######## antitheft_timer_flat ########
### Clock wiring as the flow saved it, antitheft_timer_flat

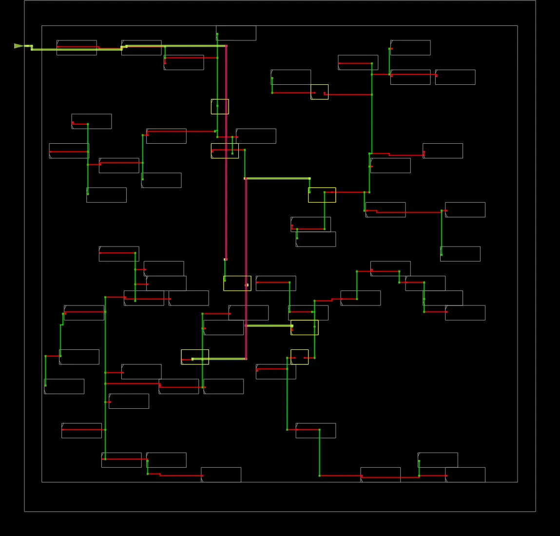

--- src/rtl/antitheft_pkg.sv ---
// antitheft_pkg: shared interval codes, default time parameters and the
// timer state encoding for the anti-theft interval timer.
package antitheft_pkg;

   // Interval / parameter select codes
   localparam logic [1:0] INT_ARM_DELAY       = 2'b00;
   localparam logic [1:0] INT_DRIVER_DELAY    = 2'b01;
   localparam logic [1:0] INT_PASSENGER_DELAY = 2'b10;
   localparam logic [1:0] INT_ALARM_ON        = 2'b11;

   // Power-up values of the reprogrammable time parameters (seconds)
   localparam logic [3:0] T_ARM_DELAY_DEF       = 4'd6;
   localparam logic [3:0] T_DRIVER_DELAY_DEF    = 4'd8;
   localparam logic [3:0] T_PASSENGER_DELAY_DEF = 4'd15;
   localparam logic [3:0] T_ALARM_ON_DEF        = 4'd10;

   typedef enum logic [1:0] {
      ST_IDLE = 2'b00,
      ST_RUN  = 2'b01,
      ST_DONE = 2'b10
   } timer_state_e;

   // Reset value of the parameter selected by an interval code
   function automatic logic [3:0] default_param(input logic [1:0] code);
      logic [3:0] value_s;
      case (code)
         INT_ARM_DELAY:       value_s = T_ARM_DELAY_DEF;
         INT_DRIVER_DELAY:    value_s = T_DRIVER_DELAY_DEF;
         INT_PASSENGER_DELAY: value_s = T_PASSENGER_DELAY_DEF;
         INT_ALARM_ON:        value_s = T_ALARM_ON_DEF;
         default:             value_s = T_ARM_DELAY_DEF;
      endcase
      return value_s;
   endfunction

endpackage

--- src/rtl/antitheft_timer_if.sv ---
// antitheft_timer_if: controller <-> timer handshake, parameter write port
// and 1 Hz strobe. The time_left display bus exists only when
// TIMER_TIME_LEFT_EN is defined.
interface antitheft_timer_if;

   logic       start_timer;
   logic [1:0] interval;
   logic       reprogram;
   logic [1:0] time_param_sel;
   logic [3:0] time_value;
   logic       expired;
   logic       one_hz_enable;
`ifdef TIMER_TIME_LEFT_EN
   logic [3:0] time_left;

   modport master (
      output start_timer, interval, reprogram, time_param_sel, time_value,
      input  expired, one_hz_enable, time_left
   );

   modport slave (
      input  start_timer, interval, reprogram, time_param_sel, time_value,
      output expired, one_hz_enable, time_left
   );
`else
   modport master (
      output start_timer, interval, reprogram, time_param_sel, time_value,
      input  expired, one_hz_enable
   );

   modport slave (
      input  start_timer, interval, reprogram, time_param_sel, time_value,
      output expired, one_hz_enable
   );
`endif

endinterface

--- src/rtl/one_hz_prescaler.sv ---
// one_hz_prescaler: free-running 0..CLK_HZ-1 counter producing a one-cycle
// tick while the count sits at CLK_HZ-1. 'clear' restarts the count at 0.
module one_hz_prescaler #(
   parameter int CLK_HZ = 100_000_000
) (
   input  logic clock,
   input  logic reset,
   input  logic clear,
   output logic tick
);

   localparam int              PW   = (CLK_HZ > 1) ? $clog2(CLK_HZ) : 1;
   localparam logic [PW-1:0]   LAST = PW'(CLK_HZ - 1);

   logic [PW-1:0] cnt_r;
   logic [PW-1:0] cnt_s;
   logic          tick_r;

   // Next prescaler value: clear wins, otherwise count and wrap at LAST
   always_comb begin
      cnt_s = cnt_r;
      if (clear) begin
         cnt_s = {PW{1'b0}};
      end else if (cnt_r == LAST) begin
         cnt_s = {PW{1'b0}};
      end else begin
         cnt_s = cnt_r + PW'(1);
      end
   end

   // Count register; tick is registered so it is high exactly while cnt_r == LAST
   always_ff @(posedge clock) begin
      if (reset) begin
         cnt_r  <= {PW{1'b0}};
         tick_r <= 1'b0;
      end else begin
         cnt_r  <= cnt_s;
         tick_r <= (cnt_s == LAST);
      end
   end

   assign tick = tick_r;

endmodule

--- src/rtl/antitheft_timer.sv ---
// antitheft_timer: four reprogrammable second parameters, a countdown of
// the parameter selected by 'interval' while 'start_timer' is held, a
// one-cycle 'expired' pulse, and the system 1 Hz enable strobe.
// Optional: TIMER_TIME_LEFT_EN adds the time_left countdown display output.
module antitheft_timer
   import antitheft_pkg::*;
#(
   parameter int CLK_HZ = 100_000_000
) (
   input  logic            clock,
   input  logic            reset,
   antitheft_timer_if.slave tif
);

   timer_state_e state_r;
   timer_state_e state_s;
   logic [3:0]   count_r;
   logic [3:0]   count_s;
   logic [1:0]   int_q_r;
   logic [1:0]   int_s;
   logic [3:0]   param_r [4];
   logic [3:0]   load_val_s;
   logic         load_s;
   logic         expire_s;
   logic         expired_r;
   logic         tick_s;

   one_hz_prescaler #(
      .CLK_HZ (CLK_HZ)
   ) u_prescaler (
      .clock (clock),
      .reset (reset),
      .clear (load_s),
      .tick  (tick_s)
   );

   assign load_val_s = param_r[tif.interval];

   // Next-state, count and expiry decision; reprogram has top priority in every state
   always_comb begin
      state_s  = state_r;
      count_s  = count_r;
      int_s    = int_q_r;
      load_s   = 1'b0;
      expire_s = 1'b0;
      case (state_r)
         ST_IDLE: begin
            if (tif.start_timer && !tif.reprogram) begin
               load_s  = 1'b1;
               state_s = ST_RUN;
               count_s = load_val_s;
               int_s   = tif.interval;
            end else begin
               state_s = ST_IDLE;
            end
         end
         ST_RUN: begin
            if (tif.reprogram) begin
               state_s = ST_IDLE;
            end else if (!tif.start_timer) begin
               state_s = ST_IDLE;
            end else if (tif.interval != int_q_r) begin
               load_s  = 1'b1;
               state_s = ST_RUN;
               count_s = load_val_s;
               int_s   = tif.interval;
            end else if (count_r == 4'd0) begin
               expire_s = 1'b1;
               state_s  = ST_DONE;
            end else if (tick_s) begin
               if (count_r == 4'd1) begin
                  count_s  = 4'd0;
                  expire_s = 1'b1;
                  state_s  = ST_DONE;
               end else begin
                  count_s = count_r - 4'd1;
               end
            end else begin
               count_s = count_r;
            end
         end
         ST_DONE: begin
            // Interval change while start stays high chains straight into a new count
            if (tif.reprogram || !tif.start_timer) begin
               state_s = ST_IDLE;
            end else if (tif.interval != int_q_r) begin
               load_s  = 1'b1;
               state_s = ST_RUN;
               count_s = load_val_s;
               int_s   = tif.interval;
            end else begin
               state_s = ST_DONE;
            end
         end
         default: begin
            state_s = ST_IDLE;
         end
      endcase
   end

   // FSM, count, latched interval and the registered expiry pulse
   always_ff @(posedge clock) begin
      if (reset) begin
         state_r   <= ST_IDLE;
         count_r   <= 4'd0;
         int_q_r   <= 2'b00;
         expired_r <= 1'b0;
      end else begin
         state_r   <= state_s;
         count_r   <= count_s;
         int_q_r   <= int_s;
         expired_r <= expire_s;
      end
   end

   // Parameter register file; writes affect only the next load
   always_ff @(posedge clock) begin
      if (reset) begin
         for (int i = 0; i < 4; i++) begin
            param_r[i] <= default_param(2'(i));
         end
      end else if (tif.reprogram) begin
         param_r[tif.time_param_sel] <= tif.time_value;
      end else begin
         param_r <= param_r;
      end
   end

   assign tif.expired       = expired_r;
   assign tif.one_hz_enable = tick_s;

`ifdef TIMER_TIME_LEFT_EN
   logic [3:0] time_left_r;

   // Display value: the running count, zero outside RUN
   always_ff @(posedge clock) begin
      if (reset) begin
         time_left_r <= 4'd0;
      end else if (state_s == ST_RUN) begin
         time_left_r <= count_s;
      end else begin
         time_left_r <= 4'd0;
      end
   end

   assign tif.time_left = time_left_r;
`endif

endmodule

--- src/flat_wrapper.sv ---
// flat-port wrapper written by rule: the top's interface ports become plain ports
module antitheft_timer_flat import antitheft_pkg::*;
#(
   parameter int CLK_HZ = 100_000_000
)
  (clock, reset, tif_start_timer, tif_interval, tif_reprogram, tif_time_param_sel, tif_time_value, tif_expired, tif_one_hz_enable);
  antitheft_timer_if tif_i ();
  input  logic clock;
  input  logic reset;
  input wire logic [$bits(tif_i.start_timer)-1:0] tif_start_timer;
  input wire logic [$bits(tif_i.interval)-1:0] tif_interval;
  input wire logic [$bits(tif_i.reprogram)-1:0] tif_reprogram;
  input wire logic [$bits(tif_i.time_param_sel)-1:0] tif_time_param_sel;
  input wire logic [$bits(tif_i.time_value)-1:0] tif_time_value;
  output wire logic [$bits(tif_i.expired)-1:0] tif_expired;
  output wire logic [$bits(tif_i.one_hz_enable)-1:0] tif_one_hz_enable;
  assign tif_i.start_timer = tif_start_timer;
  assign tif_i.interval = tif_interval;
  assign tif_i.reprogram = tif_reprogram;
  assign tif_i.time_param_sel = tif_time_param_sel;
  assign tif_i.time_value = tif_time_value;
  assign tif_expired = tif_i.expired;
  assign tif_one_hz_enable = tif_i.one_hz_enable;
  antitheft_timer #(.CLK_HZ(CLK_HZ)) u_core (.clock(clock), .reset(reset), .tif(tif_i));
endmodule
--- config.mk ---
export PLATFORM = sky130hd
export DESIGN_NAME = antitheft_timer_flat
export DESIGN_NICKNAME = d
export VERILOG_FILES = /design/src/rtl/antitheft_pkg.sv /design/src/rtl/antitheft_timer_if.sv /design/src/rtl/one_hz_prescaler.sv /design/src/rtl/antitheft_timer.sv /design/src/flat_wrapper.sv
export SDC_FILE = /design/constraint.sdc
export NUM_CORES = 1
export LEC_CHECK = 0
export ABC_CLOCK_PERIOD_IN_PS = 2700
export CELL_PAD_IN_SITES_DETAIL_PLACEMENT = 1
export CELL_PAD_IN_SITES_GLOBAL_PLACEMENT = 1
export CORE_MARGIN = 3
export CORE_UTILIZATION = 35
export DETAILED_ROUTE_END_ITERATION = 7
export GPL_ROUTABILITY_DRIVEN = 0
export PLACE_DENSITY = 0.63
export SLEW_MARGIN = 20
export SYNTH_ARGS = -nofsm -noshare
export SYNTH_HDL_FRONTEND = slang
export SYNTH_SLANG_ARGS = --single-unit
--- constraint.sdc ---
create_clock -name clock -period 2.7 [get_ports clock]
set_input_delay 0.27 -clock clock [delete_from_list [all_inputs] [get_ports clock]]
set_output_delay 0.27 -clock clock [all_outputs]
set_load 0.005 [all_outputs]
######## id_tagger_flat ########
### src/rtl/id_tagger_if.sv
// id_tagger_if: upstream word stream plus downstream (data, id) stream.
// The tagger takes the slave side, its environment the master side.
interface id_tagger_if #(
    parameter int DATA_WIDTH = 8,
    parameter int ID_WIDTH   = 32
);
    logic                  in_valid;
    logic                  in_ready;
    logic [DATA_WIDTH-1:0] in_data;
    logic                  out_valid;
    logic                  out_ready;
    logic [DATA_WIDTH-1:0] out_data;
    logic [ID_WIDTH-1:0]   out_id;

    modport master (
        output in_valid, in_data, out_ready,
        input  in_ready, out_valid, out_data, out_id
    );

    modport slave (
        input  in_valid, in_data, out_ready,
        output in_ready, out_valid, out_data, out_id
    );
endinterface

### src/rtl/id_tagger.sv
// id_tagger: stamps accepted words with a running ID, buffers pairs in a FIFO.
// Define ID_TAGGER_STATS_EN to add the stall_cnt upstream-stall counter.
module id_tagger #(
    parameter int                  DATA_WIDTH = 8,
    parameter int                  ID_WIDTH   = 32,
    parameter int                  DEPTH      = 4,
    parameter logic [ID_WIDTH-1:0] ID_START   = '0,
    localparam int                 AW         = $clog2(DEPTH),
    localparam int                 LW         = AW + 1
) (
    input  logic          clk,
    input  logic          rst_n,
    input  logic          id_clr,
    id_tagger_if.slave    bus,
    output logic [LW-1:0] level
`ifdef ID_TAGGER_STATS_EN
    ,
    output logic [15:0]   stall_cnt
`endif
);

    logic [DATA_WIDTH-1:0] dmem_q [DEPTH];
    logic [ID_WIDTH-1:0]   imem_q [DEPTH];
    logic [AW-1:0]         wr_ptr_q, wr_ptr_d;
    logic [AW-1:0]         rd_ptr_q, rd_ptr_d;
    logic [LW-1:0]         level_q, level_d;
    logic [ID_WIDTH-1:0]   id_q, id_d;
    logic [ID_WIDTH-1:0]   tag;
    logic                  en_q;
    logic                  in_rdy;
    logic                  out_vld;
    logic                  push;
    logic                  pop;

    // en_q keeps in_ready low until the first edge after reset release
    assign in_rdy  = en_q && (level_q != LW'(DEPTH));
    assign out_vld = (level_q != '0);
    assign push    = bus.in_valid & in_rdy;
    assign pop     = out_vld & bus.out_ready;

    assign bus.in_ready  = in_rdy;
    assign bus.out_valid = out_vld;
    assign bus.out_data  = out_vld ? dmem_q[rd_ptr_q] : '0;
    assign bus.out_id    = out_vld ? imem_q[rd_ptr_q] : '0;
    assign level         = level_q;

    assign tag = id_clr ? ID_START : id_q;

    always_comb begin
        id_d     = push ? tag + 1'b1 : tag;
        wr_ptr_d = push ? wr_ptr_q + 1'b1 : wr_ptr_q;
        rd_ptr_d = pop ? rd_ptr_q + 1'b1 : rd_ptr_q;
        level_d  = level_q;
        unique case (1'b1)
            push & ~pop: level_d = level_q + 1'b1;
            pop & ~push: level_d = level_q - 1'b1;
            default:     ;
        endcase
    end

    always_ff @(posedge clk or negedge rst_n) begin
        if (!rst_n) begin
            wr_ptr_q <= '0;
            rd_ptr_q <= '0;
            level_q  <= '0;
            id_q     <= ID_START;
            en_q     <= 1'b0;
        end else begin
            wr_ptr_q <= wr_ptr_d;
            rd_ptr_q <= rd_ptr_d;
            level_q  <= level_d;
            id_q     <= id_d;
            en_q     <= 1'b1;
        end
    end

    always_ff @(posedge clk or negedge rst_n) begin
        if (!rst_n) begin
            for (int i = 0; i < DEPTH; i++) begin
                dmem_q[i] <= '0;
                imem_q[i] <= '0;
            end
        end else if (push) begin
            dmem_q[wr_ptr_q] <= bus.in_data;
            imem_q[wr_ptr_q] <= tag;
        end
    end

`ifdef ID_TAGGER_STATS_EN
    logic [15:0] stall_q, stall_d;

    always_comb begin
        stall_d = stall_q;
        if (id_clr)
            stall_d = '0;
        else if (bus.in_valid && !in_rdy && stall_q != 16'hFFFF)
            stall_d = stall_q + 16'd1;
    end

    always_ff @(posedge clk or negedge rst_n) begin
        if (!rst_n)
            stall_q <= '0;
        else
            stall_q <= stall_d;
    end

    assign stall_cnt = stall_q;
`endif

endmodule

### src/flat_wrapper.sv
// flat-port wrapper written by rule: the top's interface ports become plain ports
module id_tagger_flat 
#(
    parameter int                  DATA_WIDTH = 8,
    parameter int                  ID_WIDTH   = 32,
    parameter int                  DEPTH      = 4,
    parameter logic [ID_WIDTH-1:0] ID_START   = '0,
    localparam int                 AW         = $clog2(DEPTH),
    localparam int                 LW         = AW + 1
)
  (clk, rst_n, id_clr, level, bus_in_valid, bus_in_data, bus_out_ready, bus_in_ready, bus_out_valid, bus_out_data, bus_out_id);
  id_tagger_if #(.DATA_WIDTH(DATA_WIDTH), .ID_WIDTH(ID_WIDTH)) bus_i ();
  input  logic clk;
  input  logic rst_n;
  input  logic id_clr;
  output logic [LW-1:0] level;
  input wire logic [$bits(bus_i.in_valid)-1:0] bus_in_valid;
  input wire logic [$bits(bus_i.in_data)-1:0] bus_in_data;
  input wire logic [$bits(bus_i.out_ready)-1:0] bus_out_ready;
  output wire logic [$bits(bus_i.in_ready)-1:0] bus_in_ready;
  output wire logic [$bits(bus_i.out_valid)-1:0] bus_out_valid;
  output wire logic [$bits(bus_i.out_data)-1:0] bus_out_data;
  output wire logic [$bits(bus_i.out_id)-1:0] bus_out_id;
  assign bus_i.in_valid = bus_in_valid;
  assign bus_i.in_data = bus_in_data;
  assign bus_i.out_ready = bus_out_ready;
  assign bus_in_ready = bus_i.in_ready;
  assign bus_out_valid = bus_i.out_valid;
  assign bus_out_data = bus_i.out_data;
  assign bus_out_id = bus_i.out_id;
  id_tagger #(.DATA_WIDTH(DATA_WIDTH), .ID_WIDTH(ID_WIDTH), .DEPTH(DEPTH), .ID_START(ID_START)) u_core (.clk(clk), .rst_n(rst_n), .id_clr(id_clr), .bus(bus_i), .level(level));
endmodule
### config.mk
export PLATFORM = sky130hd
export DESIGN_NAME = id_tagger_flat
export DESIGN_NICKNAME = d
export VERILOG_FILES = /design/src/rtl/id_tagger_if.sv /design/src/rtl/id_tagger.sv /design/src/flat_wrapper.sv
export SDC_FILE = /design/constraint.sdc
export NUM_CORES = 1
export LEC_CHECK = 0
export ABC_AREA = 0
export CELL_PAD_IN_SITES_DETAIL_PLACEMENT = 1
export CELL_PAD_IN_SITES_GLOBAL_PLACEMENT = 2
export CORE_ASPECT_RATIO = 1.5
export CORE_MARGIN = 1.5
export CORE_UTILIZATION = 25
export CTS_BUF_LIST = sky130_fd_sc_hd__clkbuf_16
export DETAILED_ROUTE_END_ITERATION = 16
export PLACE_DENSITY_LB_ADDON = 0.1
export SYNTH_ARGS = -nofsm -noshare
export SYNTH_HDL_FRONTEND = slang
export SYNTH_SLANG_ARGS = --single-unit
### constraint.sdc
create_clock -name clk -period 2.7 [get_ports clk]
set_input_delay 0.675 -clock clk [delete_from_list [all_inputs] [get_ports clk]]
set_output_delay 0.675 -clock clk [all_outputs]
set_load 0.05 [all_outputs]
######## thermo_decoder_pipe_flat ########
### src/rtl/thermo_decoder_pipe_pkg.sv
// Shared TDC constants and helpers: code-width derivation for thermometer
// decoders, reused by the coarse/fine timestamp merger.
package tdc_pkg;

  function automatic int clog2(input int value);
    int result;
    int span;
    result = 32'sd0;
    span   = 32'sd1;
    for (int i = 0; i < 31; i++) begin
      if (span < value) begin
        span   = span * 32'sd2;
        result = result + 32'sd1;
      end
    end
    return result;
  endfunction

  // Width the search works on: the next all-ones size at or above w.
  function automatic int pad_width(input int w);
    return (32'sd1 <<< clog2(w + 32'sd1)) - 32'sd1;
  endfunction

  function automatic int out_width(input int w);
    return clog2(w + 32'sd1);
  endfunction

  function automatic logic maj3(input logic a, input logic b, input logic c);
    return (a & b) | (a & c) | (b & c);
  endfunction

endpackage

### src/rtl/thermo_decoder_pipe_if.sv
// Capture-side bus of the thermometer decoder: one valid strobe shared by
// all channels, packed per-channel data, codes and flags.
interface thermo_decoder_pipe_if
  import tdc_pkg::*;
#(
  parameter int CHANNELS = 2,
  parameter int WIDTH    = 40
);
  localparam int OUT_W = out_width(WIDTH);

  logic                      in_valid;
  logic [CHANNELS*WIDTH-1:0] data_in;
  logic                      out_valid;
  logic [CHANNELS*OUT_W-1:0] code_out;
  logic [CHANNELS-1:0]       sat_out;
  logic [CHANNELS-1:0]       err_out;

  modport master (
    output in_valid, data_in,
    input  out_valid, code_out, sat_out, err_out
  );

  modport slave (
    input  in_valid, data_in,
    output out_valid, code_out, sat_out, err_out
  );
endinterface

### src/rtl/thermo_search_ch.sv
// One channel: capture register, optional majority bubble filter, then a
// halving search that resolves one code bit per pipeline stage.
module thermo_search_ch
  import tdc_pkg::*;
#(
  parameter int  WIDTH      = 40,
  parameter bit  BUBBLE_FIX = 1'b1,
  localparam int OUT_W      = out_width(WIDTH),
  localparam int P          = pad_width(WIDTH)
) (
  input  logic             clk,
  input  logic             rst,
  input  logic [WIDTH-1:0] word_i,
  output logic [OUT_W-1:0] code_o,
  output logic             sat_o,
  output logic             err_o
);

  logic [P-1:0]     word_q [OUT_W];
  logic [OUT_W-1:0] code_q [OUT_W];
  logic [OUT_W-1:0] code_d [1:OUT_W-1];
  logic [OUT_W-1:0] sat_q;
  logic [OUT_W-1:0] err_q;
  logic [WIDTH-1:0] filt_s;

  if (BUBBLE_FIX) begin : g_filt
    logic [WIDTH-1:0] cap_q;
    logic [WIDTH+1:0] ext_s;

    always_ff @(posedge clk or posedge rst) begin
      if (rst) cap_q <= '0;
      else     cap_q <= word_i;
    end

    // Boundary taps: below bit 0 reads as filled, above the top as empty.
    assign ext_s = {1'b0, cap_q, 1'b1};

    always_comb begin
      filt_s = '0;
      for (int i = 0; i < WIDTH; i++) begin
        filt_s[i] = maj3(ext_s[i], ext_s[i+1], ext_s[i+2]);
      end
    end
  end else begin : g_nofilt
    assign filt_s = word_i;
  end

  // Code bits above K mark the base of the surviving slice, so its middle
  // bit sits at base | (2^K - 1); a 1 there sets code bit K.
  always_comb begin
    for (int s = 1; s < OUT_W; s++) begin
      code_d[s] = code_q[s-1];
      if (word_q[s-1][code_q[s-1] | ((OUT_W'(1) << (OUT_W - s)) - OUT_W'(1))]) begin
        code_d[s] = code_q[s-1] | (OUT_W'(1) << (OUT_W - s));
      end else begin
        code_d[s] = code_q[s-1];
      end
    end
  end

  always_ff @(posedge clk or posedge rst) begin
    if (rst) begin
      for (int s = 0; s < OUT_W; s++) begin
        word_q[s] <= '0;
        code_q[s] <= '0;
      end
      sat_q <= '0;
      err_q <= '0;
    end else begin
      word_q[0] <= P'(filt_s);
      code_q[0] <= '0;
      sat_q     <= {sat_q[OUT_W-2:0], &filt_s};
      err_q     <= {err_q[OUT_W-2:0], |(filt_s[WIDTH-1:1] & ~filt_s[WIDTH-2:0])};
      for (int s = 1; s < OUT_W; s++) begin
        word_q[s] <= word_q[s-1];
        code_q[s] <= code_d[s];
      end
    end
  end

  assign code_o = code_q[OUT_W-1] | OUT_W'(word_q[OUT_W-1][code_q[OUT_W-1]]);
  assign sat_o  = sat_q[OUT_W-1];
  assign err_o  = err_q[OUT_W-1];

endmodule

### src/rtl/thermo_decoder_pipe.sv
// Multi-channel pipelined thermometer-to-binary decoder; the channels share
// one valid pipeline and a valid-gated output register bank.
module thermo_decoder_pipe
  import tdc_pkg::*;
#(
  parameter int CHANNELS   = 2,
  parameter int WIDTH      = 40,
  parameter bit BUBBLE_FIX = 1'b1
) (
  input  logic                 clk,
  input  logic                 rst,
  thermo_decoder_pipe_if.slave bus
);

  localparam int OUT_W = out_width(WIDTH);
  localparam int L     = OUT_W + 32'sd1 + int'(BUBBLE_FIX);

  logic [L-1:0]              vld_q;
  logic [CHANNELS*OUT_W-1:0] code_s;
  logic [CHANNELS*OUT_W-1:0] code_q;
  logic [CHANNELS-1:0]       sat_s;
  logic [CHANNELS-1:0]       sat_q;
  logic [CHANNELS-1:0]       err_s;
  logic [CHANNELS-1:0]       err_q;

  for (genvar c = 0; c < CHANNELS; c++) begin : g_ch
    thermo_search_ch #(
      .WIDTH      (WIDTH),
      .BUBBLE_FIX (BUBBLE_FIX)
    ) u_ch (
      .clk    (clk),
      .rst    (rst),
      .word_i (bus.data_in[c*WIDTH +: WIDTH]),
      .code_o (code_s[c*OUT_W +: OUT_W]),
      .sat_o  (sat_s[c]),
      .err_o  (err_s[c])
    );
  end

  always_ff @(posedge clk or posedge rst) begin
    if (rst) vld_q <= '0;
    else     vld_q <= {vld_q[L-2:0], bus.in_valid};
  end

  // The last data stage only captures when a real word arrives, so idle
  // cycles leave the previous result on the outputs.
  always_ff @(posedge clk or posedge rst) begin
    if (rst) begin
      code_q <= '0;
      sat_q  <= '0;
      err_q  <= '0;
    end else if (vld_q[L-2]) begin
      code_q <= code_s;
      sat_q  <= sat_s;
      err_q  <= err_s;
    end
  end

  assign bus.out_valid = vld_q[L-1];
  assign bus.code_out  = code_q;
  assign bus.sat_out   = sat_q;
  assign bus.err_out   = err_q;

endmodule

### src/flat_wrapper.sv
// flat-port wrapper written by rule: the top's interface ports become plain ports
module thermo_decoder_pipe_flat import tdc_pkg::*;
#(
  parameter int CHANNELS   = 2,
  parameter int WIDTH      = 40,
  parameter bit BUBBLE_FIX = 1'b1
)
  (clk, rst, bus_in_valid, bus_data_in, bus_out_valid, bus_code_out, bus_sat_out, bus_err_out);
  thermo_decoder_pipe_if #(.CHANNELS(CHANNELS), .WIDTH(WIDTH)) bus_i ();
  input  logic clk;
  input  logic rst;
  input wire logic [$bits(bus_i.in_valid)-1:0] bus_in_valid;
  input wire logic [$bits(bus_i.data_in)-1:0] bus_data_in;
  output wire logic [$bits(bus_i.out_valid)-1:0] bus_out_valid;
  output wire logic [$bits(bus_i.code_out)-1:0] bus_code_out;
  output wire logic [$bits(bus_i.sat_out)-1:0] bus_sat_out;
  output wire logic [$bits(bus_i.err_out)-1:0] bus_err_out;
  assign bus_i.in_valid = bus_in_valid;
  assign bus_i.data_in = bus_data_in;
  assign bus_out_valid = bus_i.out_valid;
  assign bus_code_out = bus_i.code_out;
  assign bus_sat_out = bus_i.sat_out;
  assign bus_err_out = bus_i.err_out;
  thermo_decoder_pipe #(.CHANNELS(CHANNELS), .WIDTH(WIDTH), .BUBBLE_FIX(BUBBLE_FIX)) u_core (.clk(clk), .rst(rst), .bus(bus_i));
endmodule
### config.mk
export PLATFORM = sky130hd
export DESIGN_NAME = thermo_decoder_pipe_flat
export DESIGN_NICKNAME = d
export VERILOG_FILES = /design/src/rtl/thermo_decoder_pipe_pkg.sv /design/src/rtl/thermo_decoder_pipe_if.sv /design/src/rtl/thermo_search_ch.sv /design/src/rtl/thermo_decoder_pipe.sv /design/src/flat_wrapper.sv
export SDC_FILE = /design/constraint.sdc
export NUM_CORES = 1
export LEC_CHECK = 0
export CAP_MARGIN = 20
export CORE_ASPECT_RATIO = 0.7
export CORE_MARGIN = 2
export CORE_UTILIZATION = 35
export CTS_CLUSTER_SIZE = 8
export DETAILED_ROUTE_END_ITERATION = 6
export PLACE_DENSITY = 0.52
export SYNTH_ARGS = -nofsm -noshare
export SYNTH_HDL_FRONTEND = slang
export SYNTH_SLANG_ARGS = --single-unit
### constraint.sdc
create_clock -name clk -period 18.3 [get_ports clk]
set_input_delay 2.745 -clock clk [delete_from_list [all_inputs] [get_ports clk]]
set_output_delay 2.745 -clock clk [all_outputs]
set_load 0.02 [all_outputs]
######## muldiv_unit ########
==> config.mk <==
export PLATFORM = sky130hd
export DESIGN_NAME = muldiv_unit
export DESIGN_NICKNAME = d
export VERILOG_FILES = /design/src/rtl/muldiv_unit.sv
export SDC_FILE = /design/constraint.sdc
export NUM_CORES = 1
export LEC_CHECK = 0
export ABC_AREA = 1
export CORE_MARGIN = 2
export CORE_UTILIZATION = 55
export CTS_CLUSTER_DIAMETER = 50
export DETAILED_ROUTE_END_ITERATION = 12
export GPL_TIMING_DRIVEN = 1
export PLACE_DENSITY = 0.74
export SLEW_MARGIN = 0
export SYNTH_ARGS = -nofsm -noshare
export SYNTH_HDL_FRONTEND = slang
export SYNTH_SLANG_ARGS = --single-unit
==> constraint.sdc <==
create_clock -name clk -period 5.65 [get_ports clk]
set_clock_uncertainty 0.15 [all_clocks]
set_input_delay 1.4125 -clock clk [delete_from_list [all_inputs] [get_ports clk]]
set_output_delay 1.4125 -clock clk [all_outputs]
set_load 0.01 [all_outputs]
==> src/rtl/muldiv_unit.sv <==
// Iterative RV32M multiply/divide unit: shift-add multiply and restoring divide, one bit per cycle.
// Optional MULDIV_EARLY_OUT_EN shortens divide-by-zero, signed overflow and zero-operand multiplies.
module muldiv_unit #(
  parameter int unsigned XLEN  = 32,
  parameter int unsigned CNT_W = $clog2(XLEN) + 1
) (
  input  logic            clk,
  input  logic            rst_n,
  input  logic            start,
  input  logic [2:0]      funct3,
  input  logic [XLEN-1:0] A,
  input  logic [XLEN-1:0] B,
  output logic            busy,
  output logic            done,
  output logic [XLEN-1:0] result
);

  localparam int unsigned W2 = 2 * XLEN;
  localparam int unsigned RW = XLEN + 1;
  localparam int unsigned SW = XLEN + 2;

  typedef enum logic [1:0] {S_IDLE, S_CALC, S_FIN} state_t;

  state_t            r_state, w_state_nxt;
  logic [CNT_W-1:0]  r_cnt, w_cnt_nxt;
  logic [2:0]        r_fn, w_fn_nxt;
  logic [XLEN-1:0]   r_opa, w_opa_nxt;
  logic [XLEN-1:0]   r_opb, w_opb_nxt;
  logic [W2-1:0]     r_acc, w_acc_nxt;
  logic [RW-1:0]     r_rem, w_rem_nxt;
  logic              r_neg_q, w_neg_q_nxt;
  logic              r_neg_r, w_neg_r_nxt;
  logic              r_bzero, w_bzero_nxt;
  logic              r_busy, w_busy_nxt;
  logic              r_done, w_done_nxt;
  logic [XLEN-1:0]   r_result, w_result_nxt;

  // Operand signedness and magnitudes at acceptance
  logic            w_sa, w_sb;
  logic [XLEN-1:0] w_mag_a, w_mag_b;
  assign w_sa    = A[XLEN-1] & ((funct3 == 3'b001) | (funct3 == 3'b010) |
                                (funct3 == 3'b100) | (funct3 == 3'b110));
  assign w_sb    = B[XLEN-1] & ((funct3 == 3'b001) | (funct3 == 3'b100) | (funct3 == 3'b110));
  assign w_mag_a = w_sa ? -A : A;
  assign w_mag_b = w_sb ? -B : B;

  // Multiply step: add multiplicand into the high half, shift the product right
  logic [XLEN:0] w_msum;
  assign w_msum = {1'b0, r_acc[W2-1:XLEN]} + (r_opb[0] ? {1'b0, r_opa} : RW'(0));

  // Restoring divide step: shift in next dividend bit, subtract if it fits
  logic [SW-1:0] w_shift;
  logic          w_ge;
  logic [RW-1:0] w_dsub;
  assign w_shift = {r_rem, r_opa[XLEN-1]};
  assign w_ge    = (w_shift >= SW'(r_opb));
  assign w_dsub  = w_shift[XLEN:0] - RW'(r_opb);

  // Sign correction and result selection
  logic [W2-1:0]   w_prod;
  logic [XLEN-1:0] w_qraw, w_quo, w_rraw, w_remv, w_res;
  assign w_prod = r_neg_q ? -r_acc : r_acc;
  assign w_qraw = r_acc[XLEN-1:0];
  assign w_quo  = r_bzero ? '1 : (r_neg_q ? -w_qraw : w_qraw);
  assign w_rraw = r_rem[XLEN-1:0];
  assign w_remv = r_neg_r ? -w_rraw : w_rraw;
  assign w_res  = r_fn[2] ? (r_fn[1] ? w_remv : w_quo)
                          : ((r_fn[1:0] == 2'b00) ? w_prod[XLEN-1:0] : w_prod[W2-1:XLEN]);

  logic w_step;
`ifdef MULDIV_EARLY_OUT_EN
  logic w_div0, w_ovf, w_mulz, w_early;
  logic r_skip, w_skip_nxt;
  assign w_div0  = funct3[2] & (B == '0);
  assign w_ovf   = ((funct3 == 3'b100) | (funct3 == 3'b110)) &
                   (A == {1'b1, {(XLEN-1){1'b0}}}) & (B == '1);
  assign w_mulz  = ~funct3[2] & ((A == '0) | (B == '0));
  assign w_early = w_div0 | w_ovf | w_mulz;
  assign w_step  = ~r_skip;

  // Early-out ops spend a single idle cycle in CALC with iteration suppressed
  always_comb begin
    w_skip_nxt = r_skip;
    if (r_state == S_IDLE && start) w_skip_nxt = w_early;
  end

  always_ff @(posedge clk or negedge rst_n) begin
    if (!rst_n) r_skip <= 1'b0;
    else        r_skip <= w_skip_nxt;
  end
`else
  assign w_step = 1'b1;
`endif

  always_comb begin
    w_state_nxt  = r_state;
    w_cnt_nxt    = r_cnt;
    w_fn_nxt     = r_fn;
    w_opa_nxt    = r_opa;
    w_opb_nxt    = r_opb;
    w_acc_nxt    = r_acc;
    w_rem_nxt    = r_rem;
    w_neg_q_nxt  = r_neg_q;
    w_neg_r_nxt  = r_neg_r;
    w_bzero_nxt  = r_bzero;
    w_busy_nxt   = r_busy;
    w_done_nxt   = 1'b0;
    w_result_nxt = r_result;
    case (r_state)
      S_IDLE: begin
        w_busy_nxt = 1'b0;
        if (start) begin
          w_state_nxt = S_CALC;
          w_cnt_nxt   = '0;
          w_fn_nxt    = funct3;
          w_opa_nxt   = w_mag_a;
          w_opb_nxt   = w_mag_b;
          w_acc_nxt   = '0;
          w_rem_nxt   = '0;
          w_neg_q_nxt = w_sa ^ w_sb;
          w_neg_r_nxt = w_sa;
          w_bzero_nxt = (B == '0);
          w_busy_nxt  = 1'b1;
`ifdef MULDIV_EARLY_OUT_EN
          if (w_early) begin
            w_cnt_nxt = CNT_W'(XLEN - 1);
            if (w_ovf)  w_acc_nxt = W2'(w_mag_a);
            if (w_div0) w_rem_nxt = RW'(w_mag_a);
          end
`endif
        end
      end
      S_CALC: begin
        w_cnt_nxt = r_cnt + CNT_W'(1);
        if (w_step) begin
          if (r_fn[2]) begin
            w_rem_nxt = w_ge ? w_dsub : w_shift[XLEN:0];
            w_acc_nxt = {r_acc[W2-2:0], w_ge};
            w_opa_nxt = r_opa << 1;
          end else begin
            w_acc_nxt = {w_msum, r_acc[XLEN-1:1]};
            w_opb_nxt = r_opb >> 1;
          end
        end
        if (r_cnt == CNT_W'(XLEN - 1)) w_state_nxt = S_FIN;
      end
      S_FIN: begin
        w_done_nxt   = 1'b1;
        w_result_nxt = w_res;
        w_state_nxt  = S_IDLE;
      end
      default: w_state_nxt = S_IDLE;
    endcase
  end

  always_ff @(posedge clk or negedge rst_n) begin
    if (!rst_n) begin
      r_state  <= S_IDLE;
      r_cnt    <= '0;
      r_fn     <= '0;
      r_opa    <= '0;
      r_opb    <= '0;
      r_acc    <= '0;
      r_rem    <= '0;
      r_neg_q  <= 1'b0;
      r_neg_r  <= 1'b0;
      r_bzero  <= 1'b0;
      r_busy   <= 1'b0;
      r_done   <= 1'b0;
      r_result <= '0;
    end else begin
      r_state  <= w_state_nxt;
      r_cnt    <= w_cnt_nxt;
      r_fn     <= w_fn_nxt;
      r_opa    <= w_opa_nxt;
      r_opb    <= w_opb_nxt;
      r_acc    <= w_acc_nxt;
      r_rem    <= w_rem_nxt;
      r_neg_q  <= w_neg_q_nxt;
      r_neg_r  <= w_neg_r_nxt;
      r_bzero  <= w_bzero_nxt;
      r_busy   <= w_busy_nxt;
      r_done   <= w_done_nxt;
      r_result <= w_result_nxt;
    end
  end

  assign busy   = r_busy;
  assign done   = r_done;
  assign result = r_result;

endmodule

### Metal 4, id_tagger_flat

Scale bar: 50 um.
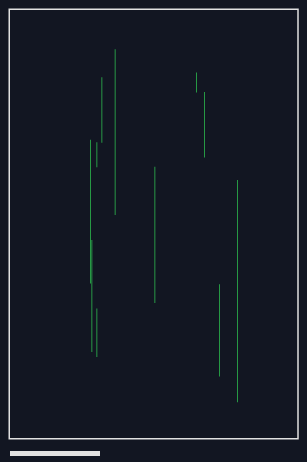
5 nets have wire on it. The longest straight run is 123 um. The layer holds 2.3% of the routed length. The layer carries 606 um of wire.
via count: 6,406
drt total wl: 26.6 mm

### Met3 routing, id_tagger_flat

Scale bar: 50 um.
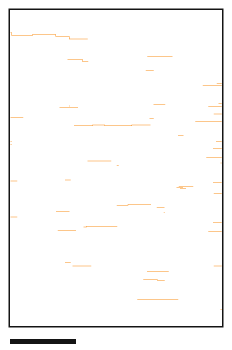
The wires run mostly horizontal. The layer carries 529 um of wire. The longest straight run is 30.6 um. The layer holds 2.0% of the routed length. 30 nets have wire on it.

==> deck_impl_summary.md, id_tagger_flat <==
Run Summary

Drt
  • Vias per cell: 4.62
  • DRT met1 WL: 10.9 mm
  • Drt first pass iters: 4
  • Average wire per standard cell: 19.2 um

Critical path
  • Startpoint Class: flip-flop
  • Crit path DAT: 2.07 ns
  • R2r setup slk: 0.34 ns

Timing
  • Finish-stage setup viols: 14
  • Worst Tran Pin Value: 0.497 ns
  • Max-slew violations: 0
  • Final count of hold timing violations: 0
  • Final worst slack: -0.0403 ns
  • Max transition margin: 0.667

Layout
  • # clk buffers: 17
  • MI comb area: 0.00406 mm^2
  • Final instance area: 0.0116 mm^2
  • Most frequent logic cell in the layout: dfrtp_1

Place
  • Placed insts: 1,342
  • I/O Buffers: 57

Die
  • Die area: 0.0379 mm^2
  • Cell Rows: 85

Status
  • Failing checks: negative setup slack
  • Status: finished with violations

Global routing
  • Largest net degree at the start of global routing: 80
  • Gr busiest metal: met2
  • Number of global-route vias before repair: 7,325

Flow run
  • Number of OpenROAD warnings: 32

Clock tree
  • # Post-CTS Setup Buffers: 5
  • CTS tree: done

Worst hold path
  • HP Class: in2async

Synth
  • Synth Instances: 817
==> id_tagger_flat: worst min path at each step <==
stage / endpoint / startpoint / cells past startpoint / slack, ns
6_report: u_core.imem_q[70] / rst_n / 1 / 0.08
5_1_grt: u_core.imem_q[103] / rst_n / 1 / 0.06
4_1_cts: u_core.imem_q[103] / rst_n / 1 / 0.05
3_5_place_dp: u_core.imem_q[114] / u_core.imem_q[114] / 2 / 0.47
3_3_place_gp: u_core.imem_q[37] / u_core.imem_q[37] / 2 / 0.46
2_1_floorplan: u_core.dmem_q[0] / rst_n / 0 / 0.38
==> id_tagger_flat: registers in the layout (all words and copies together), names as in the netlist <==
name             count
u_core.dmem_q       32
u_core.imem_q      128
u_core.rd_ptr_q      2
u_core.level         3
u_core.id_q         32
u_core.wr_ptr_q      2
u_core.en_q          1
==> id_tagger_flat: critical path: stages (launching register included) <==
cell     delay (ns)
dfrtp_2        0.43
buf_6          0.17
buf_12         0.15
mux4_2         0.54
and2_4         0.19
buf_6          0.14
==> id_tagger_flat: power breakdown <==
| part | internal (mW) | switching, mW |
|---|---|---|
| clock network | 1.27 | 1.22 |
| logic | 1.65 | 1.96 |
| registers | 3.34 | 0.216 |
### Clock wiring as the flow saved it, thermo_decoder_pipe_flat

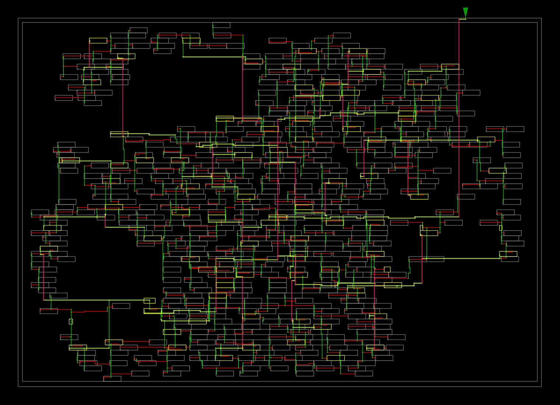
Worst-Skew Late Latency: 0.59 ns
Num CTS Buffers: 80

==> deck_impl_summary.md, thermo_decoder_pipe_flat <==
Run Summary

Worst hold path
  • WHS Endpoint: u_core.g_ch[1].u_ch.sat_q[3]
  • Hold path startpoint: u_core.g_ch[1].u_ch.sat_q[2]
  • WHS Path Cells: 0

Critical path
  • Crit end category: asynchronous set/reset pin
  • Max incr delay on CP: 0.72 ns
  • R2r setup slk: 16.29 ns
  • Crit path max fanout: 205
  • Worst path slowest cell: buf_12

Layout
  • Area delta synth->final: 21.6%
  • Area-dominant class: registers
  • # fillers: 4,472
  • MI comb area: 0.00337 mm^2
  • # clk buffers: 87
  • FF+latch area: 0.0141 mm^2

Power and ir drop
  • Static Leak: 9.23 nW

Global routing
  • Gr usage total: 0.137
  • Met2 GRT Util: 0.174
  • Gr busiest metal: met1

Synth
  • Synthesized area: 0.0178 mm^2
  • Synth top cell by count: dfrtp_1
  • Syn_nets: 1,198
  • Max-area cell share: 0.790
  • YS chip area: 0.0178 mm^2

Timing
  • Crit share post-route: 0.247
  • RSZ-0062 raised after global routing: no
  • FMAX: 0.221 GHz
  • Tmin final: 4.53 ns
  • Max-slew violations: 0
  • Final setup TNS: 0 ns

Place
  • Hpwl dp: 22.3 mm

Clock tree
  • Post-CTS Resized: 0

Drt
  • DRC Markers: 0
  • DRT met1 WL: 18.2 mm
  • Via count: 8,772

Die
  • Init Core Util: 0.353

Status
  • Status: completed
[thermo_decoder_pipe_flat: power by group]
part	internal [mW]	switching, mW	leakage, nW
logic	0.0735	0.0673	1.62
registers	1.34	0.0681	6.56
clock network	0.799	0.466	1.05
total	2.21	0.601	9.23
[thermo_decoder_pipe_flat: state kept, by name (all words and copies together), names as in the netlist]
register,cells
u_core.g_ch.u_ch.word_q,414
u_core.bus.sat_out,2
u_core.g_ch.u_ch.code_q,20
u_core.vld_q,8
u_core.g_ch.u_ch.sat_q,12
u_core.bus.err_out,2
u_core.bus.code_out,12
u_core.g_ch.u_ch.err_q,12
u_core.g_ch.u_ch.g_filt.cap_q,80
[thermo_decoder_pipe_flat: logic make-up (layout without fill, tap and decap cells)]
group	count (synthesis)	after routing
xor gates and xnor gates	34	34
and+or+nand+nor	214	214
muxes	41	41
AOI/OAI and AO/OA	125	125
buffers and inverters	92	214
other	0	2
adders and majority gates	47	47
DFF	562	562
[thermo_decoder_pipe_flat: stage by stage]
stage	setup slack, ns	hold slack (ns)
floorplan	7.90	0.331
global placement	12.66	0.332
detailed placement	12.60	0.335
CTS	13.22	0.333
global route	13.48	0.343
finish	13.77	0.338
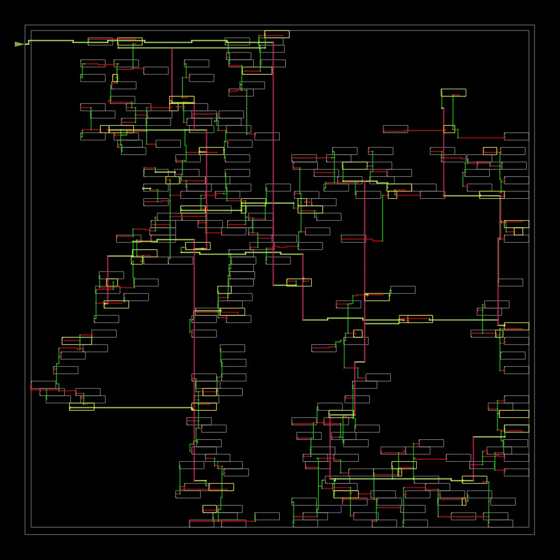
*Clock wiring as the flow saved it, muldiv_unit*
Worst-Skew Late Latency: 0.59 ns
Flops: 209
clock sink total: 209
# clk buffers: 36

==> deck_impl_summary.md, muldiv_unit <==
Run Summary

Timing
  • Crit share post-route: 0.695
  • Final worst slack: 1.72 ns

Drt
  • WL met3: 6.24 mm

Power and ir drop
  • Clock power share: 0.121
  • Top Consumer: combinational logic
  • Static Leak: 10.4 nW
  • Comb group: 10.8 mW
  • Power per cell area: 746 mW/mm^2
  • Clock group: 1.92 mW

Layout
  • Final Non-Filler Cells: 3,589
  • Diodes inserted: 0

Critical path
  • Crit-path cells: buf_4 > inv_1 > nor2_4 > buf_4 > inv_1 > o21ai_0 > nand2_1 > nand2_1
  • Crit path buf inv count: 4

Worst hold path
  • HP Class: reg2reg

Synth
  • Seq cells post-synth: 209
  • Synthesized area: 0.0190 mm^2

Status
  • Status: completed

Global routing
  • Met1 usage: 0.506
  • GRT overflow: 0

Clock tree
  • Num CTS Buffers: 29
-- muldiv_unit: cell usage after synthesis (17+ instances only) --
library cell and instances:
o21ai_0 306, nand2_1 855, xor2_1 49, inv_1 340
nand2_2 17, nor2_2 17, buf_2 19, dfrtp_1 209
ha_1 70, a21oi_1 226, o21ai_1 19, nor3_1 25
xnor2_1 24, nand4_1 36, nand3_1 275, clkbuf_1 63
nor2_1 321, a22oi_1 28
-- muldiv_unit: worst reg2reg max path: stages (launching register included) --
cell	delay, ns
dfrtp_1	0.33
buf_4	0.56
inv_1	0.70
nor2_4	0.32
buf_4	0.58
inv_1	0.66
o21ai_0	0.41
nand2_1	0.09
nand2_1	0.06
-- muldiv_unit: flip-flops by register name, summed over array words and instances (netlist names), 2 cells and up --
signal	cells
r_opb	32
r_fn	3
r_rem	33
r_acc	64
r_state	2
result	32
r_cnt	6
r_opa	32
-- muldiv_unit: area by class of cell --
class	instances	area (um^2)
fill	3270	13100
multi-input combinational	2401	11900
sequential	209	5230
inverter	353	1330
timing repair buffer	119	1170
clock buffer	36	802
tap	455	569
clock inverter	16	203
### M2 wires, antitheft_timer_flat

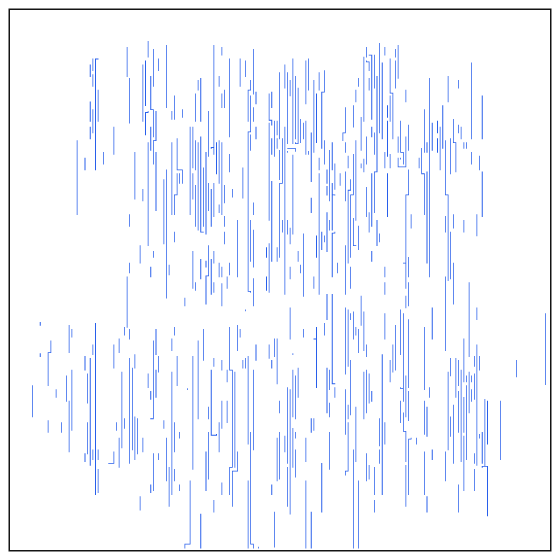
The wires run mostly vertical. The longest straight run is 34.7 um. The layer carries 2,910 um of wire.

Notes on 'Clock wiring as the flow saved it' of antitheft_timer_flat above:
Worst-Skew Late Latency: 0.31 ns
Clock group: 0.473 mW

==> deck_impl_summary.md, antitheft_timer_flat <==
Run Summary

Status
  • Status: completed

Global routing
  • Largest net degree at the start of global routing: 28
  • GRT overflow: 0

Critical path
  • R2r setup slk: 0.21 ns
  • WP depth: 7
  • Crit path max fanout: 11
  • Max incr delay on CP: 0.56 ns
  • CP most frequent cell: nor4_2
  • Startpoint Class: flip-flop
  • Critical path class: reg2reg
  • Crit-path cells: nand2_2 > or4_4 > buf_4 > nor4_2 > xnor2_1 > or4_1 > nor4_2

Drt
  • DR top layer: met4
  • Drt first pass iters: 4

Layout
  • Biggest regs: u_core.u_prescaler.cnt_r (27), u_core.param_r (16), u_core.count_r (4)
  • Nonclk inv count: 15
  • Layout Utilization: 0.419

Synth
  • Syn avg cell area: 8.83 um^2
  • Xor+xnor area frac: 0.0640
  • Syn_nets: 330
  • Dominant register cell: dfxtp_1
  • Top logic family: simple AND/OR/NAND/NOR gates

Timing
  • Max-slew violations: 0
  • Final count of hold timing violations: 0

Clock tree
  • Clock sink total: 53
  • Post-CTS Resized: 0

Power and ir drop
  • Int Power: 1.07 mW
  • Sequential Power Share: 0.566
  • Net Sw Frac: 0.265
  • Static Leak: 1.08 nW

Flow run
  • Number of OpenROAD warnings: 32
## antitheft_timer_flat: how the worst min path moves through the flow
stage | cells after the start | start | endpoint
after detailed placement | 1 | u_core.param_r[6] | u_core.param_r[6]
after floorplan | 1 | tif_time_value[1] | u_core.param_r[13]
after global placement | 1 | u_core.param_r[11] | u_core.param_r[11]
final | 1 | u_core.param_r[6] | u_core.param_r[6]
after global routing | 1 | u_core.param_r[6] | u_core.param_r[6]
after CTS | 1 | u_core.param_r[6] | u_core.param_r[6]
## antitheft_timer_flat: metal layers
| layer | vias up | GRT usage |
|---|---|---|
| met2 | 20 | 0.239 |
| met4 | 0 | 0.0397 |
| li1 | 1147 | - |
| met1 | 1111 | 0.245 |
| met3 | 6 | 0.0239 |
| met5 | - | 0 |
## antitheft_timer_flat: layout by cell type, fill, tap and decap left out, types with 5 or more instances in the layout
cell and n:
dfxtp_1 53, nor2_1 48, inv_1 15, nand2_1 15, xnor2_1 14, a21oi_1 13, nor4_1 13, clkdlybuf4s50_1 13
a211o_1 10, mux2i_1 10, nor3_1 10, nand4_1 9, buf_4 9, ha_1 8, a211oi_1 7, nand3_1 6
xor2_1 6, nor2b_1 5, clkbuf_8 5

######## decode_issue ########
### M2 wires, decode_issue

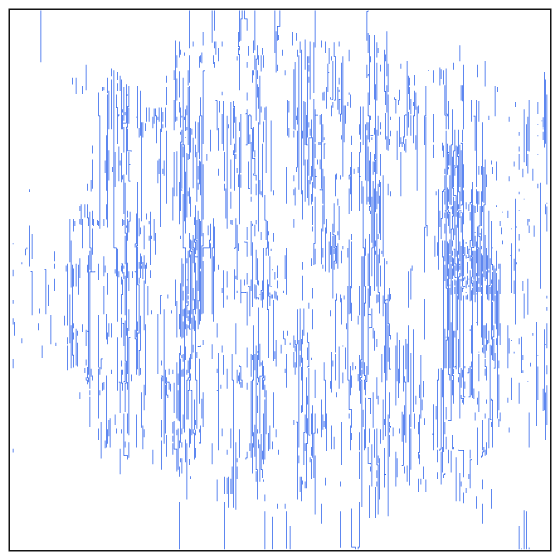

### config.mk
export PLATFORM = sky130hd
export DESIGN_NAME = decode_issue
export DESIGN_NICKNAME = d
export VERILOG_FILES = /design/src/rtl/decode_issue_pkg.sv /design/src/rtl/decode_issue_regfile.sv /design/src/rtl/decode_issue.sv
export SDC_FILE = /design/constraint.sdc
export NUM_CORES = 1
export LEC_CHECK = 0
export CORE_MARGIN = 4
export CORE_UTILIZATION = 29
export CTS_CLUSTER_DIAMETER = 200
export DETAILED_ROUTE_END_ITERATION = 6
export PLACE_DENSITY_LB_ADDON = 0.1
export SYNTH_ARGS = -nofsm -noshare
export SYNTH_HDL_FRONTEND = slang
export SYNTH_HIERARCHICAL = 1
export SYNTH_SLANG_ARGS = --single-unit
### constraint.sdc
create_clock -name clk -period 8.39 [get_ports clk]
set_clock_uncertainty 0.1 [all_clocks]
set_input_delay 1.678 -clock clk [delete_from_list [all_inputs] [get_ports clk]]
set_output_delay 1.678 -clock clk [all_outputs]
set_load 0.01 [all_outputs]
### src/rtl/decode_issue_pkg.sv
// decode_issue_pkg: shared constants and types for the decode/issue stage.
//   - 5-bit opcode constants (opcode lives in instr[15:11])
//   - 4-bit ALUOp constants consumed by the execute stage
//   - FSM state type and state constants
//   - ID/EX pipeline register layout and immediate-extension helpers
package decode_issue_pkg;

  localparam logic [4:0] OP_HALT  = 5'b00000;
  localparam logic [4:0] OP_NOP   = 5'b00001;
  localparam logic [4:0] OP_ADDI  = 5'b01000;
  localparam logic [4:0] OP_SUBI  = 5'b01001;
  localparam logic [4:0] OP_XORI  = 5'b01010;
  localparam logic [4:0] OP_ANDNI = 5'b01011;
  localparam logic [4:0] OP_ST    = 5'b10000;
  localparam logic [4:0] OP_LD    = 5'b10001;
  localparam logic [4:0] OP_LBI   = 5'b11000;
  localparam logic [4:0] OP_RTYPE = 5'b11011;
  localparam logic [4:0] OP_SEQ   = 5'b11100;
  localparam logic [4:0] OP_SLT   = 5'b11110;
  localparam logic [4:0] OP_SLE   = 5'b11111;

  localparam logic [3:0] ALU_ADD   = 4'd0;
  localparam logic [3:0] ALU_SUB   = 4'd1;
  localparam logic [3:0] ALU_XOR   = 4'd2;
  localparam logic [3:0] ALU_OR    = 4'd3;
  localparam logic [3:0] ALU_AND   = 4'd4;
  localparam logic [3:0] ALU_ROL   = 4'd5;
  localparam logic [3:0] ALU_SLL   = 4'd6;
  localparam logic [3:0] ALU_ROR   = 4'd7;
  localparam logic [3:0] ALU_SRL   = 4'd8;
  localparam logic [3:0] ALU_SLT   = 4'd9;
  localparam logic [3:0] ALU_SLE   = 4'd10;
  localparam logic [3:0] ALU_SEQ   = 4'd11;
  localparam logic [3:0] ALU_SCO   = 4'd12;
  localparam logic [3:0] ALU_ANDN  = 4'd13;
  localparam logic [3:0] ALU_PASSB = 4'd14;
  localparam logic [3:0] ALU_BTR   = 4'd15;

  typedef logic [0:0] state_t;
  localparam state_t ST_RUN    = 1'b0;
  localparam state_t ST_HALTED = 1'b1;

  // ID/EX register contents; an all-zero value is a bubble.
  typedef struct packed {
    logic        valid;
    logic        regwrite;
    logic        memread;
    logic        memwrite;
    logic        halt;
    logic [2:0]  rd;
    logic        alusrc;
    logic [3:0]  aluop;
    logic [15:0] rd1;
    logic [15:0] rd2;
    logic [15:0] ext;
  } idex_t;

  function automatic logic [15:0] sext5(input logic [4:0] v);
    return {{11{v[4]}}, v};
  endfunction

  function automatic logic [15:0] zext5(input logic [4:0] v);
    return {11'd0, v};
  endfunction

  function automatic logic [15:0] sext8(input logic [7:0] v);
    return {{8{v[7]}}, v};
  endfunction

endpackage

### src/rtl/decode_issue_regfile.sv
// regfile_bypass: 8 x 16-bit register file, two combinational read ports,
// one synchronous write port. A read of the register being written in the
// same cycle returns the write data (write-before-read bypass).
// R0 is an ordinary register.
//   clk, rst        : clock, asynchronous active-high reset (clears all regs)
//   raddr1/rdata1   : read port 1
//   raddr2/rdata2   : read port 2
//   wen/waddr/wdata : write port
module regfile_bypass (
  input  logic        clk,
  input  logic        rst,
  input  logic [2:0]  raddr1,
  output logic [15:0] rdata1,
  input  logic [2:0]  raddr2,
  output logic [15:0] rdata2,
  input  logic        wen,
  input  logic [2:0]  waddr,
  input  logic [15:0] wdata
);

  logic [15:0] mem [8];

  always_ff @(posedge clk or posedge rst) begin
    if (rst) begin
      for (int i = 0; i < 8; i++) mem[i] <= 16'd0;
    end else if (wen) begin
      mem[waddr] <= wdata;
    end
  end

  assign rdata1 = (wen && (waddr == raddr1)) ? wdata : mem[raddr1];
  assign rdata2 = (wen && (waddr == raddr2)) ? wdata : mem[raddr2];

endmodule

### src/rtl/decode_issue.sv
// decode_issue: decode stage with register read, load-use stall, flush and
// halt handling, feeding a registered ID/EX stage (1-cycle latency).
//   clk, rst                  : clock, asynchronous active-high reset
//   if_valid, if_instr        : instruction from fetch (opcode in [15:11])
//   if_ready                  : decode accepts if_instr this cycle
//   flush                     : branch redirect, presented instruction is killed
//   wb_en, wb_reg, wb_data    : register write-back port
//   ALUSrc, ALUOp, ReadData1, ReadData2, extOutput : registered operands
//   ex_valid, ex_regwrite, ex_memread, ex_memwrite, ex_halt, ex_rd : ID/EX control
//   err                       : sticky illegal-opcode flag
//   dbg_state                 : current FSM state (RUN/HALTED)
//
// Handshake: an instruction transfers on a rising edge where if_valid=1 and
// if_ready=1. if_ready depends combinationally on if_instr (stall check) and
// flush; fetch must hold if_instr stable while if_valid=1 and if_ready=0.
// With flush=1 the transfer still happens but the instruction is discarded.
module decode_issue
  import decode_issue_pkg::*;
(
  input  logic        clk,
  input  logic        rst,
  input  logic        if_valid,
  input  logic [15:0] if_instr,
  output logic        if_ready,
  input  logic        flush,
  input  logic        wb_en,
  input  logic [2:0]  wb_reg,
  input  logic [15:0] wb_data,
  output logic        ALUSrc,
  output logic [3:0]  ALUOp,
  output logic [15:0] ReadData1,
  output logic [15:0] ReadData2,
  output logic [15:0] extOutput,
  output logic        ex_valid,
  output logic        ex_regwrite,
  output logic        ex_memread,
  output logic        ex_memwrite,
  output logic        ex_halt,
  output logic [2:0]  ex_rd,
  output logic        err,
  output state_t      dbg_state
);

  state_t      state;
  idex_t       idex;
  idex_t       dec;
  logic        legal;
  logic        uses_rs;
  logic        uses_rt;
  logic        stall;
  logic        accept;
  logic [4:0]  op;
  logic [2:0]  rs;
  logic [2:0]  rt;
  logic [15:0] rdata1;
  logic [15:0] rdata2;

  assign op = if_instr[15:11];
  assign rs = if_instr[10:8];
  // [7:5] is Rt for R-format and the store-data register for ST, so one read
  // port index serves both.
  assign rt = if_instr[7:5];

  regfile_bypass u_rf (
    .clk    (clk),
    .rst    (rst),
    .raddr1 (rs),
    .rdata1 (rdata1),
    .raddr2 (rt),
    .rdata2 (rdata2),
    .wen    (wb_en),
    .waddr  (wb_reg),
    .wdata  (wb_data)
  );

  always_comb begin
    dec     = '0;
    legal   = 1'b1;
    uses_rs = 1'b0;
    uses_rt = 1'b0;
    case (op)
      OP_ADDI, OP_SUBI, OP_XORI, OP_ANDNI: begin
        dec.regwrite = 1'b1;
        dec.rd       = if_instr[7:5];
        dec.alusrc   = 1'b1;
        uses_rs      = 1'b1;
        case (op)
          OP_ADDI: begin dec.aluop = ALU_ADD;  dec.ext = sext5(if_instr[4:0]); end
          OP_SUBI: begin dec.aluop = ALU_SUB;  dec.ext = sext5(if_instr[4:0]); end
          OP_XORI: begin dec.aluop = ALU_XOR;  dec.ext = zext5(if_instr[4:0]); end
          default: begin dec.aluop = ALU_ANDN; dec.ext = zext5(if_instr[4:0]); end
        endcase
      end
      OP_ST: begin
        dec.memwrite = 1'b1;
        dec.alusrc   = 1'b1;
        dec.aluop    = ALU_ADD;
        dec.ext      = sext5(if_instr[4:0]);
        uses_rs      = 1'b1;
        uses_rt      = 1'b1;
      end
      OP_LD: begin
        dec.memread  = 1'b1;
        dec.regwrite = 1'b1;
        dec.rd       = if_instr[7:5];
        dec.alusrc   = 1'b1;
        dec.aluop    = ALU_ADD;
        dec.ext      = sext5(if_instr[4:0]);
        uses_rs      = 1'b1;
      end
      OP_LBI: begin
        dec.regwrite = 1'b1;
        dec.rd       = if_instr[10:8];
        dec.alusrc   = 1'b1;
        dec.aluop    = ALU_PASSB;
        dec.ext      = sext8(if_instr[7:0]);
      end
      OP_RTYPE, OP_SEQ, OP_SLT, OP_SLE: begin
        dec.regwrite = 1'b1;
        dec.rd       = if_instr[4:2];
        uses_rs      = 1'b1;
        uses_rt      = 1'b1;
        case (op)
          OP_SEQ: dec.aluop = ALU_SEQ;
          OP_SLT: dec.aluop = ALU_SLT;
          OP_SLE: dec.aluop = ALU_SLE;
          default: begin
            case (if_instr[1:0])
              2'b00:   dec.aluop = ALU_ADD;
              2'b01:   dec.aluop = ALU_SUB;
              2'b10:   dec.aluop = ALU_XOR;
              default: dec.aluop = ALU_ANDN;
            endcase
          end
        endcase
      end
      OP_NOP: ;
      OP_HALT: dec.halt = 1'b1;
      default: legal = 1'b0;
    endcase
    // Operands are always the raw reads of [10:8] and [7:5]; execute ignores
    // the ones an opcode does not need.
    dec.valid = 1'b1;
    dec.rd1   = rdata1;
    dec.rd2   = rdata2;
  end

  // Load-use hazard: the load in ID/EX writes a register this instruction reads.
  assign stall = if_valid && idex.valid && idex.memread &&
                 ((uses_rs && (idex.rd == rs)) || (uses_rt && (idex.rd == rt)));

  // flush overrides the stall so the killed instruction is consumed.
  assign if_ready = !rst && (state == ST_RUN) && (flush || !stall);
  assign accept   = if_valid && if_ready && !flush;

  always_ff @(posedge clk or posedge rst) begin
    if (rst) begin
      idex  <= '0;
      state <= ST_RUN;
      err   <= 1'b0;
    end else begin
      idex <= '0;
      if (accept) begin
        if (legal) idex <= dec;
        else       err  <= 1'b1;
        if (legal && dec.halt) state <= ST_HALTED;
      end
    end
  end

  assign ex_valid    = idex.valid;
  assign ex_regwrite = idex.regwrite;
  assign ex_memread  = idex.memread;
  assign ex_memwrite = idex.memwrite;
  assign ex_halt     = idex.halt;
  assign ex_rd       = idex.rd;
  assign ALUSrc      = idex.alusrc;
  assign ALUOp       = idex.aluop;
  assign ReadData1   = idex.rd1;
  assign ReadData2   = idex.rd2;
  assign extOutput   = idex.ext;
  assign dbg_state   = state;

endmodule

######## uart_word_rx ########
==> config.mk <==
export PLATFORM = sky130hd
export DESIGN_NAME = uart_word_rx
export DESIGN_NICKNAME = d
export VERILOG_FILES = /design/src/rtl/uart_word_rx_pkg.sv /design/src/rtl/uart_word_rx_baud_tick.sv /design/src/rtl/uart_word_rx.sv
export SDC_FILE = /design/constraint.sdc
export NUM_CORES = 1
export LEC_CHECK = 0
export ABC_AREA = 1
export CORE_UTILIZATION = 57
export DETAILED_ROUTE_END_ITERATION = 16
export PLACE_DENSITY_LB_ADDON = 0.25
export SYNTH_ARGS = -nofsm -noshare
export SYNTH_HDL_FRONTEND = slang
export SYNTH_HIERARCHICAL = 1
export SYNTH_SLANG_ARGS = --single-unit
==> constraint.sdc <==
create_clock -name clock -period 3.6 [get_ports clock]
set_input_delay 0.72 -clock clock [delete_from_list [all_inputs] [get_ports clock]]
set_output_delay 0.72 -clock clock [all_outputs]
set_load 0.02 [all_outputs]
==> src/rtl/uart_word_rx_pkg.sv <==
// Shared definitions for the UART word receiver: FSM encoding, byte-pairing
// selectors and the default bit period.
package uart_word_rx_pkg;

  typedef enum logic [1:0] {
    ST_IDLE  = 2'd0,
    ST_START = 2'd1,
    ST_DATA  = 2'd2,
    ST_STOP  = 2'd3
  } rx_state_t;

  localparam logic BYTE_LOW  = 1'b0;
  localparam logic BYTE_HIGH = 1'b1;

  // 100 MHz system clock / 115200 baud
  localparam int DEFAULT_BAUD_DIV = 868;

endpackage

==> src/rtl/uart_word_rx_baud_tick.sv <==
// Bit-period counter: counts 0..limit-1, pulses tick on the last count and
// reloads. clear holds it at zero.
module uart_baud_tick #(
  parameter int W = 16
) (
  input  logic         clock,
  input  logic         reset,
  input  logic         clear,
  input  logic [W-1:0] limit,
  output logic         tick
);

  localparam logic [W-1:0] ONE = W'(1);

  logic [W-1:0] cnt;

  assign tick = !clear && (cnt == (limit - ONE));

  always_ff @(posedge clock) begin
    if (!reset) begin
      cnt <= '0;
    end else if (clear || tick) begin
      cnt <= '0;
    end else begin
      cnt <= cnt + ONE;
    end
  end

endmodule

==> src/rtl/uart_word_rx.sv <==
// 8N1 serial receiver that pairs two bytes (low first) into a 16-bit word and
// presents it with a one-cycle load strobe to a downstream holding register.
module uart_word_rx
  import uart_word_rx_pkg::*;
#(
  parameter int BAUD_DIV = DEFAULT_BAUD_DIV,
  parameter int HALF_DIV = BAUD_DIV / 2
) (
  input  logic        clock,
  input  logic        reset,
  input  logic        rxd,
  output logic [15:0] word_out,
  output logic        load,
  output logic        frame_err,
  output logic        busy
);

  localparam logic [15:0] BAUD_LIM = 16'(BAUD_DIV);
  localparam logic [15:0] HALF_LIM = 16'(HALF_DIV);

  rx_state_t   state, state_next;
  logic        rxd_m, rxd_s;
  logic        tick;
  logic        cnt_clear;
  logic [15:0] cnt_limit;
  logic [2:0]  bit_cnt;
  logic [7:0]  shift;
  logic [7:0]  low_byte;
  logic        byte_sel;
  logic        armed;
  logic        shift_en, stop_ok, stop_bad;

  uart_baud_tick #(.W(16)) u_baud (
    .clock (clock),
    .reset (reset),
    .clear (cnt_clear),
    .limit (cnt_limit),
    .tick  (tick)
  );

  always_ff @(posedge clock) begin
    if (!reset) state <= ST_IDLE;
    else        state <= state_next;
  end

  // armed drops after a bad stop bit so a held-low line (break) cannot
  // immediately look like a new start bit.
  always_comb begin
    state_next = state;
    case (state)
      ST_IDLE:  if (armed && !rxd_s) state_next = ST_START;
      ST_START: if (tick) state_next = rxd_s ? ST_IDLE : ST_DATA;
      ST_DATA:  if (tick && (bit_cnt == 3'd7)) state_next = ST_STOP;
      ST_STOP:  if (tick) state_next = ST_IDLE;
      default:  state_next = ST_IDLE;
    endcase
  end

  always_comb begin
    busy      = (state != ST_IDLE);
    cnt_clear = (state == ST_IDLE);
    cnt_limit = (state == ST_START) ? HALF_LIM : BAUD_LIM;
    shift_en  = (state == ST_DATA) && tick;
    stop_ok   = (state == ST_STOP) && tick && rxd_s;
    stop_bad  = (state == ST_STOP) && tick && !rxd_s;
  end

  always_ff @(posedge clock) begin
    if (!reset) begin
      rxd_m     <= 1'b1;
      rxd_s     <= 1'b1;
      bit_cnt   <= '0;
      shift     <= '0;
      low_byte  <= '0;
      byte_sel  <= BYTE_LOW;
      armed     <= 1'b1;
      word_out  <= '0;
      load      <= 1'b0;
      frame_err <= 1'b0;
    end else begin
      rxd_m     <= rxd;
      rxd_s     <= rxd_m;
      load      <= 1'b0;
      frame_err <= 1'b0;
      if ((state == ST_IDLE) && rxd_s) armed <= 1'b1;
      if (state != ST_DATA) bit_cnt <= '0;
      else if (shift_en)    bit_cnt <= bit_cnt + 3'd1;
      if (shift_en) shift <= {rxd_s, shift[7:1]};
      if (stop_ok) begin
        if (byte_sel == BYTE_LOW) begin
          low_byte <= shift;
          byte_sel <= BYTE_HIGH;
        end else begin
          word_out <= {shift, low_byte};
          load     <= 1'b1;
          byte_sel <= BYTE_LOW;
        end
      end
      if (stop_bad) begin
        frame_err <= 1'b1;
        byte_sel  <= BYTE_LOW;
        armed     <= 1'b0;
      end
    end
  end

endmodule


## Gallery

Met1 routing.
shot_01.png
Scale bar: 50 um.
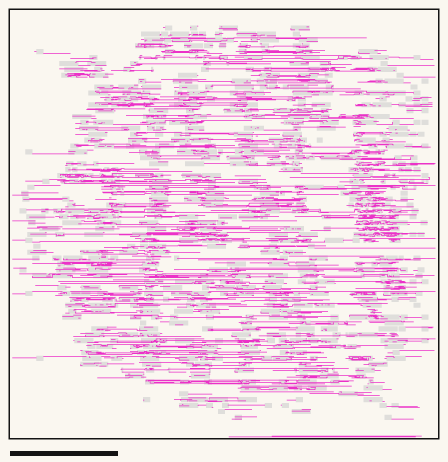
shot_02.png
Scale bar: 20 um.
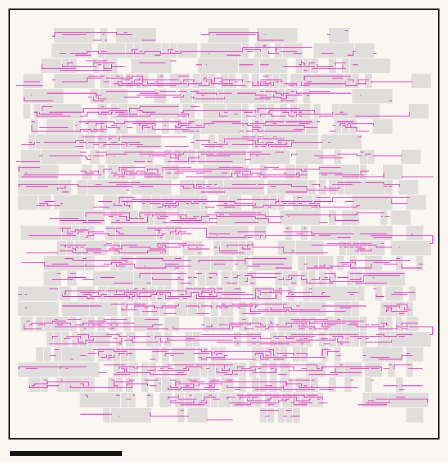
| from | picture |
|---|---|
| decode_issue | shot_01.png |
| uart_word_rx | shot_02.png |
- largest die: shot_01.png

### Met3 routing, uart_word_rx

Scale bar: 20 um.
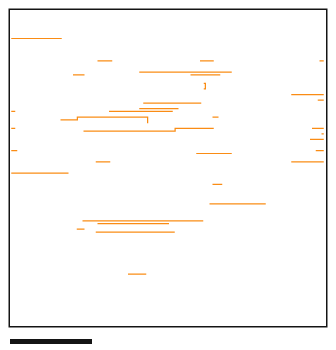
The layer holds 4.4% of the routed length. The layer carries 284 um of wire.

==> deck_impl_summary.md, uart_word_rx <==
Run Summary

Layout
  • Area delta synth->final: 18.3%
  • Bufs w/o clock: 28
  • Final non-clock buffer share: 0.0733
  • Clock-cell share: 0.0447
  • Seq/total area: 0.315

Timing
  • Max transition margin: 0.389
  • Final setup TNS: 0 ns
  • Finish-stage setup viols: 0
  • Final worst slack: 0.495 ns

Clock tree
  • Clock sink total: 59
  • Worst-Skew Late Latency: 0.33 ns
  • Post-CTS Resized: 0

Synth
  • Ys async rst share: 0

Drt
  • ANT nets after route: 0
  • Initial drt markers: 223
  • Average wire per standard cell: 10.9 um

Place
  • Hpwl dp: 4.62 mm

Status
  • Status: completed

Critical path
  • Crit path max fanout: 11
  • Max incr delay on CP: 0.42 ns
  • Worst R2R End: word_out[11]

Global routing
  • Largest net degree at the start of global routing: 29

Worst hold path
  • HP Class: reg2reg

Die
  • Io pins: 22
uart_word_rx: cells in the final DEF (no fill, tap or decap), types with 12 or more instances in the layout:
| master | instances |
|---|---|
| nand2_1 | 97 |
| nor2_1 | 95 |
| inv_1 | 63 |
| dfxtp_1 | 59 |
| nand4_1 | 31 |
| conb_1 | 29 |
| clkdlybuf4s50_1 | 21 |
| nand3_1 | 16 |
| nor2_2 | 13 |
| o21ai_0 | 13 |
| xor2_1 | 13 |
| a21oi_1 | 12 |
uart_word_rx: logic make-up after synthesis:
| family | share of synthesized area |
|---|---|
| AND-OR/OR-AND | 0.0450 |
| XOR/XNOR | 0.0678 |
| adder cells (fa/ha/maj) | 0.0158 |
| buffers and inverters | 0.102 |
| flip-flops | 0.372 |
| other | 0.00237 |
| AND/OR/NAND/NOR | 0.395 |
uart_word_rx: per-layer routing:
layer  up-vias  share of wire  wire, um  GRT usage
met4         0          0.013        87     0.0962
met5         -              0         0          0
met2        48           0.45      2940      0.372
met3         9          0.043       283     0.0551
li1       1542              -         -          -
met1      1267           0.49      3220      0.312
### Met3 routing, decode_issue

Scale bar: 50 um.
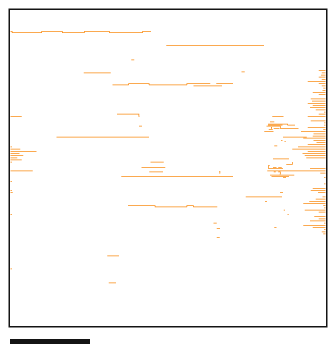
The layer carries 1,210 um of wire. The longest straight run is 69.5 um. 111 nets have wire on it. The wires run mostly horizontal. The layer holds 4.1% of the routed length.
via count: 6,423
met3 Usage GRT: 0.0264

About 'M2 wires' of decode_issue:
733 nets have wire on it. The layer holds 46% of the routed length. The layer carries 13,600 um of wire. The longest straight run is 71.4 um. The wires run mostly vertical.
drt total wl: 29.8 mm
met2 GRT Util: 0.245

==> deck_impl_summary.md, decode_issue <==
Run Summary

Status
  • Status: completed

Layout
  • Final non-clock buffer share: 0.0961
  • Flops: 183
  • Most frequent logic cell in the layout: dfrtp_1
  • Final instance area: 0.0122 mm^2

Synth
  • Synth area leader: dfrtp_1
  • Max-area cell share: 0.440
  • YS chip area: 0.0104 mm^2
  • Area contributors post-synth: dfrtp_1 (44%), mux2_2 (19%), mux4_1 (12%)
  • Most instantiated cells after synthesis: dfrtp_1 (183), mux2_2 (172), mux4_1 (46)
  • Dominant register cell: dfrtp_1
  • Synth top cell by count: dfrtp_1
  • Cells in synth_stat.txt: 700

Drt
  • Met2 WL post-DR: 13.6 mm

Timing
  • Hold slack: 0.370 ns
  • FMAX: 0.171 GHz

Place
  • Placed cell area: 0.0117 mm^2

Critical path
  • WP depth: 6
  • Crit path buf inv count: 2

Die
  • Core Region: 0.0355 mm^2
-- decode_issue: per-stage QoR --
stage | std cells | worst slack [ns]
after floorplan | 700 | 3.20
after global placement | 1205 | 2.63
after detailed placement | 1205 | 2.56
after CTS | 1237 | 2.54
after global routing | 1237 | 2.43
final | 1237 | 2.54
-- decode_issue: worst min-delay path by stage --
stage / to / startpoint / slack (ns)
6_report: err / err / 0.37
4_1_cts: err / err / 0.38
3_5_place_dp: err / err / 0.36
3_3_place_gp: err / err / 0.36
5_1_grt: err / err / 0.39
2_1_floorplan: u_rf/mem[47] / u_rf/mem[47] / 0.38
-- decode_issue: sequential cells by signal, indices dropped and copies added (netlist names) --
register,count
ex_valid,1
err,1
ReadData1,16
u_rf/mem,128
ReadData2,16
ex_memwrite,1
ALUOp,4
ex_halt,1
extOutput,8
ex_memread,1
ex_regwrite,1
ex_rd,3
dbg_state,1
ALUSrc,1
-- decode_issue: power by group --
part	internal [mW]	leakage (nW)	switching [mW]
sequential	1.02	2.29	0.0942
clock	0.401	0.284	0.408
combinational	0.352	2.36	0.207
-- decode_issue: kinds of logic after synthesis --
kind of cell,after synthesis
compound gates,27
xor+xnor,13
buf+inv,86
flops,183
mux,257
simple gates,134

######## wb_write_buffer ########
[src/rtl/wb_write_buffer.sv]
// In-order write-back buffer between MEM/WB and the register-file write port.
// Queues results, drains one per cycle, and forwards queued data to two ID lookups.
module wb_write_buffer #(
   parameter int DEPTH = 4,
   parameter int PTR_W = 2
) (
   input  logic             clk,
   input  logic             rst,
   input  logic             in_valid,
   output logic             in_ready,
   input  logic             in_wreg,
   input  logic [4:0]       in_waddr,
   input  logic [31:0]      in_wdata,
   input  logic             wb_stall,
   input  logic             flush,
   output logic             we,
   output logic [4:0]       waddr,
   output logic [31:0]      wdata,
   input  logic [4:0]       raddr1,
   output logic             hit1,
   output logic [31:0]      hdata1,
   input  logic [4:0]       raddr2,
   output logic             hit2,
   output logic [31:0]      hdata2,
   output logic [PTR_W:0]   count
);

   localparam logic [PTR_W:0] FULL_CNT = (PTR_W+1)'(DEPTH);

   logic [4:0]       addr_q [DEPTH];
   logic [31:0]      data_q [DEPTH];
   logic [DEPTH-1:0] vld_q;
   logic [PTR_W-1:0] rd_ptr;
   logic [PTR_W-1:0] wr_ptr;
   logic [PTR_W:0]   count_q;
   logic             push;

   assign count    = count_q;
   assign in_ready = (count_q != FULL_CNT);

   // Filtered transfers (no register write, or $0) complete the handshake but store nothing.
   assign push = in_valid & in_ready & in_wreg & (in_waddr != 5'd0) & ~flush;

   assign we    = (count_q != '0) & ~wb_stall & ~flush;
   assign waddr = we ? addr_q[rd_ptr] : 5'd0;
   assign wdata = we ? data_q[rd_ptr] : 32'd0;

   always_ff @(posedge clk or posedge rst) begin
      if (rst) begin
         count_q <= '0;
         rd_ptr  <= '0;
         wr_ptr  <= '0;
         vld_q   <= '0;
      end else if (flush) begin
         count_q <= '0;
         rd_ptr  <= wr_ptr;
         vld_q   <= '0;
      end else begin
         if (we) begin
            rd_ptr        <= rd_ptr + 1'b1;
            vld_q[rd_ptr] <= 1'b0;
         end
         if (push) begin
            wr_ptr        <= wr_ptr + 1'b1;
            vld_q[wr_ptr] <= 1'b1;
         end
         case ({push, we})
            2'b10:   count_q <= count_q + 1'b1;
            2'b01:   count_q <= count_q - 1'b1;
            default: count_q <= count_q;
         endcase
      end
   end

   // Payload storage needs no reset; it is only observed through the valid bits and count.
   always_ff @(posedge clk) begin
      if (push) begin
         addr_q[wr_ptr] <= in_waddr;
         data_q[wr_ptr] <= in_wdata;
      end
   end

   // Walk oldest to youngest so the last match wins.
   always_comb begin
      logic [PTR_W-1:0] idx;
      idx    = '0;
      hit1   = 1'b0;
      hdata1 = 32'd0;
      hit2   = 1'b0;
      hdata2 = 32'd0;
      for (int i = 0; i < DEPTH; i++) begin
         idx = rd_ptr + PTR_W'(i);
         if (vld_q[idx] && (raddr1 != 5'd0) && (addr_q[idx] == raddr1)) begin
            hit1   = 1'b1;
            hdata1 = data_q[idx];
         end
         if (vld_q[idx] && (raddr2 != 5'd0) && (addr_q[idx] == raddr2)) begin
            hit2   = 1'b1;
            hdata2 = data_q[idx];
         end
      end
   end

endmodule

[config.mk]
export PLATFORM = sky130hd
export DESIGN_NAME = wb_write_buffer
export DESIGN_NICKNAME = d
export VERILOG_FILES = /design/src/rtl/wb_write_buffer.sv
export SDC_FILE = /design/constraint.sdc
export NUM_CORES = 1
export LEC_CHECK = 0
export CORE_MARGIN = 8
export CORE_UTILIZATION = 40
export DETAILED_ROUTE_END_ITERATION = 10
export GPL_TIMING_DRIVEN = 0
export HOLD_SLACK_MARGIN = 0.15
export PLACE_DENSITY = 0.6
export SYNTH_ARGS = -nofsm -noshare
export SYNTH_HDL_FRONTEND = slang
export SYNTH_SLANG_ARGS = --single-unit
export TNS_END_PERCENT = 20
[constraint.sdc]
create_clock -name clk -period 11.2 [get_ports clk]
set_clock_uncertainty 0.1 [all_clocks]
set_input_delay 1.68 -clock clk [delete_from_list [all_inputs] [get_ports clk]]
set_output_delay 1.68 -clock clk [all_outputs]
set_load 0.03 [all_outputs]
######## id_stage ########
[src/rtl/id_stage.sv]
`timescale 1ns/1ps
// id_stage -- decode stage of a MIPS-style pipeline, directly after fetch.
//
// Accepts one instruction per cycle from fetch over a valid/allowin
// handshake. It latches the instruction with its PC, NPC (PC+4) and
// NNPC (PC+8). It reads the register file through combinational addresses
// and stalls on a load-use hazard against the instruction in EX. Branches
// and jumps are resolved here and the redirect goes back to fetch. The
// delay slot is never squashed.
//
// Optional feature: define ID_RI_EXC_EN to add the id_ri_exc output, which
// flags unsupported encodings. Without it those encodings decode as a NOP.
//
// Ports:
//   clk, rst                 clock, asynchronous active-high reset
//   if_valid/if_inst/if_pc/if_npc/if_nnpc   instruction offered by fetch
//   id_allowin               decode can accept an instruction this cycle
//   ex_allowin               execute can accept the decoded bundle
//   ex_is_load/ex_dest       load-use hazard information from EX
//   rf_raddr1/rf_raddr2      register file read addresses (rs, rt)
//   rf_rdata1/rf_rdata2      forwarded register values
//   brcal_out/bjpc_out       taken redirect and its target, back to fetch
//   id_to_ex_valid, id_pc, id_inst, id_rs_value, id_rt_value, id_imm,
//   id_dest, id_link_value   decoded bundle toward EX
//   id_ri_exc                (ID_RI_EXC_EN only) reserved-instruction flag
module id_stage #(
  parameter logic [31:0] RESET_PC   = 32'hBFC00000,
  parameter logic [31:0] RESET_INST = 32'h00000000
) (
  input  logic        clk,
  input  logic        rst,
  input  logic        if_valid,
  input  logic [31:0] if_inst,
  input  logic [31:0] if_pc,
  input  logic [31:0] if_npc,
  input  logic [31:0] if_nnpc,
  output logic        id_allowin,
  input  logic        ex_allowin,
  input  logic        ex_is_load,
  input  logic [4:0]  ex_dest,
  output logic [4:0]  rf_raddr1,
  output logic [4:0]  rf_raddr2,
  input  logic [31:0] rf_rdata1,
  input  logic [31:0] rf_rdata2,
  output logic        brcal_out,
  output logic [31:0] bjpc_out,
  output logic        id_to_ex_valid,
  output logic [31:0] id_pc,
  output logic [31:0] id_inst,
  output logic [31:0] id_rs_value,
  output logic [31:0] id_rt_value,
  output logic [31:0] id_imm,
  output logic [4:0]  id_dest,
  output logic [31:0] id_link_value
`ifdef ID_RI_EXC_EN
  ,
  output logic        id_ri_exc
`endif
);

  localparam logic [5:0] OP_SPECIAL = 6'h00, OP_J    = 6'h02, OP_JAL  = 6'h03,
                         OP_BEQ     = 6'h04, OP_BNE  = 6'h05, OP_ADDIU = 6'h09,
                         OP_SLTI    = 6'h0A, OP_ANDI = 6'h0C, OP_ORI  = 6'h0D,
                         OP_XORI    = 6'h0E, OP_LUI  = 6'h0F, OP_LW   = 6'h23,
                         OP_SW      = 6'h2B;
  localparam logic [5:0] FN_SLL  = 6'h00, FN_SRL = 6'h02, FN_SRA  = 6'h03,
                         FN_JR   = 6'h08, FN_ADDU = 6'h21, FN_SUBU = 6'h23,
                         FN_AND  = 6'h24, FN_OR  = 6'h25, FN_XOR  = 6'h26,
                         FN_NOR  = 6'h27, FN_SLT = 6'h2A, FN_SLTU = 6'h2B;

  logic        id_valid;
  logic [31:0] inst_q, pc_q, npc_q, nnpc_q;
  logic        id_ready_go;

  logic [5:0] opcode, funct;
  logic [4:0] rs, rt, rd;
  assign opcode = inst_q[31:26];
  assign funct  = inst_q[5:0];
  assign rs     = inst_q[25:21];
  assign rt     = inst_q[20:16];
  assign rd     = inst_q[15:11];

  // Pipeline register. A stalled or blocked instruction simply holds.
  always_ff @(posedge clk or posedge rst) begin
    if (rst) begin
      // NOTE: state is updated with non-blocking assignments so every
      // register samples the pre-edge values of its neighbours.
      id_valid <= 1'b0;
      inst_q   <= RESET_INST;
      pc_q     <= RESET_PC;
      npc_q    <= RESET_PC + 32'd4;
      nnpc_q   <= RESET_PC + 32'd8;
    end else if (id_allowin) begin
      id_valid <= if_valid;
      if (if_valid) begin
        inst_q <= if_inst;
        pc_q   <= if_pc;
        npc_q  <= if_npc;
        nnpc_q <= if_nnpc;
      end
    end
  end

  // Instruction class decode.
  logic        supported, uses_rt, is_beq, is_bne, is_jump, is_jr;
  logic [4:0]  dest_raw;
  logic [31:0] imm_ext;

  always_comb begin
    // NOTE: every signal gets a default first, so no path through the
    // case statement can leave one unassigned and infer a latch.
    supported = 1'b0;
    uses_rt   = 1'b0;
    is_beq    = 1'b0;
    is_bne    = 1'b0;
    is_jump   = 1'b0;
    is_jr     = 1'b0;
    dest_raw  = 5'd0;
    imm_ext   = {{16{inst_q[15]}}, inst_q[15:0]};
    case (opcode)
      OP_SPECIAL: begin
        uses_rt   = 1'b1;
        dest_raw  = rd;
        is_jr     = (funct == FN_JR);
        supported = funct inside {FN_SLL, FN_SRL, FN_SRA, FN_JR, FN_ADDU, FN_SUBU,
                                  FN_AND, FN_OR, FN_XOR, FN_NOR, FN_SLT, FN_SLTU};
      end
      OP_J:   begin supported = 1'b1; is_jump = 1'b1; end
      OP_JAL: begin supported = 1'b1; is_jump = 1'b1; dest_raw = 5'd31; end
      OP_BEQ: begin supported = 1'b1; is_beq = 1'b1; uses_rt = 1'b1; end
      OP_BNE: begin supported = 1'b1; is_bne = 1'b1; uses_rt = 1'b1; end
      OP_ADDIU, OP_SLTI, OP_LW: begin supported = 1'b1; dest_raw = rt; end
      OP_ANDI, OP_ORI, OP_XORI: begin
        supported = 1'b1;
        dest_raw  = rt;
        imm_ext   = {16'h0000, inst_q[15:0]};
      end
      OP_LUI: begin
        supported = 1'b1;
        dest_raw  = rt;
        imm_ext   = {inst_q[15:0], 16'h0000};
      end
      OP_SW:  begin supported = 1'b1; uses_rt = 1'b1; end
      default: ;
    endcase
  end

  // A load in EX cannot forward to us this cycle; wait one cycle for it.
  assign id_ready_go = !(id_valid && ex_is_load && (ex_dest != 5'd0) &&
                         ((ex_dest == rs) || (uses_rt && (ex_dest == rt))));
  assign id_allowin     = !id_valid || (id_ready_go && ex_allowin);
  assign id_to_ex_valid = id_valid && id_ready_go;

  // Branch resolution. brcal_out stays high for as long as the branch sits
  // in decode ready to go, so a blocked EX keeps the redirect asserted.
  logic        taken;
  logic [31:0] target;

  always_comb begin
    taken  = 1'b0;
    target = npc_q;
    if (is_beq && (rf_rdata1 == rf_rdata2)) begin
      taken  = 1'b1;
      target = npc_q + {imm_ext[29:0], 2'b00};
    end else if (is_bne && (rf_rdata1 != rf_rdata2)) begin
      taken  = 1'b1;
      target = npc_q + {imm_ext[29:0], 2'b00};
    end else if (is_jump) begin
      taken  = 1'b1;
      target = {npc_q[31:28], inst_q[25:0], 2'b00};
    end else if (supported && is_jr) begin
      taken  = 1'b1;
      target = rf_rdata1;
    end
  end

  assign brcal_out = id_to_ex_valid && taken;
  assign bjpc_out  = brcal_out ? target : npc_q;

  assign rf_raddr1     = rs;
  assign rf_raddr2     = rt;
  assign id_pc         = pc_q;
  assign id_inst       = inst_q;
  assign id_rs_value   = rf_rdata1;
  assign id_rt_value   = rf_rdata2;
  assign id_imm        = imm_ext;
  assign id_link_value = nnpc_q;
  // Unsupported encodings and jr write nothing back.
  assign id_dest       = (supported && !is_jr) ? dest_raw : 5'd0;

`ifdef ID_RI_EXC_EN
  assign id_ri_exc = id_to_ex_valid && !supported;
`endif

endmodule

[config.mk]
export PLATFORM = sky130hd
export DESIGN_NAME = id_stage
export DESIGN_NICKNAME = d
export VERILOG_FILES = /design/src/rtl/id_stage.sv
export SDC_FILE = /design/constraint.sdc
export NUM_CORES = 1
export LEC_CHECK = 0
export ABC_AREA = 1
export CELL_PAD_IN_SITES_DETAIL_PLACEMENT = 0
export CELL_PAD_IN_SITES_GLOBAL_PLACEMENT = 2
export CORE_UTILIZATION = 23
export DETAILED_ROUTE_END_ITERATION = 12
export PLACE_DENSITY_LB_ADDON = 0.25
export SKIP_CTS_REPAIR_TIMING = 1
export SYNTH_ARGS = -nofsm -noshare
export SYNTH_HDL_FRONTEND = slang
export SYNTH_SLANG_ARGS = --single-unit
[constraint.sdc]
create_clock -name clk -period 7.9 [get_ports clk]
set_input_delay 1.58 -clock clk [delete_from_list [all_inputs] [get_ports clk]]
set_output_delay 1.58 -clock clk [all_outputs]
set_load 0.1 [all_outputs]
######## baud_gen_prog_flat ########
--- config.mk ---
export PLATFORM = sky130hd
export DESIGN_NAME = baud_gen_prog_flat
export DESIGN_NICKNAME = d
export VERILOG_FILES = /design/src/rtl/baud_gen_prog_if.sv /design/src/rtl/baud_gen_prog.sv /design/src/flat_wrapper.sv
export SDC_FILE = /design/constraint.sdc
export NUM_CORES = 1
export LEC_CHECK = 0
export CORE_MARGIN = 2
export CORE_UTILIZATION = 54
export DETAILED_ROUTE_END_ITERATION = 12
export GPL_TIMING_DRIVEN = 1
export HOLD_SLACK_MARGIN = 0.05
export PLACE_DENSITY = 0.79
export RECOVER_POWER = 50
export SLEW_MARGIN = 10
export SYNTH_ARGS = -nofsm -noshare
export SYNTH_HDL_FRONTEND = slang
export SYNTH_SLANG_ARGS = --single-unit
--- constraint.sdc ---
create_clock -name sys_clk -period 2.2 [get_ports sys_clk]
set_input_delay 0.33 -clock sys_clk [delete_from_list [all_inputs] [get_ports sys_clk]]
set_output_delay 0.33 -clock sys_clk [all_outputs]
set_load 0.02 [all_outputs]
--- src/rtl/baud_gen_prog_if.sv ---
// rtl/baud_gen_prog_if.sv - control and strobe bundle for the programmable bit-rate generator
interface baud_gen_prog_if #(
    parameter int CNT_W = 16
);
    logic             bps_start;
    logic             div_wr;
    logic [CNT_W-1:0] div_in;
    logic             clk_bps;
    logic             bit_end;
    logic [CNT_W-1:0] div_cur;
    logic             div_pend;
    logic             div_err;
    logic             ovs_tick;

    modport master (
        output bps_start, div_wr, div_in,
        input  clk_bps, bit_end, div_cur, div_pend, div_err, ovs_tick
    );

    modport slave (
        input  bps_start, div_wr, div_in,
        output clk_bps, bit_end, div_cur, div_pend, div_err, ovs_tick
    );
endinterface

--- src/rtl/baud_gen_prog.sv ---
// rtl/baud_gen_prog.sv - run-time programmable UART bit-rate generator (optional oversample tick: BAUD_OVS_EN)
module baud_gen_prog #(
    parameter int CNT_W       = 16,
    parameter int DIV_DEFAULT = 5207,
    parameter int DIV_MIN     = 3
`ifdef BAUD_OVS_EN
    ,
    parameter int OVS_LOG2    = 4
`endif
) (
    input  logic            sys_clk,
    input  logic            sys_rstn,
    baud_gen_prog_if.slave  bus
);
    localparam logic [CNT_W-1:0] DIV_RST = CNT_W'(DIV_DEFAULT);
    localparam logic [CNT_W-1:0] DIV_LO  = CNT_W'(DIV_MIN);

    logic [CNT_W-1:0] cnt;
    logic [CNT_W-1:0] div_cur_q;
    logic [CNT_W-1:0] pend_val;
    logic             pend_q;
    logic             clk_bps_q;
    logic             bit_end_q;
    logic             div_err_q;

    logic [CNT_W-1:0] half;
    logic             wrap;
    logic             wr_ok;
    logic             wr_bad;

    // The wrap compare always uses the divisor in force, so a bit in flight keeps its length
    assign half   = div_cur_q >> 1;
    assign wrap   = bus.bps_start && (cnt == div_cur_q);
    assign wr_ok  = bus.div_wr && (bus.div_in >= DIV_LO);
    assign wr_bad = bus.div_wr && (bus.div_in < DIV_LO);

    // Bit counter: held at 0 while stopped, wraps after div_cur
    always_ff @(posedge sys_clk) begin
        if (!sys_rstn) begin
            cnt <= '0;
        end else if (!bus.bps_start || wrap) begin
            cnt <= '0;
        end else begin
            cnt <= cnt + CNT_W'(1);
        end
    end

    // Registered mid-bit, end-of-bit and rejected-write strobes
    always_ff @(posedge sys_clk) begin
        if (!sys_rstn) begin
            clk_bps_q <= 1'b0;
            bit_end_q <= 1'b0;
            div_err_q <= 1'b0;
        end else begin
            clk_bps_q <= bus.bps_start && (cnt == half);
            bit_end_q <= wrap;
            div_err_q <= wr_bad;
        end
    end

    // Divisor update: immediate when stopped or on a wrap, otherwise parked until the next wrap
    always_ff @(posedge sys_clk) begin
        if (!sys_rstn) begin
            div_cur_q <= DIV_RST;
            pend_val  <= '0;
            pend_q    <= 1'b0;
        end else if (wr_ok) begin
            if (!bus.bps_start || wrap) begin
                div_cur_q <= bus.div_in;
                pend_q    <= 1'b0;
            end else begin
                pend_val  <= bus.div_in;
                pend_q    <= 1'b1;
            end
        end else if (pend_q && (!bus.bps_start || wrap)) begin
            div_cur_q <= pend_val;
            pend_q    <= 1'b0;
        end
    end

    assign bus.clk_bps  = clk_bps_q;
    assign bus.bit_end  = bit_end_q;
    assign bus.div_cur  = div_cur_q;
    assign bus.div_pend = pend_q;
    assign bus.div_err  = div_err_q;

`ifdef BAUD_OVS_EN
    logic [CNT_W-1:0] ocnt;
    logic [CNT_W-1:0] ovs_p;
    logic             ovs_last;
    logic             ovs_tick_q;

    // Prescale never drops below 1 so very small divisors still tick every cycle
    assign ovs_p    = ((div_cur_q >> OVS_LOG2) == '0) ? CNT_W'(1) : (div_cur_q >> OVS_LOG2);
    assign ovs_last = (ocnt == ovs_p - CNT_W'(1));

    // Oversample counter, realigned to the start of every bit
    always_ff @(posedge sys_clk) begin
        if (!sys_rstn) begin
            ocnt       <= '0;
            ovs_tick_q <= 1'b0;
        end else begin
            ovs_tick_q <= bus.bps_start && ovs_last;
            if (!bus.bps_start || wrap || ovs_last) begin
                ocnt <= '0;
            end else begin
                ocnt <= ocnt + CNT_W'(1);
            end
        end
    end

    assign bus.ovs_tick = ovs_tick_q;
`else
    assign bus.ovs_tick = 1'b0;
`endif
endmodule

--- src/flat_wrapper.sv ---
// flat-port wrapper written by rule: the top's interface ports become plain ports
module baud_gen_prog_flat 
#(
    parameter int CNT_W       = 16,
    parameter int DIV_DEFAULT = 5207,
    parameter int DIV_MIN     = 3

)
  (sys_clk, sys_rstn, bus_bps_start, bus_div_wr, bus_div_in, bus_clk_bps, bus_bit_end, bus_div_cur, bus_div_pend, bus_div_err, bus_ovs_tick);
  baud_gen_prog_if #(.CNT_W(CNT_W)) bus_i ();
  input  logic sys_clk;
  input  logic sys_rstn;
  input wire logic [$bits(bus_i.bps_start)-1:0] bus_bps_start;
  input wire logic [$bits(bus_i.div_wr)-1:0] bus_div_wr;
  input wire logic [$bits(bus_i.div_in)-1:0] bus_div_in;
  output wire logic [$bits(bus_i.clk_bps)-1:0] bus_clk_bps;
  output wire logic [$bits(bus_i.bit_end)-1:0] bus_bit_end;
  output wire logic [$bits(bus_i.div_cur)-1:0] bus_div_cur;
  output wire logic [$bits(bus_i.div_pend)-1:0] bus_div_pend;
  output wire logic [$bits(bus_i.div_err)-1:0] bus_div_err;
  output wire logic [$bits(bus_i.ovs_tick)-1:0] bus_ovs_tick;
  assign bus_i.bps_start = bus_bps_start;
  assign bus_i.div_wr = bus_div_wr;
  assign bus_i.div_in = bus_div_in;
  assign bus_clk_bps = bus_i.clk_bps;
  assign bus_bit_end = bus_i.bit_end;
  assign bus_div_cur = bus_i.div_cur;
  assign bus_div_pend = bus_i.div_pend;
  assign bus_div_err = bus_i.div_err;
  assign bus_ovs_tick = bus_i.ovs_tick;
  baud_gen_prog #(.CNT_W(CNT_W), .DIV_DEFAULT(DIV_DEFAULT), .DIV_MIN(DIV_MIN)) u_core (.sys_clk(sys_clk), .sys_rstn(sys_rstn), .bus(bus_i));
endmodule
######## argmax_classifier ########
==> config.mk <==
export PLATFORM = sky130hd
export DESIGN_NAME = argmax_classifier
export DESIGN_NICKNAME = d
export VERILOG_FILES = /design/src/rtl/argmax_classifier.sv
export SDC_FILE = /design/constraint.sdc
export NUM_CORES = 1
export LEC_CHECK = 0
export CAP_MARGIN = 20
export CORE_MARGIN = 2
export CORE_UTILIZATION = 40
export CTS_CLUSTER_SIZE = 16
export DETAILED_ROUTE_END_ITERATION = 6
export GPL_ROUTABILITY_DRIVEN = 0
export SLEW_MARGIN = 10
export SYNTH_ARGS = -nofsm -noshare
export SYNTH_HDL_FRONTEND = slang
export SYNTH_SLANG_ARGS = --single-unit
==> constraint.sdc <==
create_clock -name clk -period 3.2 [get_ports clk]
set_input_delay 0.8 -clock clk [delete_from_list [all_inputs] [get_ports clk]]
set_output_delay 0.8 -clock clk [all_outputs]
set_load 0.005 [all_outputs]
==> src/rtl/argmax_classifier.sv <==
// argmax_classifier
// Output-layer classifier: a rising edge on done opens a frame, the block then
// takes N_CLASSES scores on a valid/ready stream and reports the index and
// value of the largest one alongside a single-cycle finished pulse.
module argmax_classifier #(
    parameter int WIDTH     = 16,
    parameter int N_CLASSES = 10,
    parameter int IDX_W     = 4,
    parameter bit SIGNED    = 1'b1
) (
    input  logic             clk,
    input  logic             reset,
    input  logic             done,
    input  logic             in_valid,
    input  logic [WIDTH-1:0] in_data,
    output logic             in_ready,
    output logic             finished,
    output logic [IDX_W-1:0] class_idx,
    output logic [WIDTH-1:0] max_val,
    output logic             busy,
    output logic             error
);

    typedef enum logic [1:0] {
        IDLE    = 2'd0,
        COLLECT = 2'd1,
        REPORT  = 2'd2
    } state_t;

    // Index of the final beat of a frame.
    localparam logic [IDX_W-1:0] LAST_IDX = IDX_W'(N_CLASSES - 1);

    state_t           state_q, state_d;
    logic             prev_done_q, prev_done_d;
    logic [IDX_W-1:0] count_q, count_d;
    logic [WIDTH-1:0] run_max_q, run_max_d;
    logic [IDX_W-1:0] run_idx_q, run_idx_d;
    logic [IDX_W-1:0] class_idx_q, class_idx_d;
    logic [WIDTH-1:0] max_val_q, max_val_d;
    logic             error_q, error_d;

    logic             rise;
    logic             accept;
    logic             greater;
    logic             take;
    logic [WIDTH-1:0] new_max;
    logic [IDX_W-1:0] new_idx;

    // Score comparison against the running maximum, signed or unsigned.
    always_comb begin
        greater = 1'b0;
        if (SIGNED) begin
            greater = $signed(in_data) > $signed(run_max_q);
        end else begin
            greater = in_data > run_max_q;
        end
    end

    // Next-state, running max tracking, result capture and error flagging.
    always_comb begin
        state_d     = state_q;
        prev_done_d = done;
        count_d     = count_q;
        run_max_d   = run_max_q;
        run_idx_d   = run_idx_q;
        class_idx_d = class_idx_q;
        max_val_d   = max_val_q;
        error_d     = error_q;

        rise    = done & ~prev_done_q;
        accept  = in_valid && (state_q == COLLECT);
        // Beat 0 always loads; later beats only on strictly greater, so ties keep the lower index.
        take    = (count_q == '0) || greater;
        new_max = take ? in_data : run_max_q;
        new_idx = take ? count_q : run_idx_q;

        case (state_q)
            IDLE: begin
                if (rise) begin
                    state_d = COLLECT;
                    count_d = '0;
                end
            end
            COLLECT: begin
                if (accept) begin
                    run_max_d = new_max;
                    run_idx_d = new_idx;
                    if (count_q == LAST_IDX) begin
                        state_d     = REPORT;
                        class_idx_d = new_idx;
                        max_val_d   = new_max;
                    end else begin
                        count_d = count_q + 1'b1;
                    end
                end
            end
            REPORT: begin
                state_d = IDLE;
            end
            default: begin
                state_d = IDLE;
            end
        endcase

        // A new frame request while one is still in flight is dropped but remembered.
        if (rise && (state_q != IDLE)) begin
            error_d = 1'b1;
        end
    end

    // State and datapath registers with synchronous active-high reset.
    always_ff @(posedge clk) begin
        if (reset) begin
            state_q     <= IDLE;
            prev_done_q <= 1'b0;
            count_q     <= '0;
            run_max_q   <= '0;
            run_idx_q   <= '0;
            class_idx_q <= '0;
            max_val_q   <= '0;
            error_q     <= 1'b0;
        end else begin
            state_q     <= state_d;
            prev_done_q <= prev_done_d;
            count_q     <= count_d;
            run_max_q   <= run_max_d;
            run_idx_q   <= run_idx_d;
            class_idx_q <= class_idx_d;
            max_val_q   <= max_val_d;
            error_q     <= error_d;
        end
    end

    assign in_ready  = (state_q == COLLECT);
    assign finished  = (state_q == REPORT);
    assign busy      = (state_q != IDLE);
    assign class_idx = class_idx_q;
    assign max_val   = max_val_q;
    assign error     = error_q;

endmodule

==> screenshots <==
M2 wires.
(a)
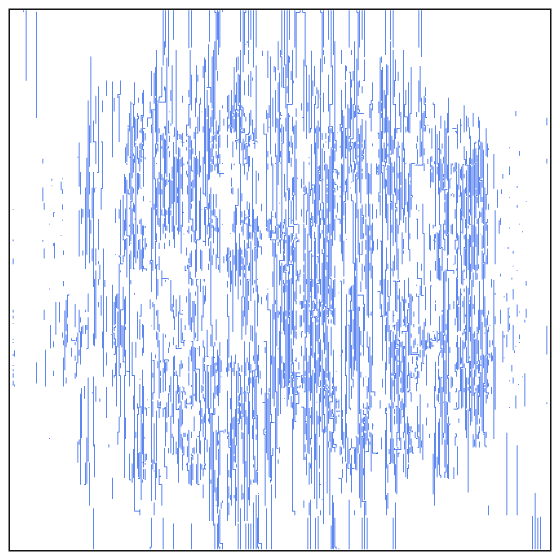
(b)
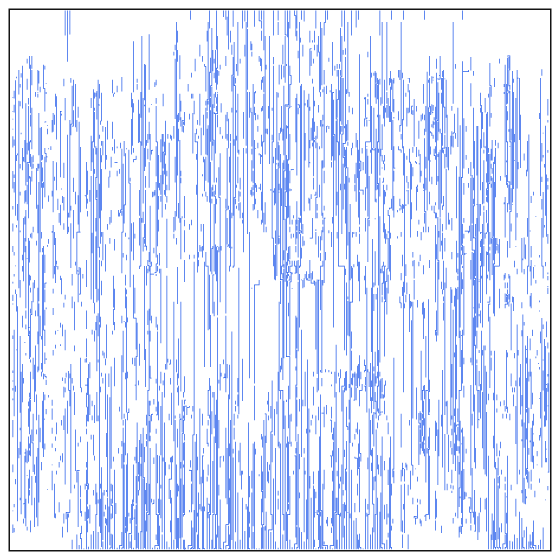
(c)
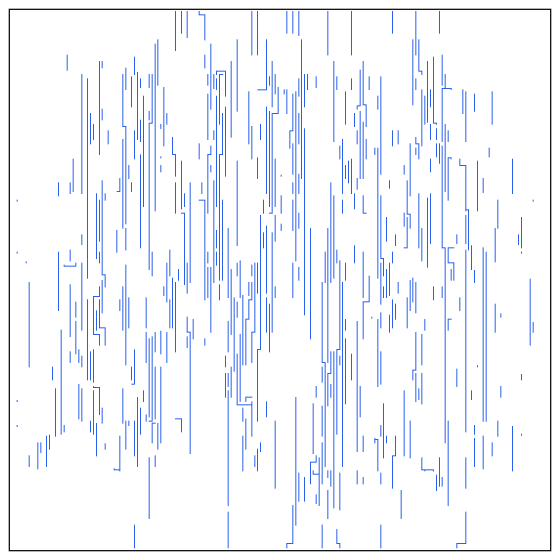
(d)
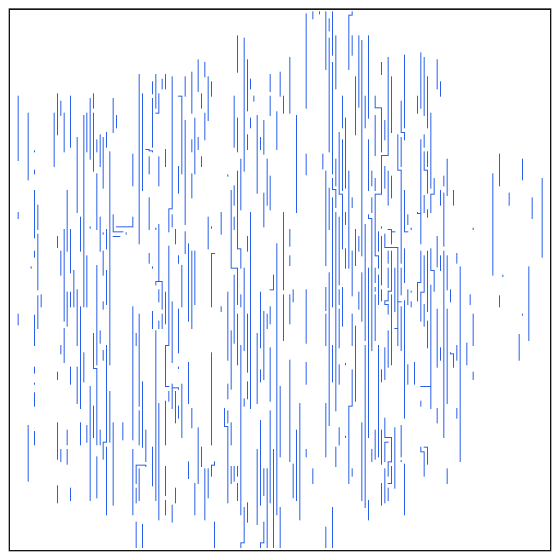
- argmax_classifier = (c)
- id_stage = (b)
- baud_gen_prog_flat = (d)
- wb_write_buffer = (a)

### Met3 routing, baud_gen_prog_flat

Scale bar: 20 um.
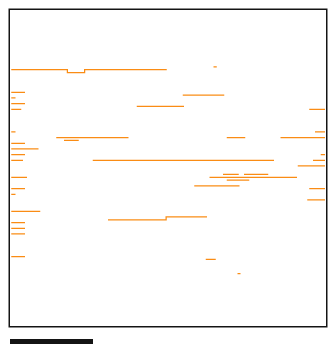
The wires run mostly horizontal. 37 nets have wire on it. The layer holds 4.9% of the routed length. The longest straight run is 43.2 um.
met3 Usage GRT: 0.0529
drt total wl: 5.73 mm
via count: 2,147

==> deck_impl_summary.md, baud_gen_prog_flat <==
Run Summary

Place
  • Hpwl dp: 4.36 mm
  • I/O Buffers: 39
  • Placed cell area: 0.00338 mm^2

Layout
  • Comb_multi_in: 223
  • FF+latch area: 0.00104 mm^2
  • Area-dominant class: combinational gates
  • Layout Utilization: 0.695
  • Share of cells above drive strength 1: 0.184
  • Comb area share: 0.453
  • Final Non-Filler Cells: 428
  • Nonclk inv count: 4
  • Diodes inserted: 0
  • Bufs w/o clock: 72
  • Final non-clock buffer share: 0.184
  • # fillers: 406

Clock tree
  • Post-cts hold buffer count: 0
  • Maximum clock insertion buffer count: 2
  • CTS H-Tree Depth: 2
  • Clock sink total: 52
  • CTS tree: done
  • Num CTS Buffers: 5

Status
  • Status: completed

Die
  • Cell Rows: 26
  • Io pins: 41
  • Chip width: 75.9 um

Global routing
  • Number of global-route vias before repair: 2,050
  • Met1 usage: 0.301

Critical path
  • Worst reg2reg startpoint: u_core.cnt[0]
  • Crit path buf inv count: 1
  • Max incr delay on CP: 0.46 ns
  • Crit path DAT: 2.24 ns
  • Crit path launch: u_core.cnt[0]
  • Crit-path cells: xor2_1 > nor4_4 > a41oi_1 > or2_1 > buf_12 > mux2_2

Synth
  • Ys async rst share: 0
  • Yosys simple share: 0.227
  • Yosys aoi share: 0.0135
  • Netlist cell types: 33
  • Xor+xnor area frac: 0.147
  • Syn avg cell area: 9.30 um^2
  • Cells in synth_stat.txt: 300
  • YS chip area: 0.00279 mm^2

Drt
  • ANT nets after route: 0
  • Average wire per standard cell: 13.4 um
  • DRC Markers: 0
  • DRT met1 WL: 2.65 mm
  • DR top layer: met4

Power and ir drop
  • Static Leak: 1.46 nW
  • Power per cell area: 601 mW/mm^2

Timing
  • Clock skew: 0.00903 ns
## baud_gen_prog_flat: power by group through the flow
| stage | clock (mW) | combinational, mW | sequential [mW] |
|---|---|---|---|
| detailed placement | 0 | 0.344 | 1.03 |
| finish | 0.758 | 0.337 | 1.01 |
| global placement | 0 | 0.336 | 1.03 |
| CTS | 0.772 | 0.347 | 1.01 |
| floorplan | 0 | 0.179 | 1.05 |
| global route | 0.818 | 0.365 | 1.02 |
## baud_gen_prog_flat: path summary, 6_finish.rpt
kind | end | slack (ns) | cells past startpoint
worst min register to register | u_core.pend_val[3] | 0.46 | 2
worst min-delay path | u_core.bus.bit_end | 0.34 | 3
worst max register to register | u_core.bus.div_cur[0] | 0.16 | 6
worst max-delay path | u_core.bus.div_cur[0] | 0.16 | 6
## baud_gen_prog_flat: cell usage after synthesis (2+ instances only)
cell type and instances:
buf_4 2, buf_6 5, nor4_2 4, and3_1 2, inv_1 4, nor4_4 3, nand2_1 65, nand2b_1 7
clkbuf_1 8, buf_2 4, mux2_2 14, xor2_2 2, mux2i_1 32, xnor2_1 15, nand3_1 5, dfxtp_1 52
nor2_1 22, nand4_1 8, xor2_1 28, and4_1 3, nor3_1 3
### Met3 routing, id_stage

Scale bar: 50 um.
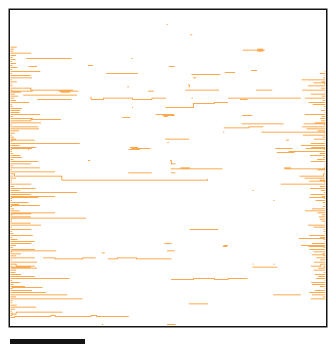
The layer holds 6.3% of the routed length. The layer carries 3,200 um of wire.
met3 Usage GRT: 0.0591
via count: 11,000
drt total wl: 50.8 mm

==> deck_impl_summary.md, id_stage <==
Run Summary

Synth
  • Synthesized area: 0.00994 mm^2
  • Netlist cell types: 39
  • EDFF count, synth: 0
  • Seq cells post-synth: 129

Global routing
  • Gr busiest metal: met2
  • Met2 GRT Util: 0.409
  • Gr usage total: 0.232

Drt
  • Drt first pass iters: 7
  • Initial drt markers: 588
  • DR top layer: met4
  • ANT nets after route: 0
  • DRC Markers: 0

Critical path
  • Worst R2R End: id_pc[7]
  • WP depth: 13
  • Worst reg2reg startpoint: id_inst[28]
  • Crit path DAT: 5.51 ns
  • Max incr delay on CP: 0.61 ns
  • Crit-path cells: clkdlybuf4s50_1 > xnor2_1 > nand2_1 > nor2_1 > nand2_1 > nor2_1 > nand3_1 > nand2_1 > nand2_1 > nand2_1 > o21ai_0 > nand2_1 > buf_12

Layout
  • Comb_multi_in: 1,127
  • # clk buffers: 19
  • Final non-clock buffer share: 0.307
  • Top cells excl fill/tap: nand2_1 (573), clkdlybuf4s50_1 (407), nand3_1 (206)

Place
  • Placed cell area: 0.0144 mm^2

Timing
  • Final count of hold timing violations: 0
  • Hold slack: 0.460 ns
  • Worst Tran Pin Value: 1.11 ns
  • Finish-stage setup viols: 0

Die
  • Init Core Util: 0.235
  • Well Taps: 577

Clock tree
  • Num CTS Buffers: 17
  • Clock slew at the register clock pins of the worst setup and hold paths: 0.06 ns

Status
  • Status: completed

Worst hold path
  • WHS Path Cells: 2
[id_stage: cell usage after synthesis (2+ instances only)]
master    count
o21bai_1      2
nand4_1      16
nor2_2        3
buf_6        12
xor2_1       13
nand3b_1      2
nor2_1      105
nand2_2       4
clkbuf_1     16
a22oi_1       8
nor3_1        7
a21oi_1      42
nor4_1        2
o211ai_1      3
nand3_2       2
buf_1        10
dfstp_2      29
inv_1       122
buf_2        22
o22ai_1       9
nand2_1     573
dfrtp_1     100
nand3_1     206
o21ai_0      59
xnor2_1      25
or2_2         3
o21ai_1       5
buf_4        77
ha_1         29
[id_stage: report_power, final]
group	switching [mW]	total, mW	internal, mW
logic	1.83	2.43	0.598
clock network	0.361	0.801	0.440
registers	0.102	0.874	0.772
total	2.30	4.11	1.81
[id_stage: registers in the layout, indices dropped and copies added, names as in the netlist]
register and count:
npc_q 32, id_valid 1, id_pc 32, id_link_value 32, id_inst 32
[id_stage: kinds of logic after synthesis]
family,Yosys count,synth area share
xor+xnor,38,0.0335
fa+ha+maj,30,0.0385
buf+inv,260,0.139
flops,129,0.328
compound gates,132,0.0724
simple gates,927,0.388
### Clock wiring as the flow saved it, argmax_classifier

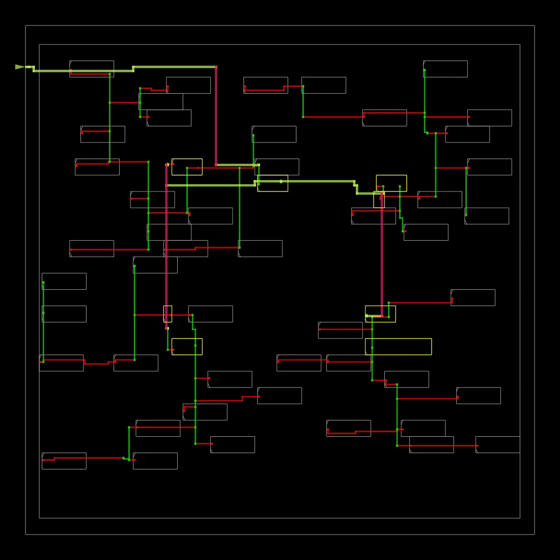
clock skew: 0.00654 ns
Num CTS Buffers: 5
Flops: 48

==> deck_impl_summary.md, argmax_classifier <==
Run Summary

Critical path
  • Crit path launch: in_data[14]
  • Crit path max fanout: 8
  • Startpoint Class: input pin
  • Worst R2R End: run_max_q[7]
  • Critical path class: in2reg
  • Crit end category: flip-flop

Synth
  • Yosys warning total: 0
  • Most instantiated cells after synthesis: nor2_1 (52), dfxtp_1 (48), nand2b_1 (37)
  • FA/HA/MAJ Cells, Area Fraction: 0.0911
  • YS chip area: 0.00261 mm^2
  • Synth area leader: dfxtp_1
  • Yosys simple share: 0.232

Drt
  • Vias per cell: 4.97
  • Via count: 2,164

Die
  • Well Taps: 77

Layout
  • Comb_multi_in: 206
  • FF+latch area: 961 um^2
  • Nonclk inv count: 21

Place
  • Placed insts: 426
  • I/O Buffers: 43

Clock tree
  • Clock slew at the register clock pins of the worst setup and hold paths: 0.09 ns
  • Worst-Skew Late Latency: 0.31 ns
  • CTS tree: done
  • Clock sink total: 48
  • Root Buffer: clkbuf_8

Global routing
  • GRT overflow: 0
  • Met1 usage: 0.238
  • Initial antenna violation count: 0
  • Met2 GRT Util: 0.261
  • First-pass GRT wire length: 9.86 mm

Flow run
  • Max-cap violation count: 0
  • Number of OpenROAD warnings: 28

Timing
  • Tmin final: 3.07 ns
  • Max-slew violations: 0
  • Max transition margin: 0.347

Power and ir drop
  • Clock power share: 0.349

Status
  • Status: completed
==> argmax_classifier: state kept, by name, indices dropped and copies added, names as in the netlist <==
name	cells
run_idx_q	4
prev_done_q	1
count_q	4
run_max_q	16
max_val	16
error	1
state_q	2
class_idx	4
==> argmax_classifier: critical path: stages <==
cell,delay [ns]
clkdlybuf4s50_1,0.44
ha_1,0.36
nand4_4,0.14
nor2_1,0.05
a311o_1,0.35
a211o_1,0.36
buf_4,0.19
mux2i_4,0.21
buf_6,0.20
mux2i_1,0.19
==> argmax_classifier: power groups by stage <==
| stage | combinational [mW] | sequential [mW] | clock (mW) |
|---|---|---|---|
| CTS | 0.195 | 0.624 | 0.454 |
| detailed placement | 0.193 | 0.638 | 0 |
| global placement | 0.191 | 0.637 | 0 |
| floorplan | 0.108 | 0.634 | 0 |
| finish | 0.204 | 0.624 | 0.443 |
| global route | 0.227 | 0.626 | 0.475 |
==> argmax_classifier: per-layer routing <==
layer	part of all wire	routed length [um]
met5	0	0
met3	0.037	221
met1	0.49	2920
met4	0.011	63
met2	0.46	2720
==> argmax_classifier: repair_timing <==
action / in CTS / in global routing
endpoints found under the hold margin: 0 / 0
buffers inserted: 0 / 1
endpoints found under the setup margin: 0 / 37
resized: 0 / 8
### Met3 routing, wb_write_buffer

Scale bar: 50 um.
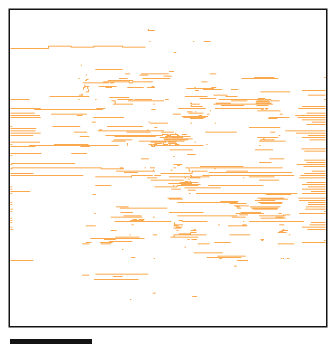
The wires run mostly horizontal. The longest straight run is 61.2 um. 259 nets have wire on it. The layer holds 9.7% of the routed length. The layer carries 3,990 um of wire.
drt total wl: 41.3 mm
met3 Usage GRT: 0.0484
via count: 9,967

==> deck_impl_summary.md, wb_write_buffer <==
Run Summary

Status
  • Status: completed

Synth
  • Syn avg cell area: 12.9 um^2
  • Max-area cell share: 0.358
  • Syn_nets: 1,026

Layout
  • Final Non-Filler Cells: 1,546
  • Most frequent logic cell in the layout: mux4_2
  • Layout Utilization: 0.493

Global routing
  • Largest net degree at the start of global routing: 21
  • Number of global-route vias before repair: 10,300

Critical path
  • Worst R2R Path Depth: 13
  • Cell family with the largest share of critical-path delay: buffers and inverters
  • Crit path max fanout: 10
  • Crit path launch: rd_ptr[1]
  • Crit path capture: hdata1[27]
  • R2r setup slk: 6.37 ns
  • Critical path class: reg2out
  • Worst reg2reg startpoint: rd_ptr[1]

Power and ir drop
  • Static Leak: 4.75 nW
  • Sequential Power Share: 0.220
  • Peak supply drop: 0.000156 V
  • Clock power share: 0.177
  • Net Sw Frac: 0.423
  • Int Power: 1.92 mW

Timing
  • Max-slew violations: 0
  • Final worst slack: 3.17 ns
  • Crit share post-route: 0.717

Clock tree
  • CTS H-Tree Depth: 4
  • Post-CTS Resized: 0
  • Clock slew at the register clock pins of the worst setup and hold paths: 0.07 ns
  • Num CTS Buffers: 17

Drt
  • Met2 WL post-DR: 19.4 mm
  • Vias per cell: 6.45

Die
  • Chip width: 192 um
  • Io pins: 161
  • Init Core Util: 0.406

Place
  • GP Congestion: 0.851
  • Worst slack, placed: 3.69 ns

Flow run
  • Max-cap violation count: 0
[wb_write_buffer: cells by family (layout without fill, tap and decap cells)]
family,count (synthesis),after routing,share of synthesized area
xor gates and xnor gates,43,43,0.0303
buffers and inverters,147,333,0.0619
AOI/OAI and AO/OA,145,145,0.115
DFF,159,159,0.380
and+or+nand+nor,299,299,0.120
muxes,162,162,0.284
adders and majority gates,9,9,0.00967
[wb_write_buffer: flip-flops by register name, summed over array words and instances (netlist names)]
signal	cells
addr_q	20
count	3
data_q	128
rd_ptr	2
vld_q	4
wr_ptr	2
[wb_write_buffer: area by class of cell]
class / count / area [um^2]
fillers: 2735 / 15500
multi-input cells: 658 / 6940
flip-flops and latches: 159 / 4720
repair buffers: 154 / 1580
plain buffers: 109 / 627
well taps: 396 / 495
clock buffers: 17 / 425
clock inverters: 15 / 161
inverters: 38 / 143
[wb_write_buffer: metrics by stage]
step | instance area [um^2] | power [mW]
6_report | 15100 | 3.33
5_1_grt | 15100 | 3.50
4_1_cts | 15100 | 3.34
3_5_place_dp | 14500 | 2.75
3_3_place_gp | 14400 | 2.74
2_1_floorplan | 12400 | 2.22

######## sus_grid_scanner ########
### Met3 routing, sus_grid_scanner

Scale bar: 50 um.
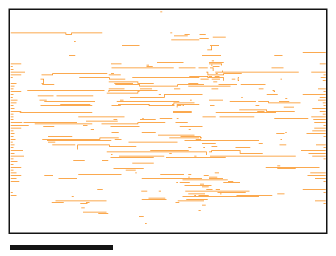
File: config.mk
export PLATFORM = sky130hd
export DESIGN_NAME = sus_grid_scanner
export DESIGN_NICKNAME = d
export VERILOG_FILES = /design/src/rtl/sus_grid_scanner.sv
export SDC_FILE = /design/constraint.sdc
export NUM_CORES = 1
export LEC_CHECK = 0
export ABC_AREA = 0
export CAP_MARGIN = 20
export CORE_ASPECT_RATIO = 0.7
export CORE_UTILIZATION = 59
export DETAILED_ROUTE_END_ITERATION = 8
export PLACE_DENSITY = 0.87
export SETUP_SLACK_MARGIN = 0.05
export SLEW_MARGIN = 0
export SYNTH_ARGS = -nofsm -noshare
export SYNTH_HDL_FRONTEND = slang
export SYNTH_SLANG_ARGS = --single-unit
File: constraint.sdc
create_clock -name clock -period 11.5 [get_ports clock]
set_clock_uncertainty 0.15 [all_clocks]
set_input_delay 2.3 -clock clock [delete_from_list [all_inputs] [get_ports clock]]
set_output_delay 2.3 -clock clock [all_outputs]
set_load 0.1 [all_outputs]
File: src/rtl/sus_grid_scanner.sv
// Grid event scanner: snapshots the grid on a trigger and scans one point per clock for the argmax.
// Reports the result over a valid/ready handshake. Optional macro SUS_GRID_SCANNER_TIMESTAMP_EN adds event_timestamp.
module sus_grid_scanner #(
    parameter int NUMBER_OF_BITS_OF_OUTPUT = 9,
    parameter int NUMBER_OF_GRID_POINTS    = 12,
    parameter int INDEX_WIDTH              = 4,
    parameter int HOLDOFF_CYCLES           = 16
) (
    input  logic                                                clock,
    input  logic                                                reset,
    input  logic [NUMBER_OF_GRID_POINTS*NUMBER_OF_BITS_OF_OUTPUT-1:0] grid_flat,
    input  logic [NUMBER_OF_BITS_OF_OUTPUT-1:0]                 threshold,
    input  logic                                                enable,
    output logic                                                event_valid,
    input  logic                                                event_ready,
    output logic [INDEX_WIDTH-1:0]                              event_index,
    output logic [NUMBER_OF_BITS_OF_OUTPUT-1:0]                 event_value,
    output logic                                                busy,
    output logic [15:0]                                         missed_count
`ifdef SUS_GRID_SCANNER_TIMESTAMP_EN
    ,output logic [31:0]                                        event_timestamp
`endif
);
    localparam int W   = NUMBER_OF_BITS_OF_OUTPUT;
    localparam int N   = NUMBER_OF_GRID_POINTS;
    localparam int HCW = (HOLDOFF_CYCLES > 1) ? $clog2(HOLDOFF_CYCLES) : 1;

    localparam logic [1:0] ST_IDLE    = 2'd0;
    localparam logic [1:0] ST_SCAN    = 2'd1;
    localparam logic [1:0] ST_REPORT  = 2'd2;
    localparam logic [1:0] ST_HOLDOFF = 2'd3;

    logic [1:0]               state_q, state_d;
    logic [N-1:0][W-1:0]      snap_q, snap_d;
    logic [INDEX_WIDTH-1:0]   scan_idx_q, scan_idx_d;
    logic [INDEX_WIDTH-1:0]   best_idx_q, best_idx_d;
    logic [W-1:0]             best_val_q, best_val_d;
    logic [HCW-1:0]           hold_cnt_q, hold_cnt_d;
    logic [15:0]              missed_q, missed_d;
    logic [N-1:0]             above;
    logic                     trigger;

    for (genvar k = 0; k < N; k++) begin : g_cmp
        assign above[k] = grid_flat[k*W +: W] > threshold;
    end
    assign trigger = enable & (|above);

    always_comb begin
        state_d    = state_q;
        snap_d     = snap_q;
        scan_idx_d = scan_idx_q;
        best_idx_d = best_idx_q;
        best_val_d = best_val_q;
        hold_cnt_d = hold_cnt_q;
        missed_d   = missed_q;
        case (state_q)
            ST_IDLE: begin
                if (trigger) begin
                    snap_d     = grid_flat;
                    scan_idx_d = '0;
                    best_idx_d = '0;
                    best_val_d = grid_flat[W-1:0];
                    state_d    = ST_SCAN;
                end
            end
            ST_SCAN: begin
                // strict compare keeps the lowest index on ties
                if (snap_q[scan_idx_q] > best_val_q) begin
                    best_val_d = snap_q[scan_idx_q];
                    best_idx_d = scan_idx_q;
                end
                if (scan_idx_q == INDEX_WIDTH'(N-1)) state_d = ST_REPORT;
                else scan_idx_d = scan_idx_q + 1'b1;
            end
            ST_REPORT: begin
                if (event_ready) begin
                    if (HOLDOFF_CYCLES == 0) state_d = ST_IDLE;
                    else begin
                        state_d    = ST_HOLDOFF;
                        hold_cnt_d = HCW'(HOLDOFF_CYCLES - 1);
                    end
                end
            end
            default: begin
                if (hold_cnt_q == '0) state_d = ST_IDLE;
                else hold_cnt_d = hold_cnt_q - 1'b1;
            end
        endcase
        // capture only from IDLE; any other trigger is a miss, including the HOLDOFF exit edge
        if (trigger && state_q != ST_IDLE && missed_q != 16'hFFFF) missed_d = missed_q + 16'd1;
    end

    always_ff @(posedge clock or negedge reset) begin
        if (!reset) begin
            state_q    <= ST_IDLE;
            snap_q     <= '0;
            scan_idx_q <= '0;
            best_idx_q <= '0;
            best_val_q <= '0;
            hold_cnt_q <= '0;
            missed_q   <= '0;
        end else begin
            state_q    <= state_d;
            snap_q     <= snap_d;
            scan_idx_q <= scan_idx_d;
            best_idx_q <= best_idx_d;
            best_val_q <= best_val_d;
            hold_cnt_q <= hold_cnt_d;
            missed_q   <= missed_d;
        end
    end

`ifdef SUS_GRID_SCANNER_TIMESTAMP_EN
    logic [31:0] ts_q, ts_d, ev_ts_q, ev_ts_d;

    always_comb begin
        ts_d    = ts_q + 32'd1;
        ev_ts_d = ev_ts_q;
        if (state_q == ST_IDLE && trigger) ev_ts_d = ts_q;
    end

    always_ff @(posedge clock or negedge reset) begin
        if (!reset) begin
            ts_q    <= '0;
            ev_ts_q <= '0;
        end else begin
            ts_q    <= ts_d;
            ev_ts_q <= ev_ts_d;
        end
    end

    assign event_timestamp = ev_ts_q;
`endif

    assign event_valid  = (state_q == ST_REPORT);
    assign event_index  = best_idx_q;
    assign event_value  = best_val_q;
    assign busy         = (state_q != ST_IDLE);
    assign missed_count = missed_q;
endmodule

==> deck_impl_summary.md <==
Run Summary

Timing
  • FMAX: 0.133 GHz
  • Final count of hold timing violations: 0
  • Crit share post-route: 0.652

Layout
  • Seq/total area: 0.313
  • Bufs w/o clock: 158
  • Area delta synth->final: 24.2%
  • Clock-cell share: 0.0530
  • Diodes inserted: 0

Die
  • Io pins: 152
  • Chip width: 154 um

Power and ir drop
  • Total power: 3.11 mW
  • Int Power: 1.81 mW
  • Net Sw Frac: 0.416
  • Sequential Power Share: 0.308

Synth
  • Cells in synth_stat.txt: 821
  • Area contributors post-synth: dfrtp_1 (39%), ha_1 (16%), mux2_2 (11%)
  • YS chip area: 0.00948 mm^2
  • Most instantiated cells after synthesis: dfrtp_1 (147), ha_1 (123), mux2_2 (91)
  • Syn avg cell area: 11.5 um^2
  • Yosys warning total: 0
  • Synth Instances: 821

Drt
  • ANT nets after route: 0
  • Average wire per standard cell: 23.3 um
  • Drt total wl: 27.4 mm
  • Met2 WL post-DR: 12.1 mm
  • DRC Markers: 0
  • DR top layer: met4
  • Initial drt markers: 770

Clock tree
  • Clock slew at the register clock pins of the worst setup and hold paths: 0.06 ns
  • Worst-Skew Late Latency: 0.43 ns
  • Num CTS Buffers: 17

Place
  • Hpwl dp: 19.2 mm
  • GP Congestion: 0.853

Status
  • Status: completed

Critical path
  • Startpoint Class: input pin
  • Crit end category: flip-flop
  • Worst R2R Path Depth: 13

Flow run
  • Number of OpenROAD warnings: 28
About 'Met3 routing' of sus_grid_scanner:
212 nets have wire on it. The longest straight run is 48.3 um. The layer holds 8.8% of the routed length.

per-layer routing:
| metal | track usage | up-vias |
|---|---|---|
| met5 | 0 | - |
| met4 | 0.138 | 0 |
| met3 | 0.0601 | 88 |
| met2 | 0.524 | 458 |
| met1 | 0.481 | 3800 |
| li1 | - | 3373 |
logic make-up after synthesis:
group                    count (synthesis)  synth area share
adder cells (fa/ha/maj)                123             0.162
buffers and inverters                   77            0.0347
AND-OR/OR-AND                          132            0.0898
XOR/XNOR                                15            0.0139
flip-flops                             147             0.388
multiplexers                           165             0.225
AND/OR/NAND/NOR                        162            0.0867
per-stage QoR:
step | setup slack, ns | util | instance area, um^2
global route | 3.94 | 0.755 | 11800
CTS | 4.20 | 0.755 | 11800
floorplan | 6.24 | - | 9480
detailed placement | 3.77 | 0.715 | 11100
global placement | 3.83 | 0.715 | 11100
finish | 4.00 | 0.755 | 11800
worst max-delay path, stage by stage:
cell and delay, ns:
clkdlybuf4s50_1 0.39, inv_1 0.49, ha_1 0.37, a21o_1 0.16, a21o_1 0.17, a2111oi_0 0.51
o22ai_1 0.17, a211oi_1 0.50, nand4_2 0.59, nand3_4 0.74, buf_4 0.75, mux2_2 0.43


==> screenshots <==
Met1 routing.
Plate I
Scale bar: 50 um.
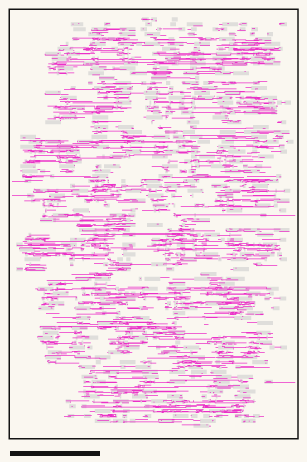
Plate II
Scale bar: 20 um.
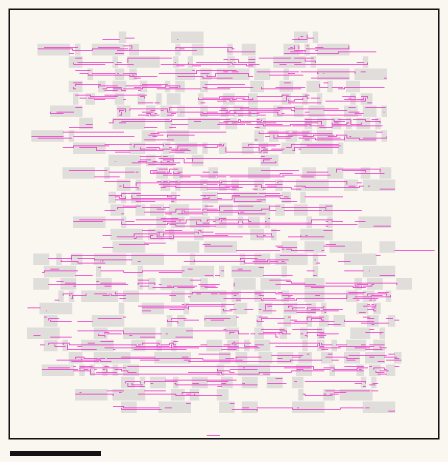
Plate III
Scale bar: 50 um.
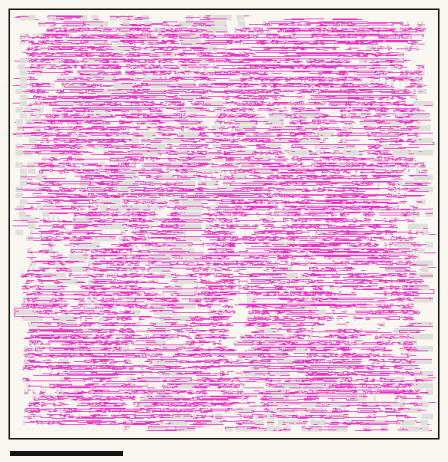
Plate IV
Scale bar: 20 um.
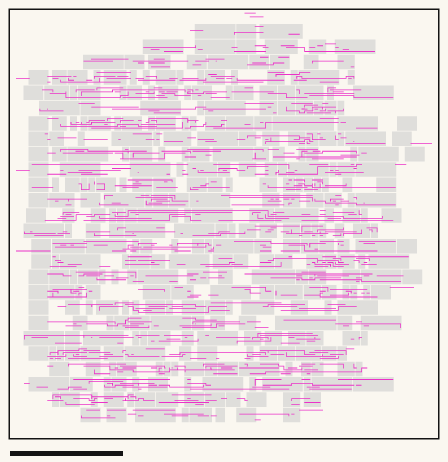
Plate V
Scale bar: 50 um.
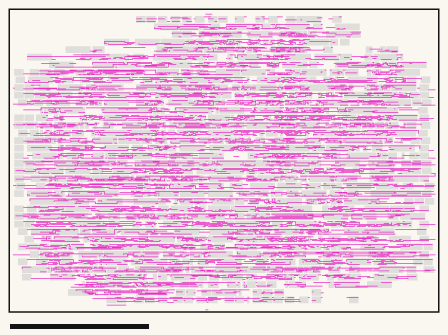
Plate VI
Scale bar: 20 um.
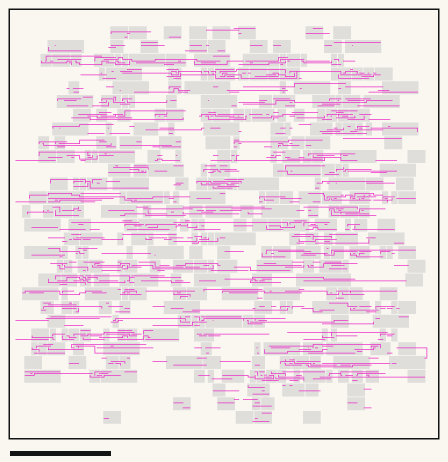
| picture | from |
|---|---|
| Plate II | antitheft_timer_flat |
| Plate V | sus_grid_scanner |
| Plate III | muldiv_unit |
| Plate I | id_tagger_flat |
| Plate IV | baud_gen_prog_flat |
| Plate VI | argmax_classifier |
Of these, smallest die: Plate IV


==> gallery <==
Drive-strength map.
image #1
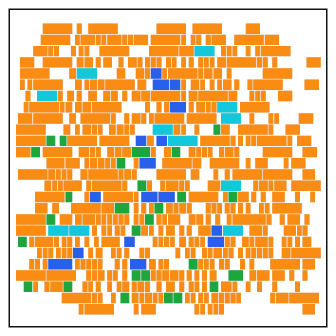
image #2
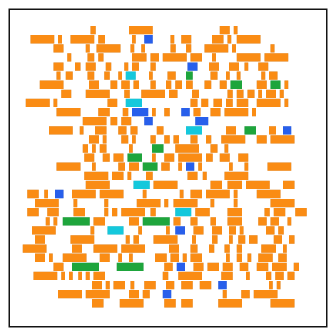
image #3
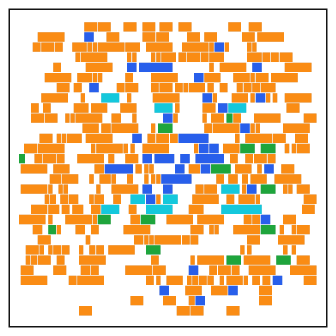
image #4
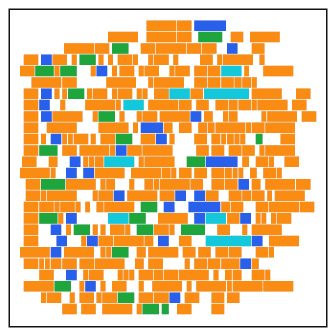
Image #4 is baud_gen_prog_flat.
Image #3 is argmax_classifier.
Image #1 is uart_word_rx.
Image #2 is antitheft_timer_flat.
- most cells: image #1

Power figures rest on the tool's default switching activity, not on a simulated workload.
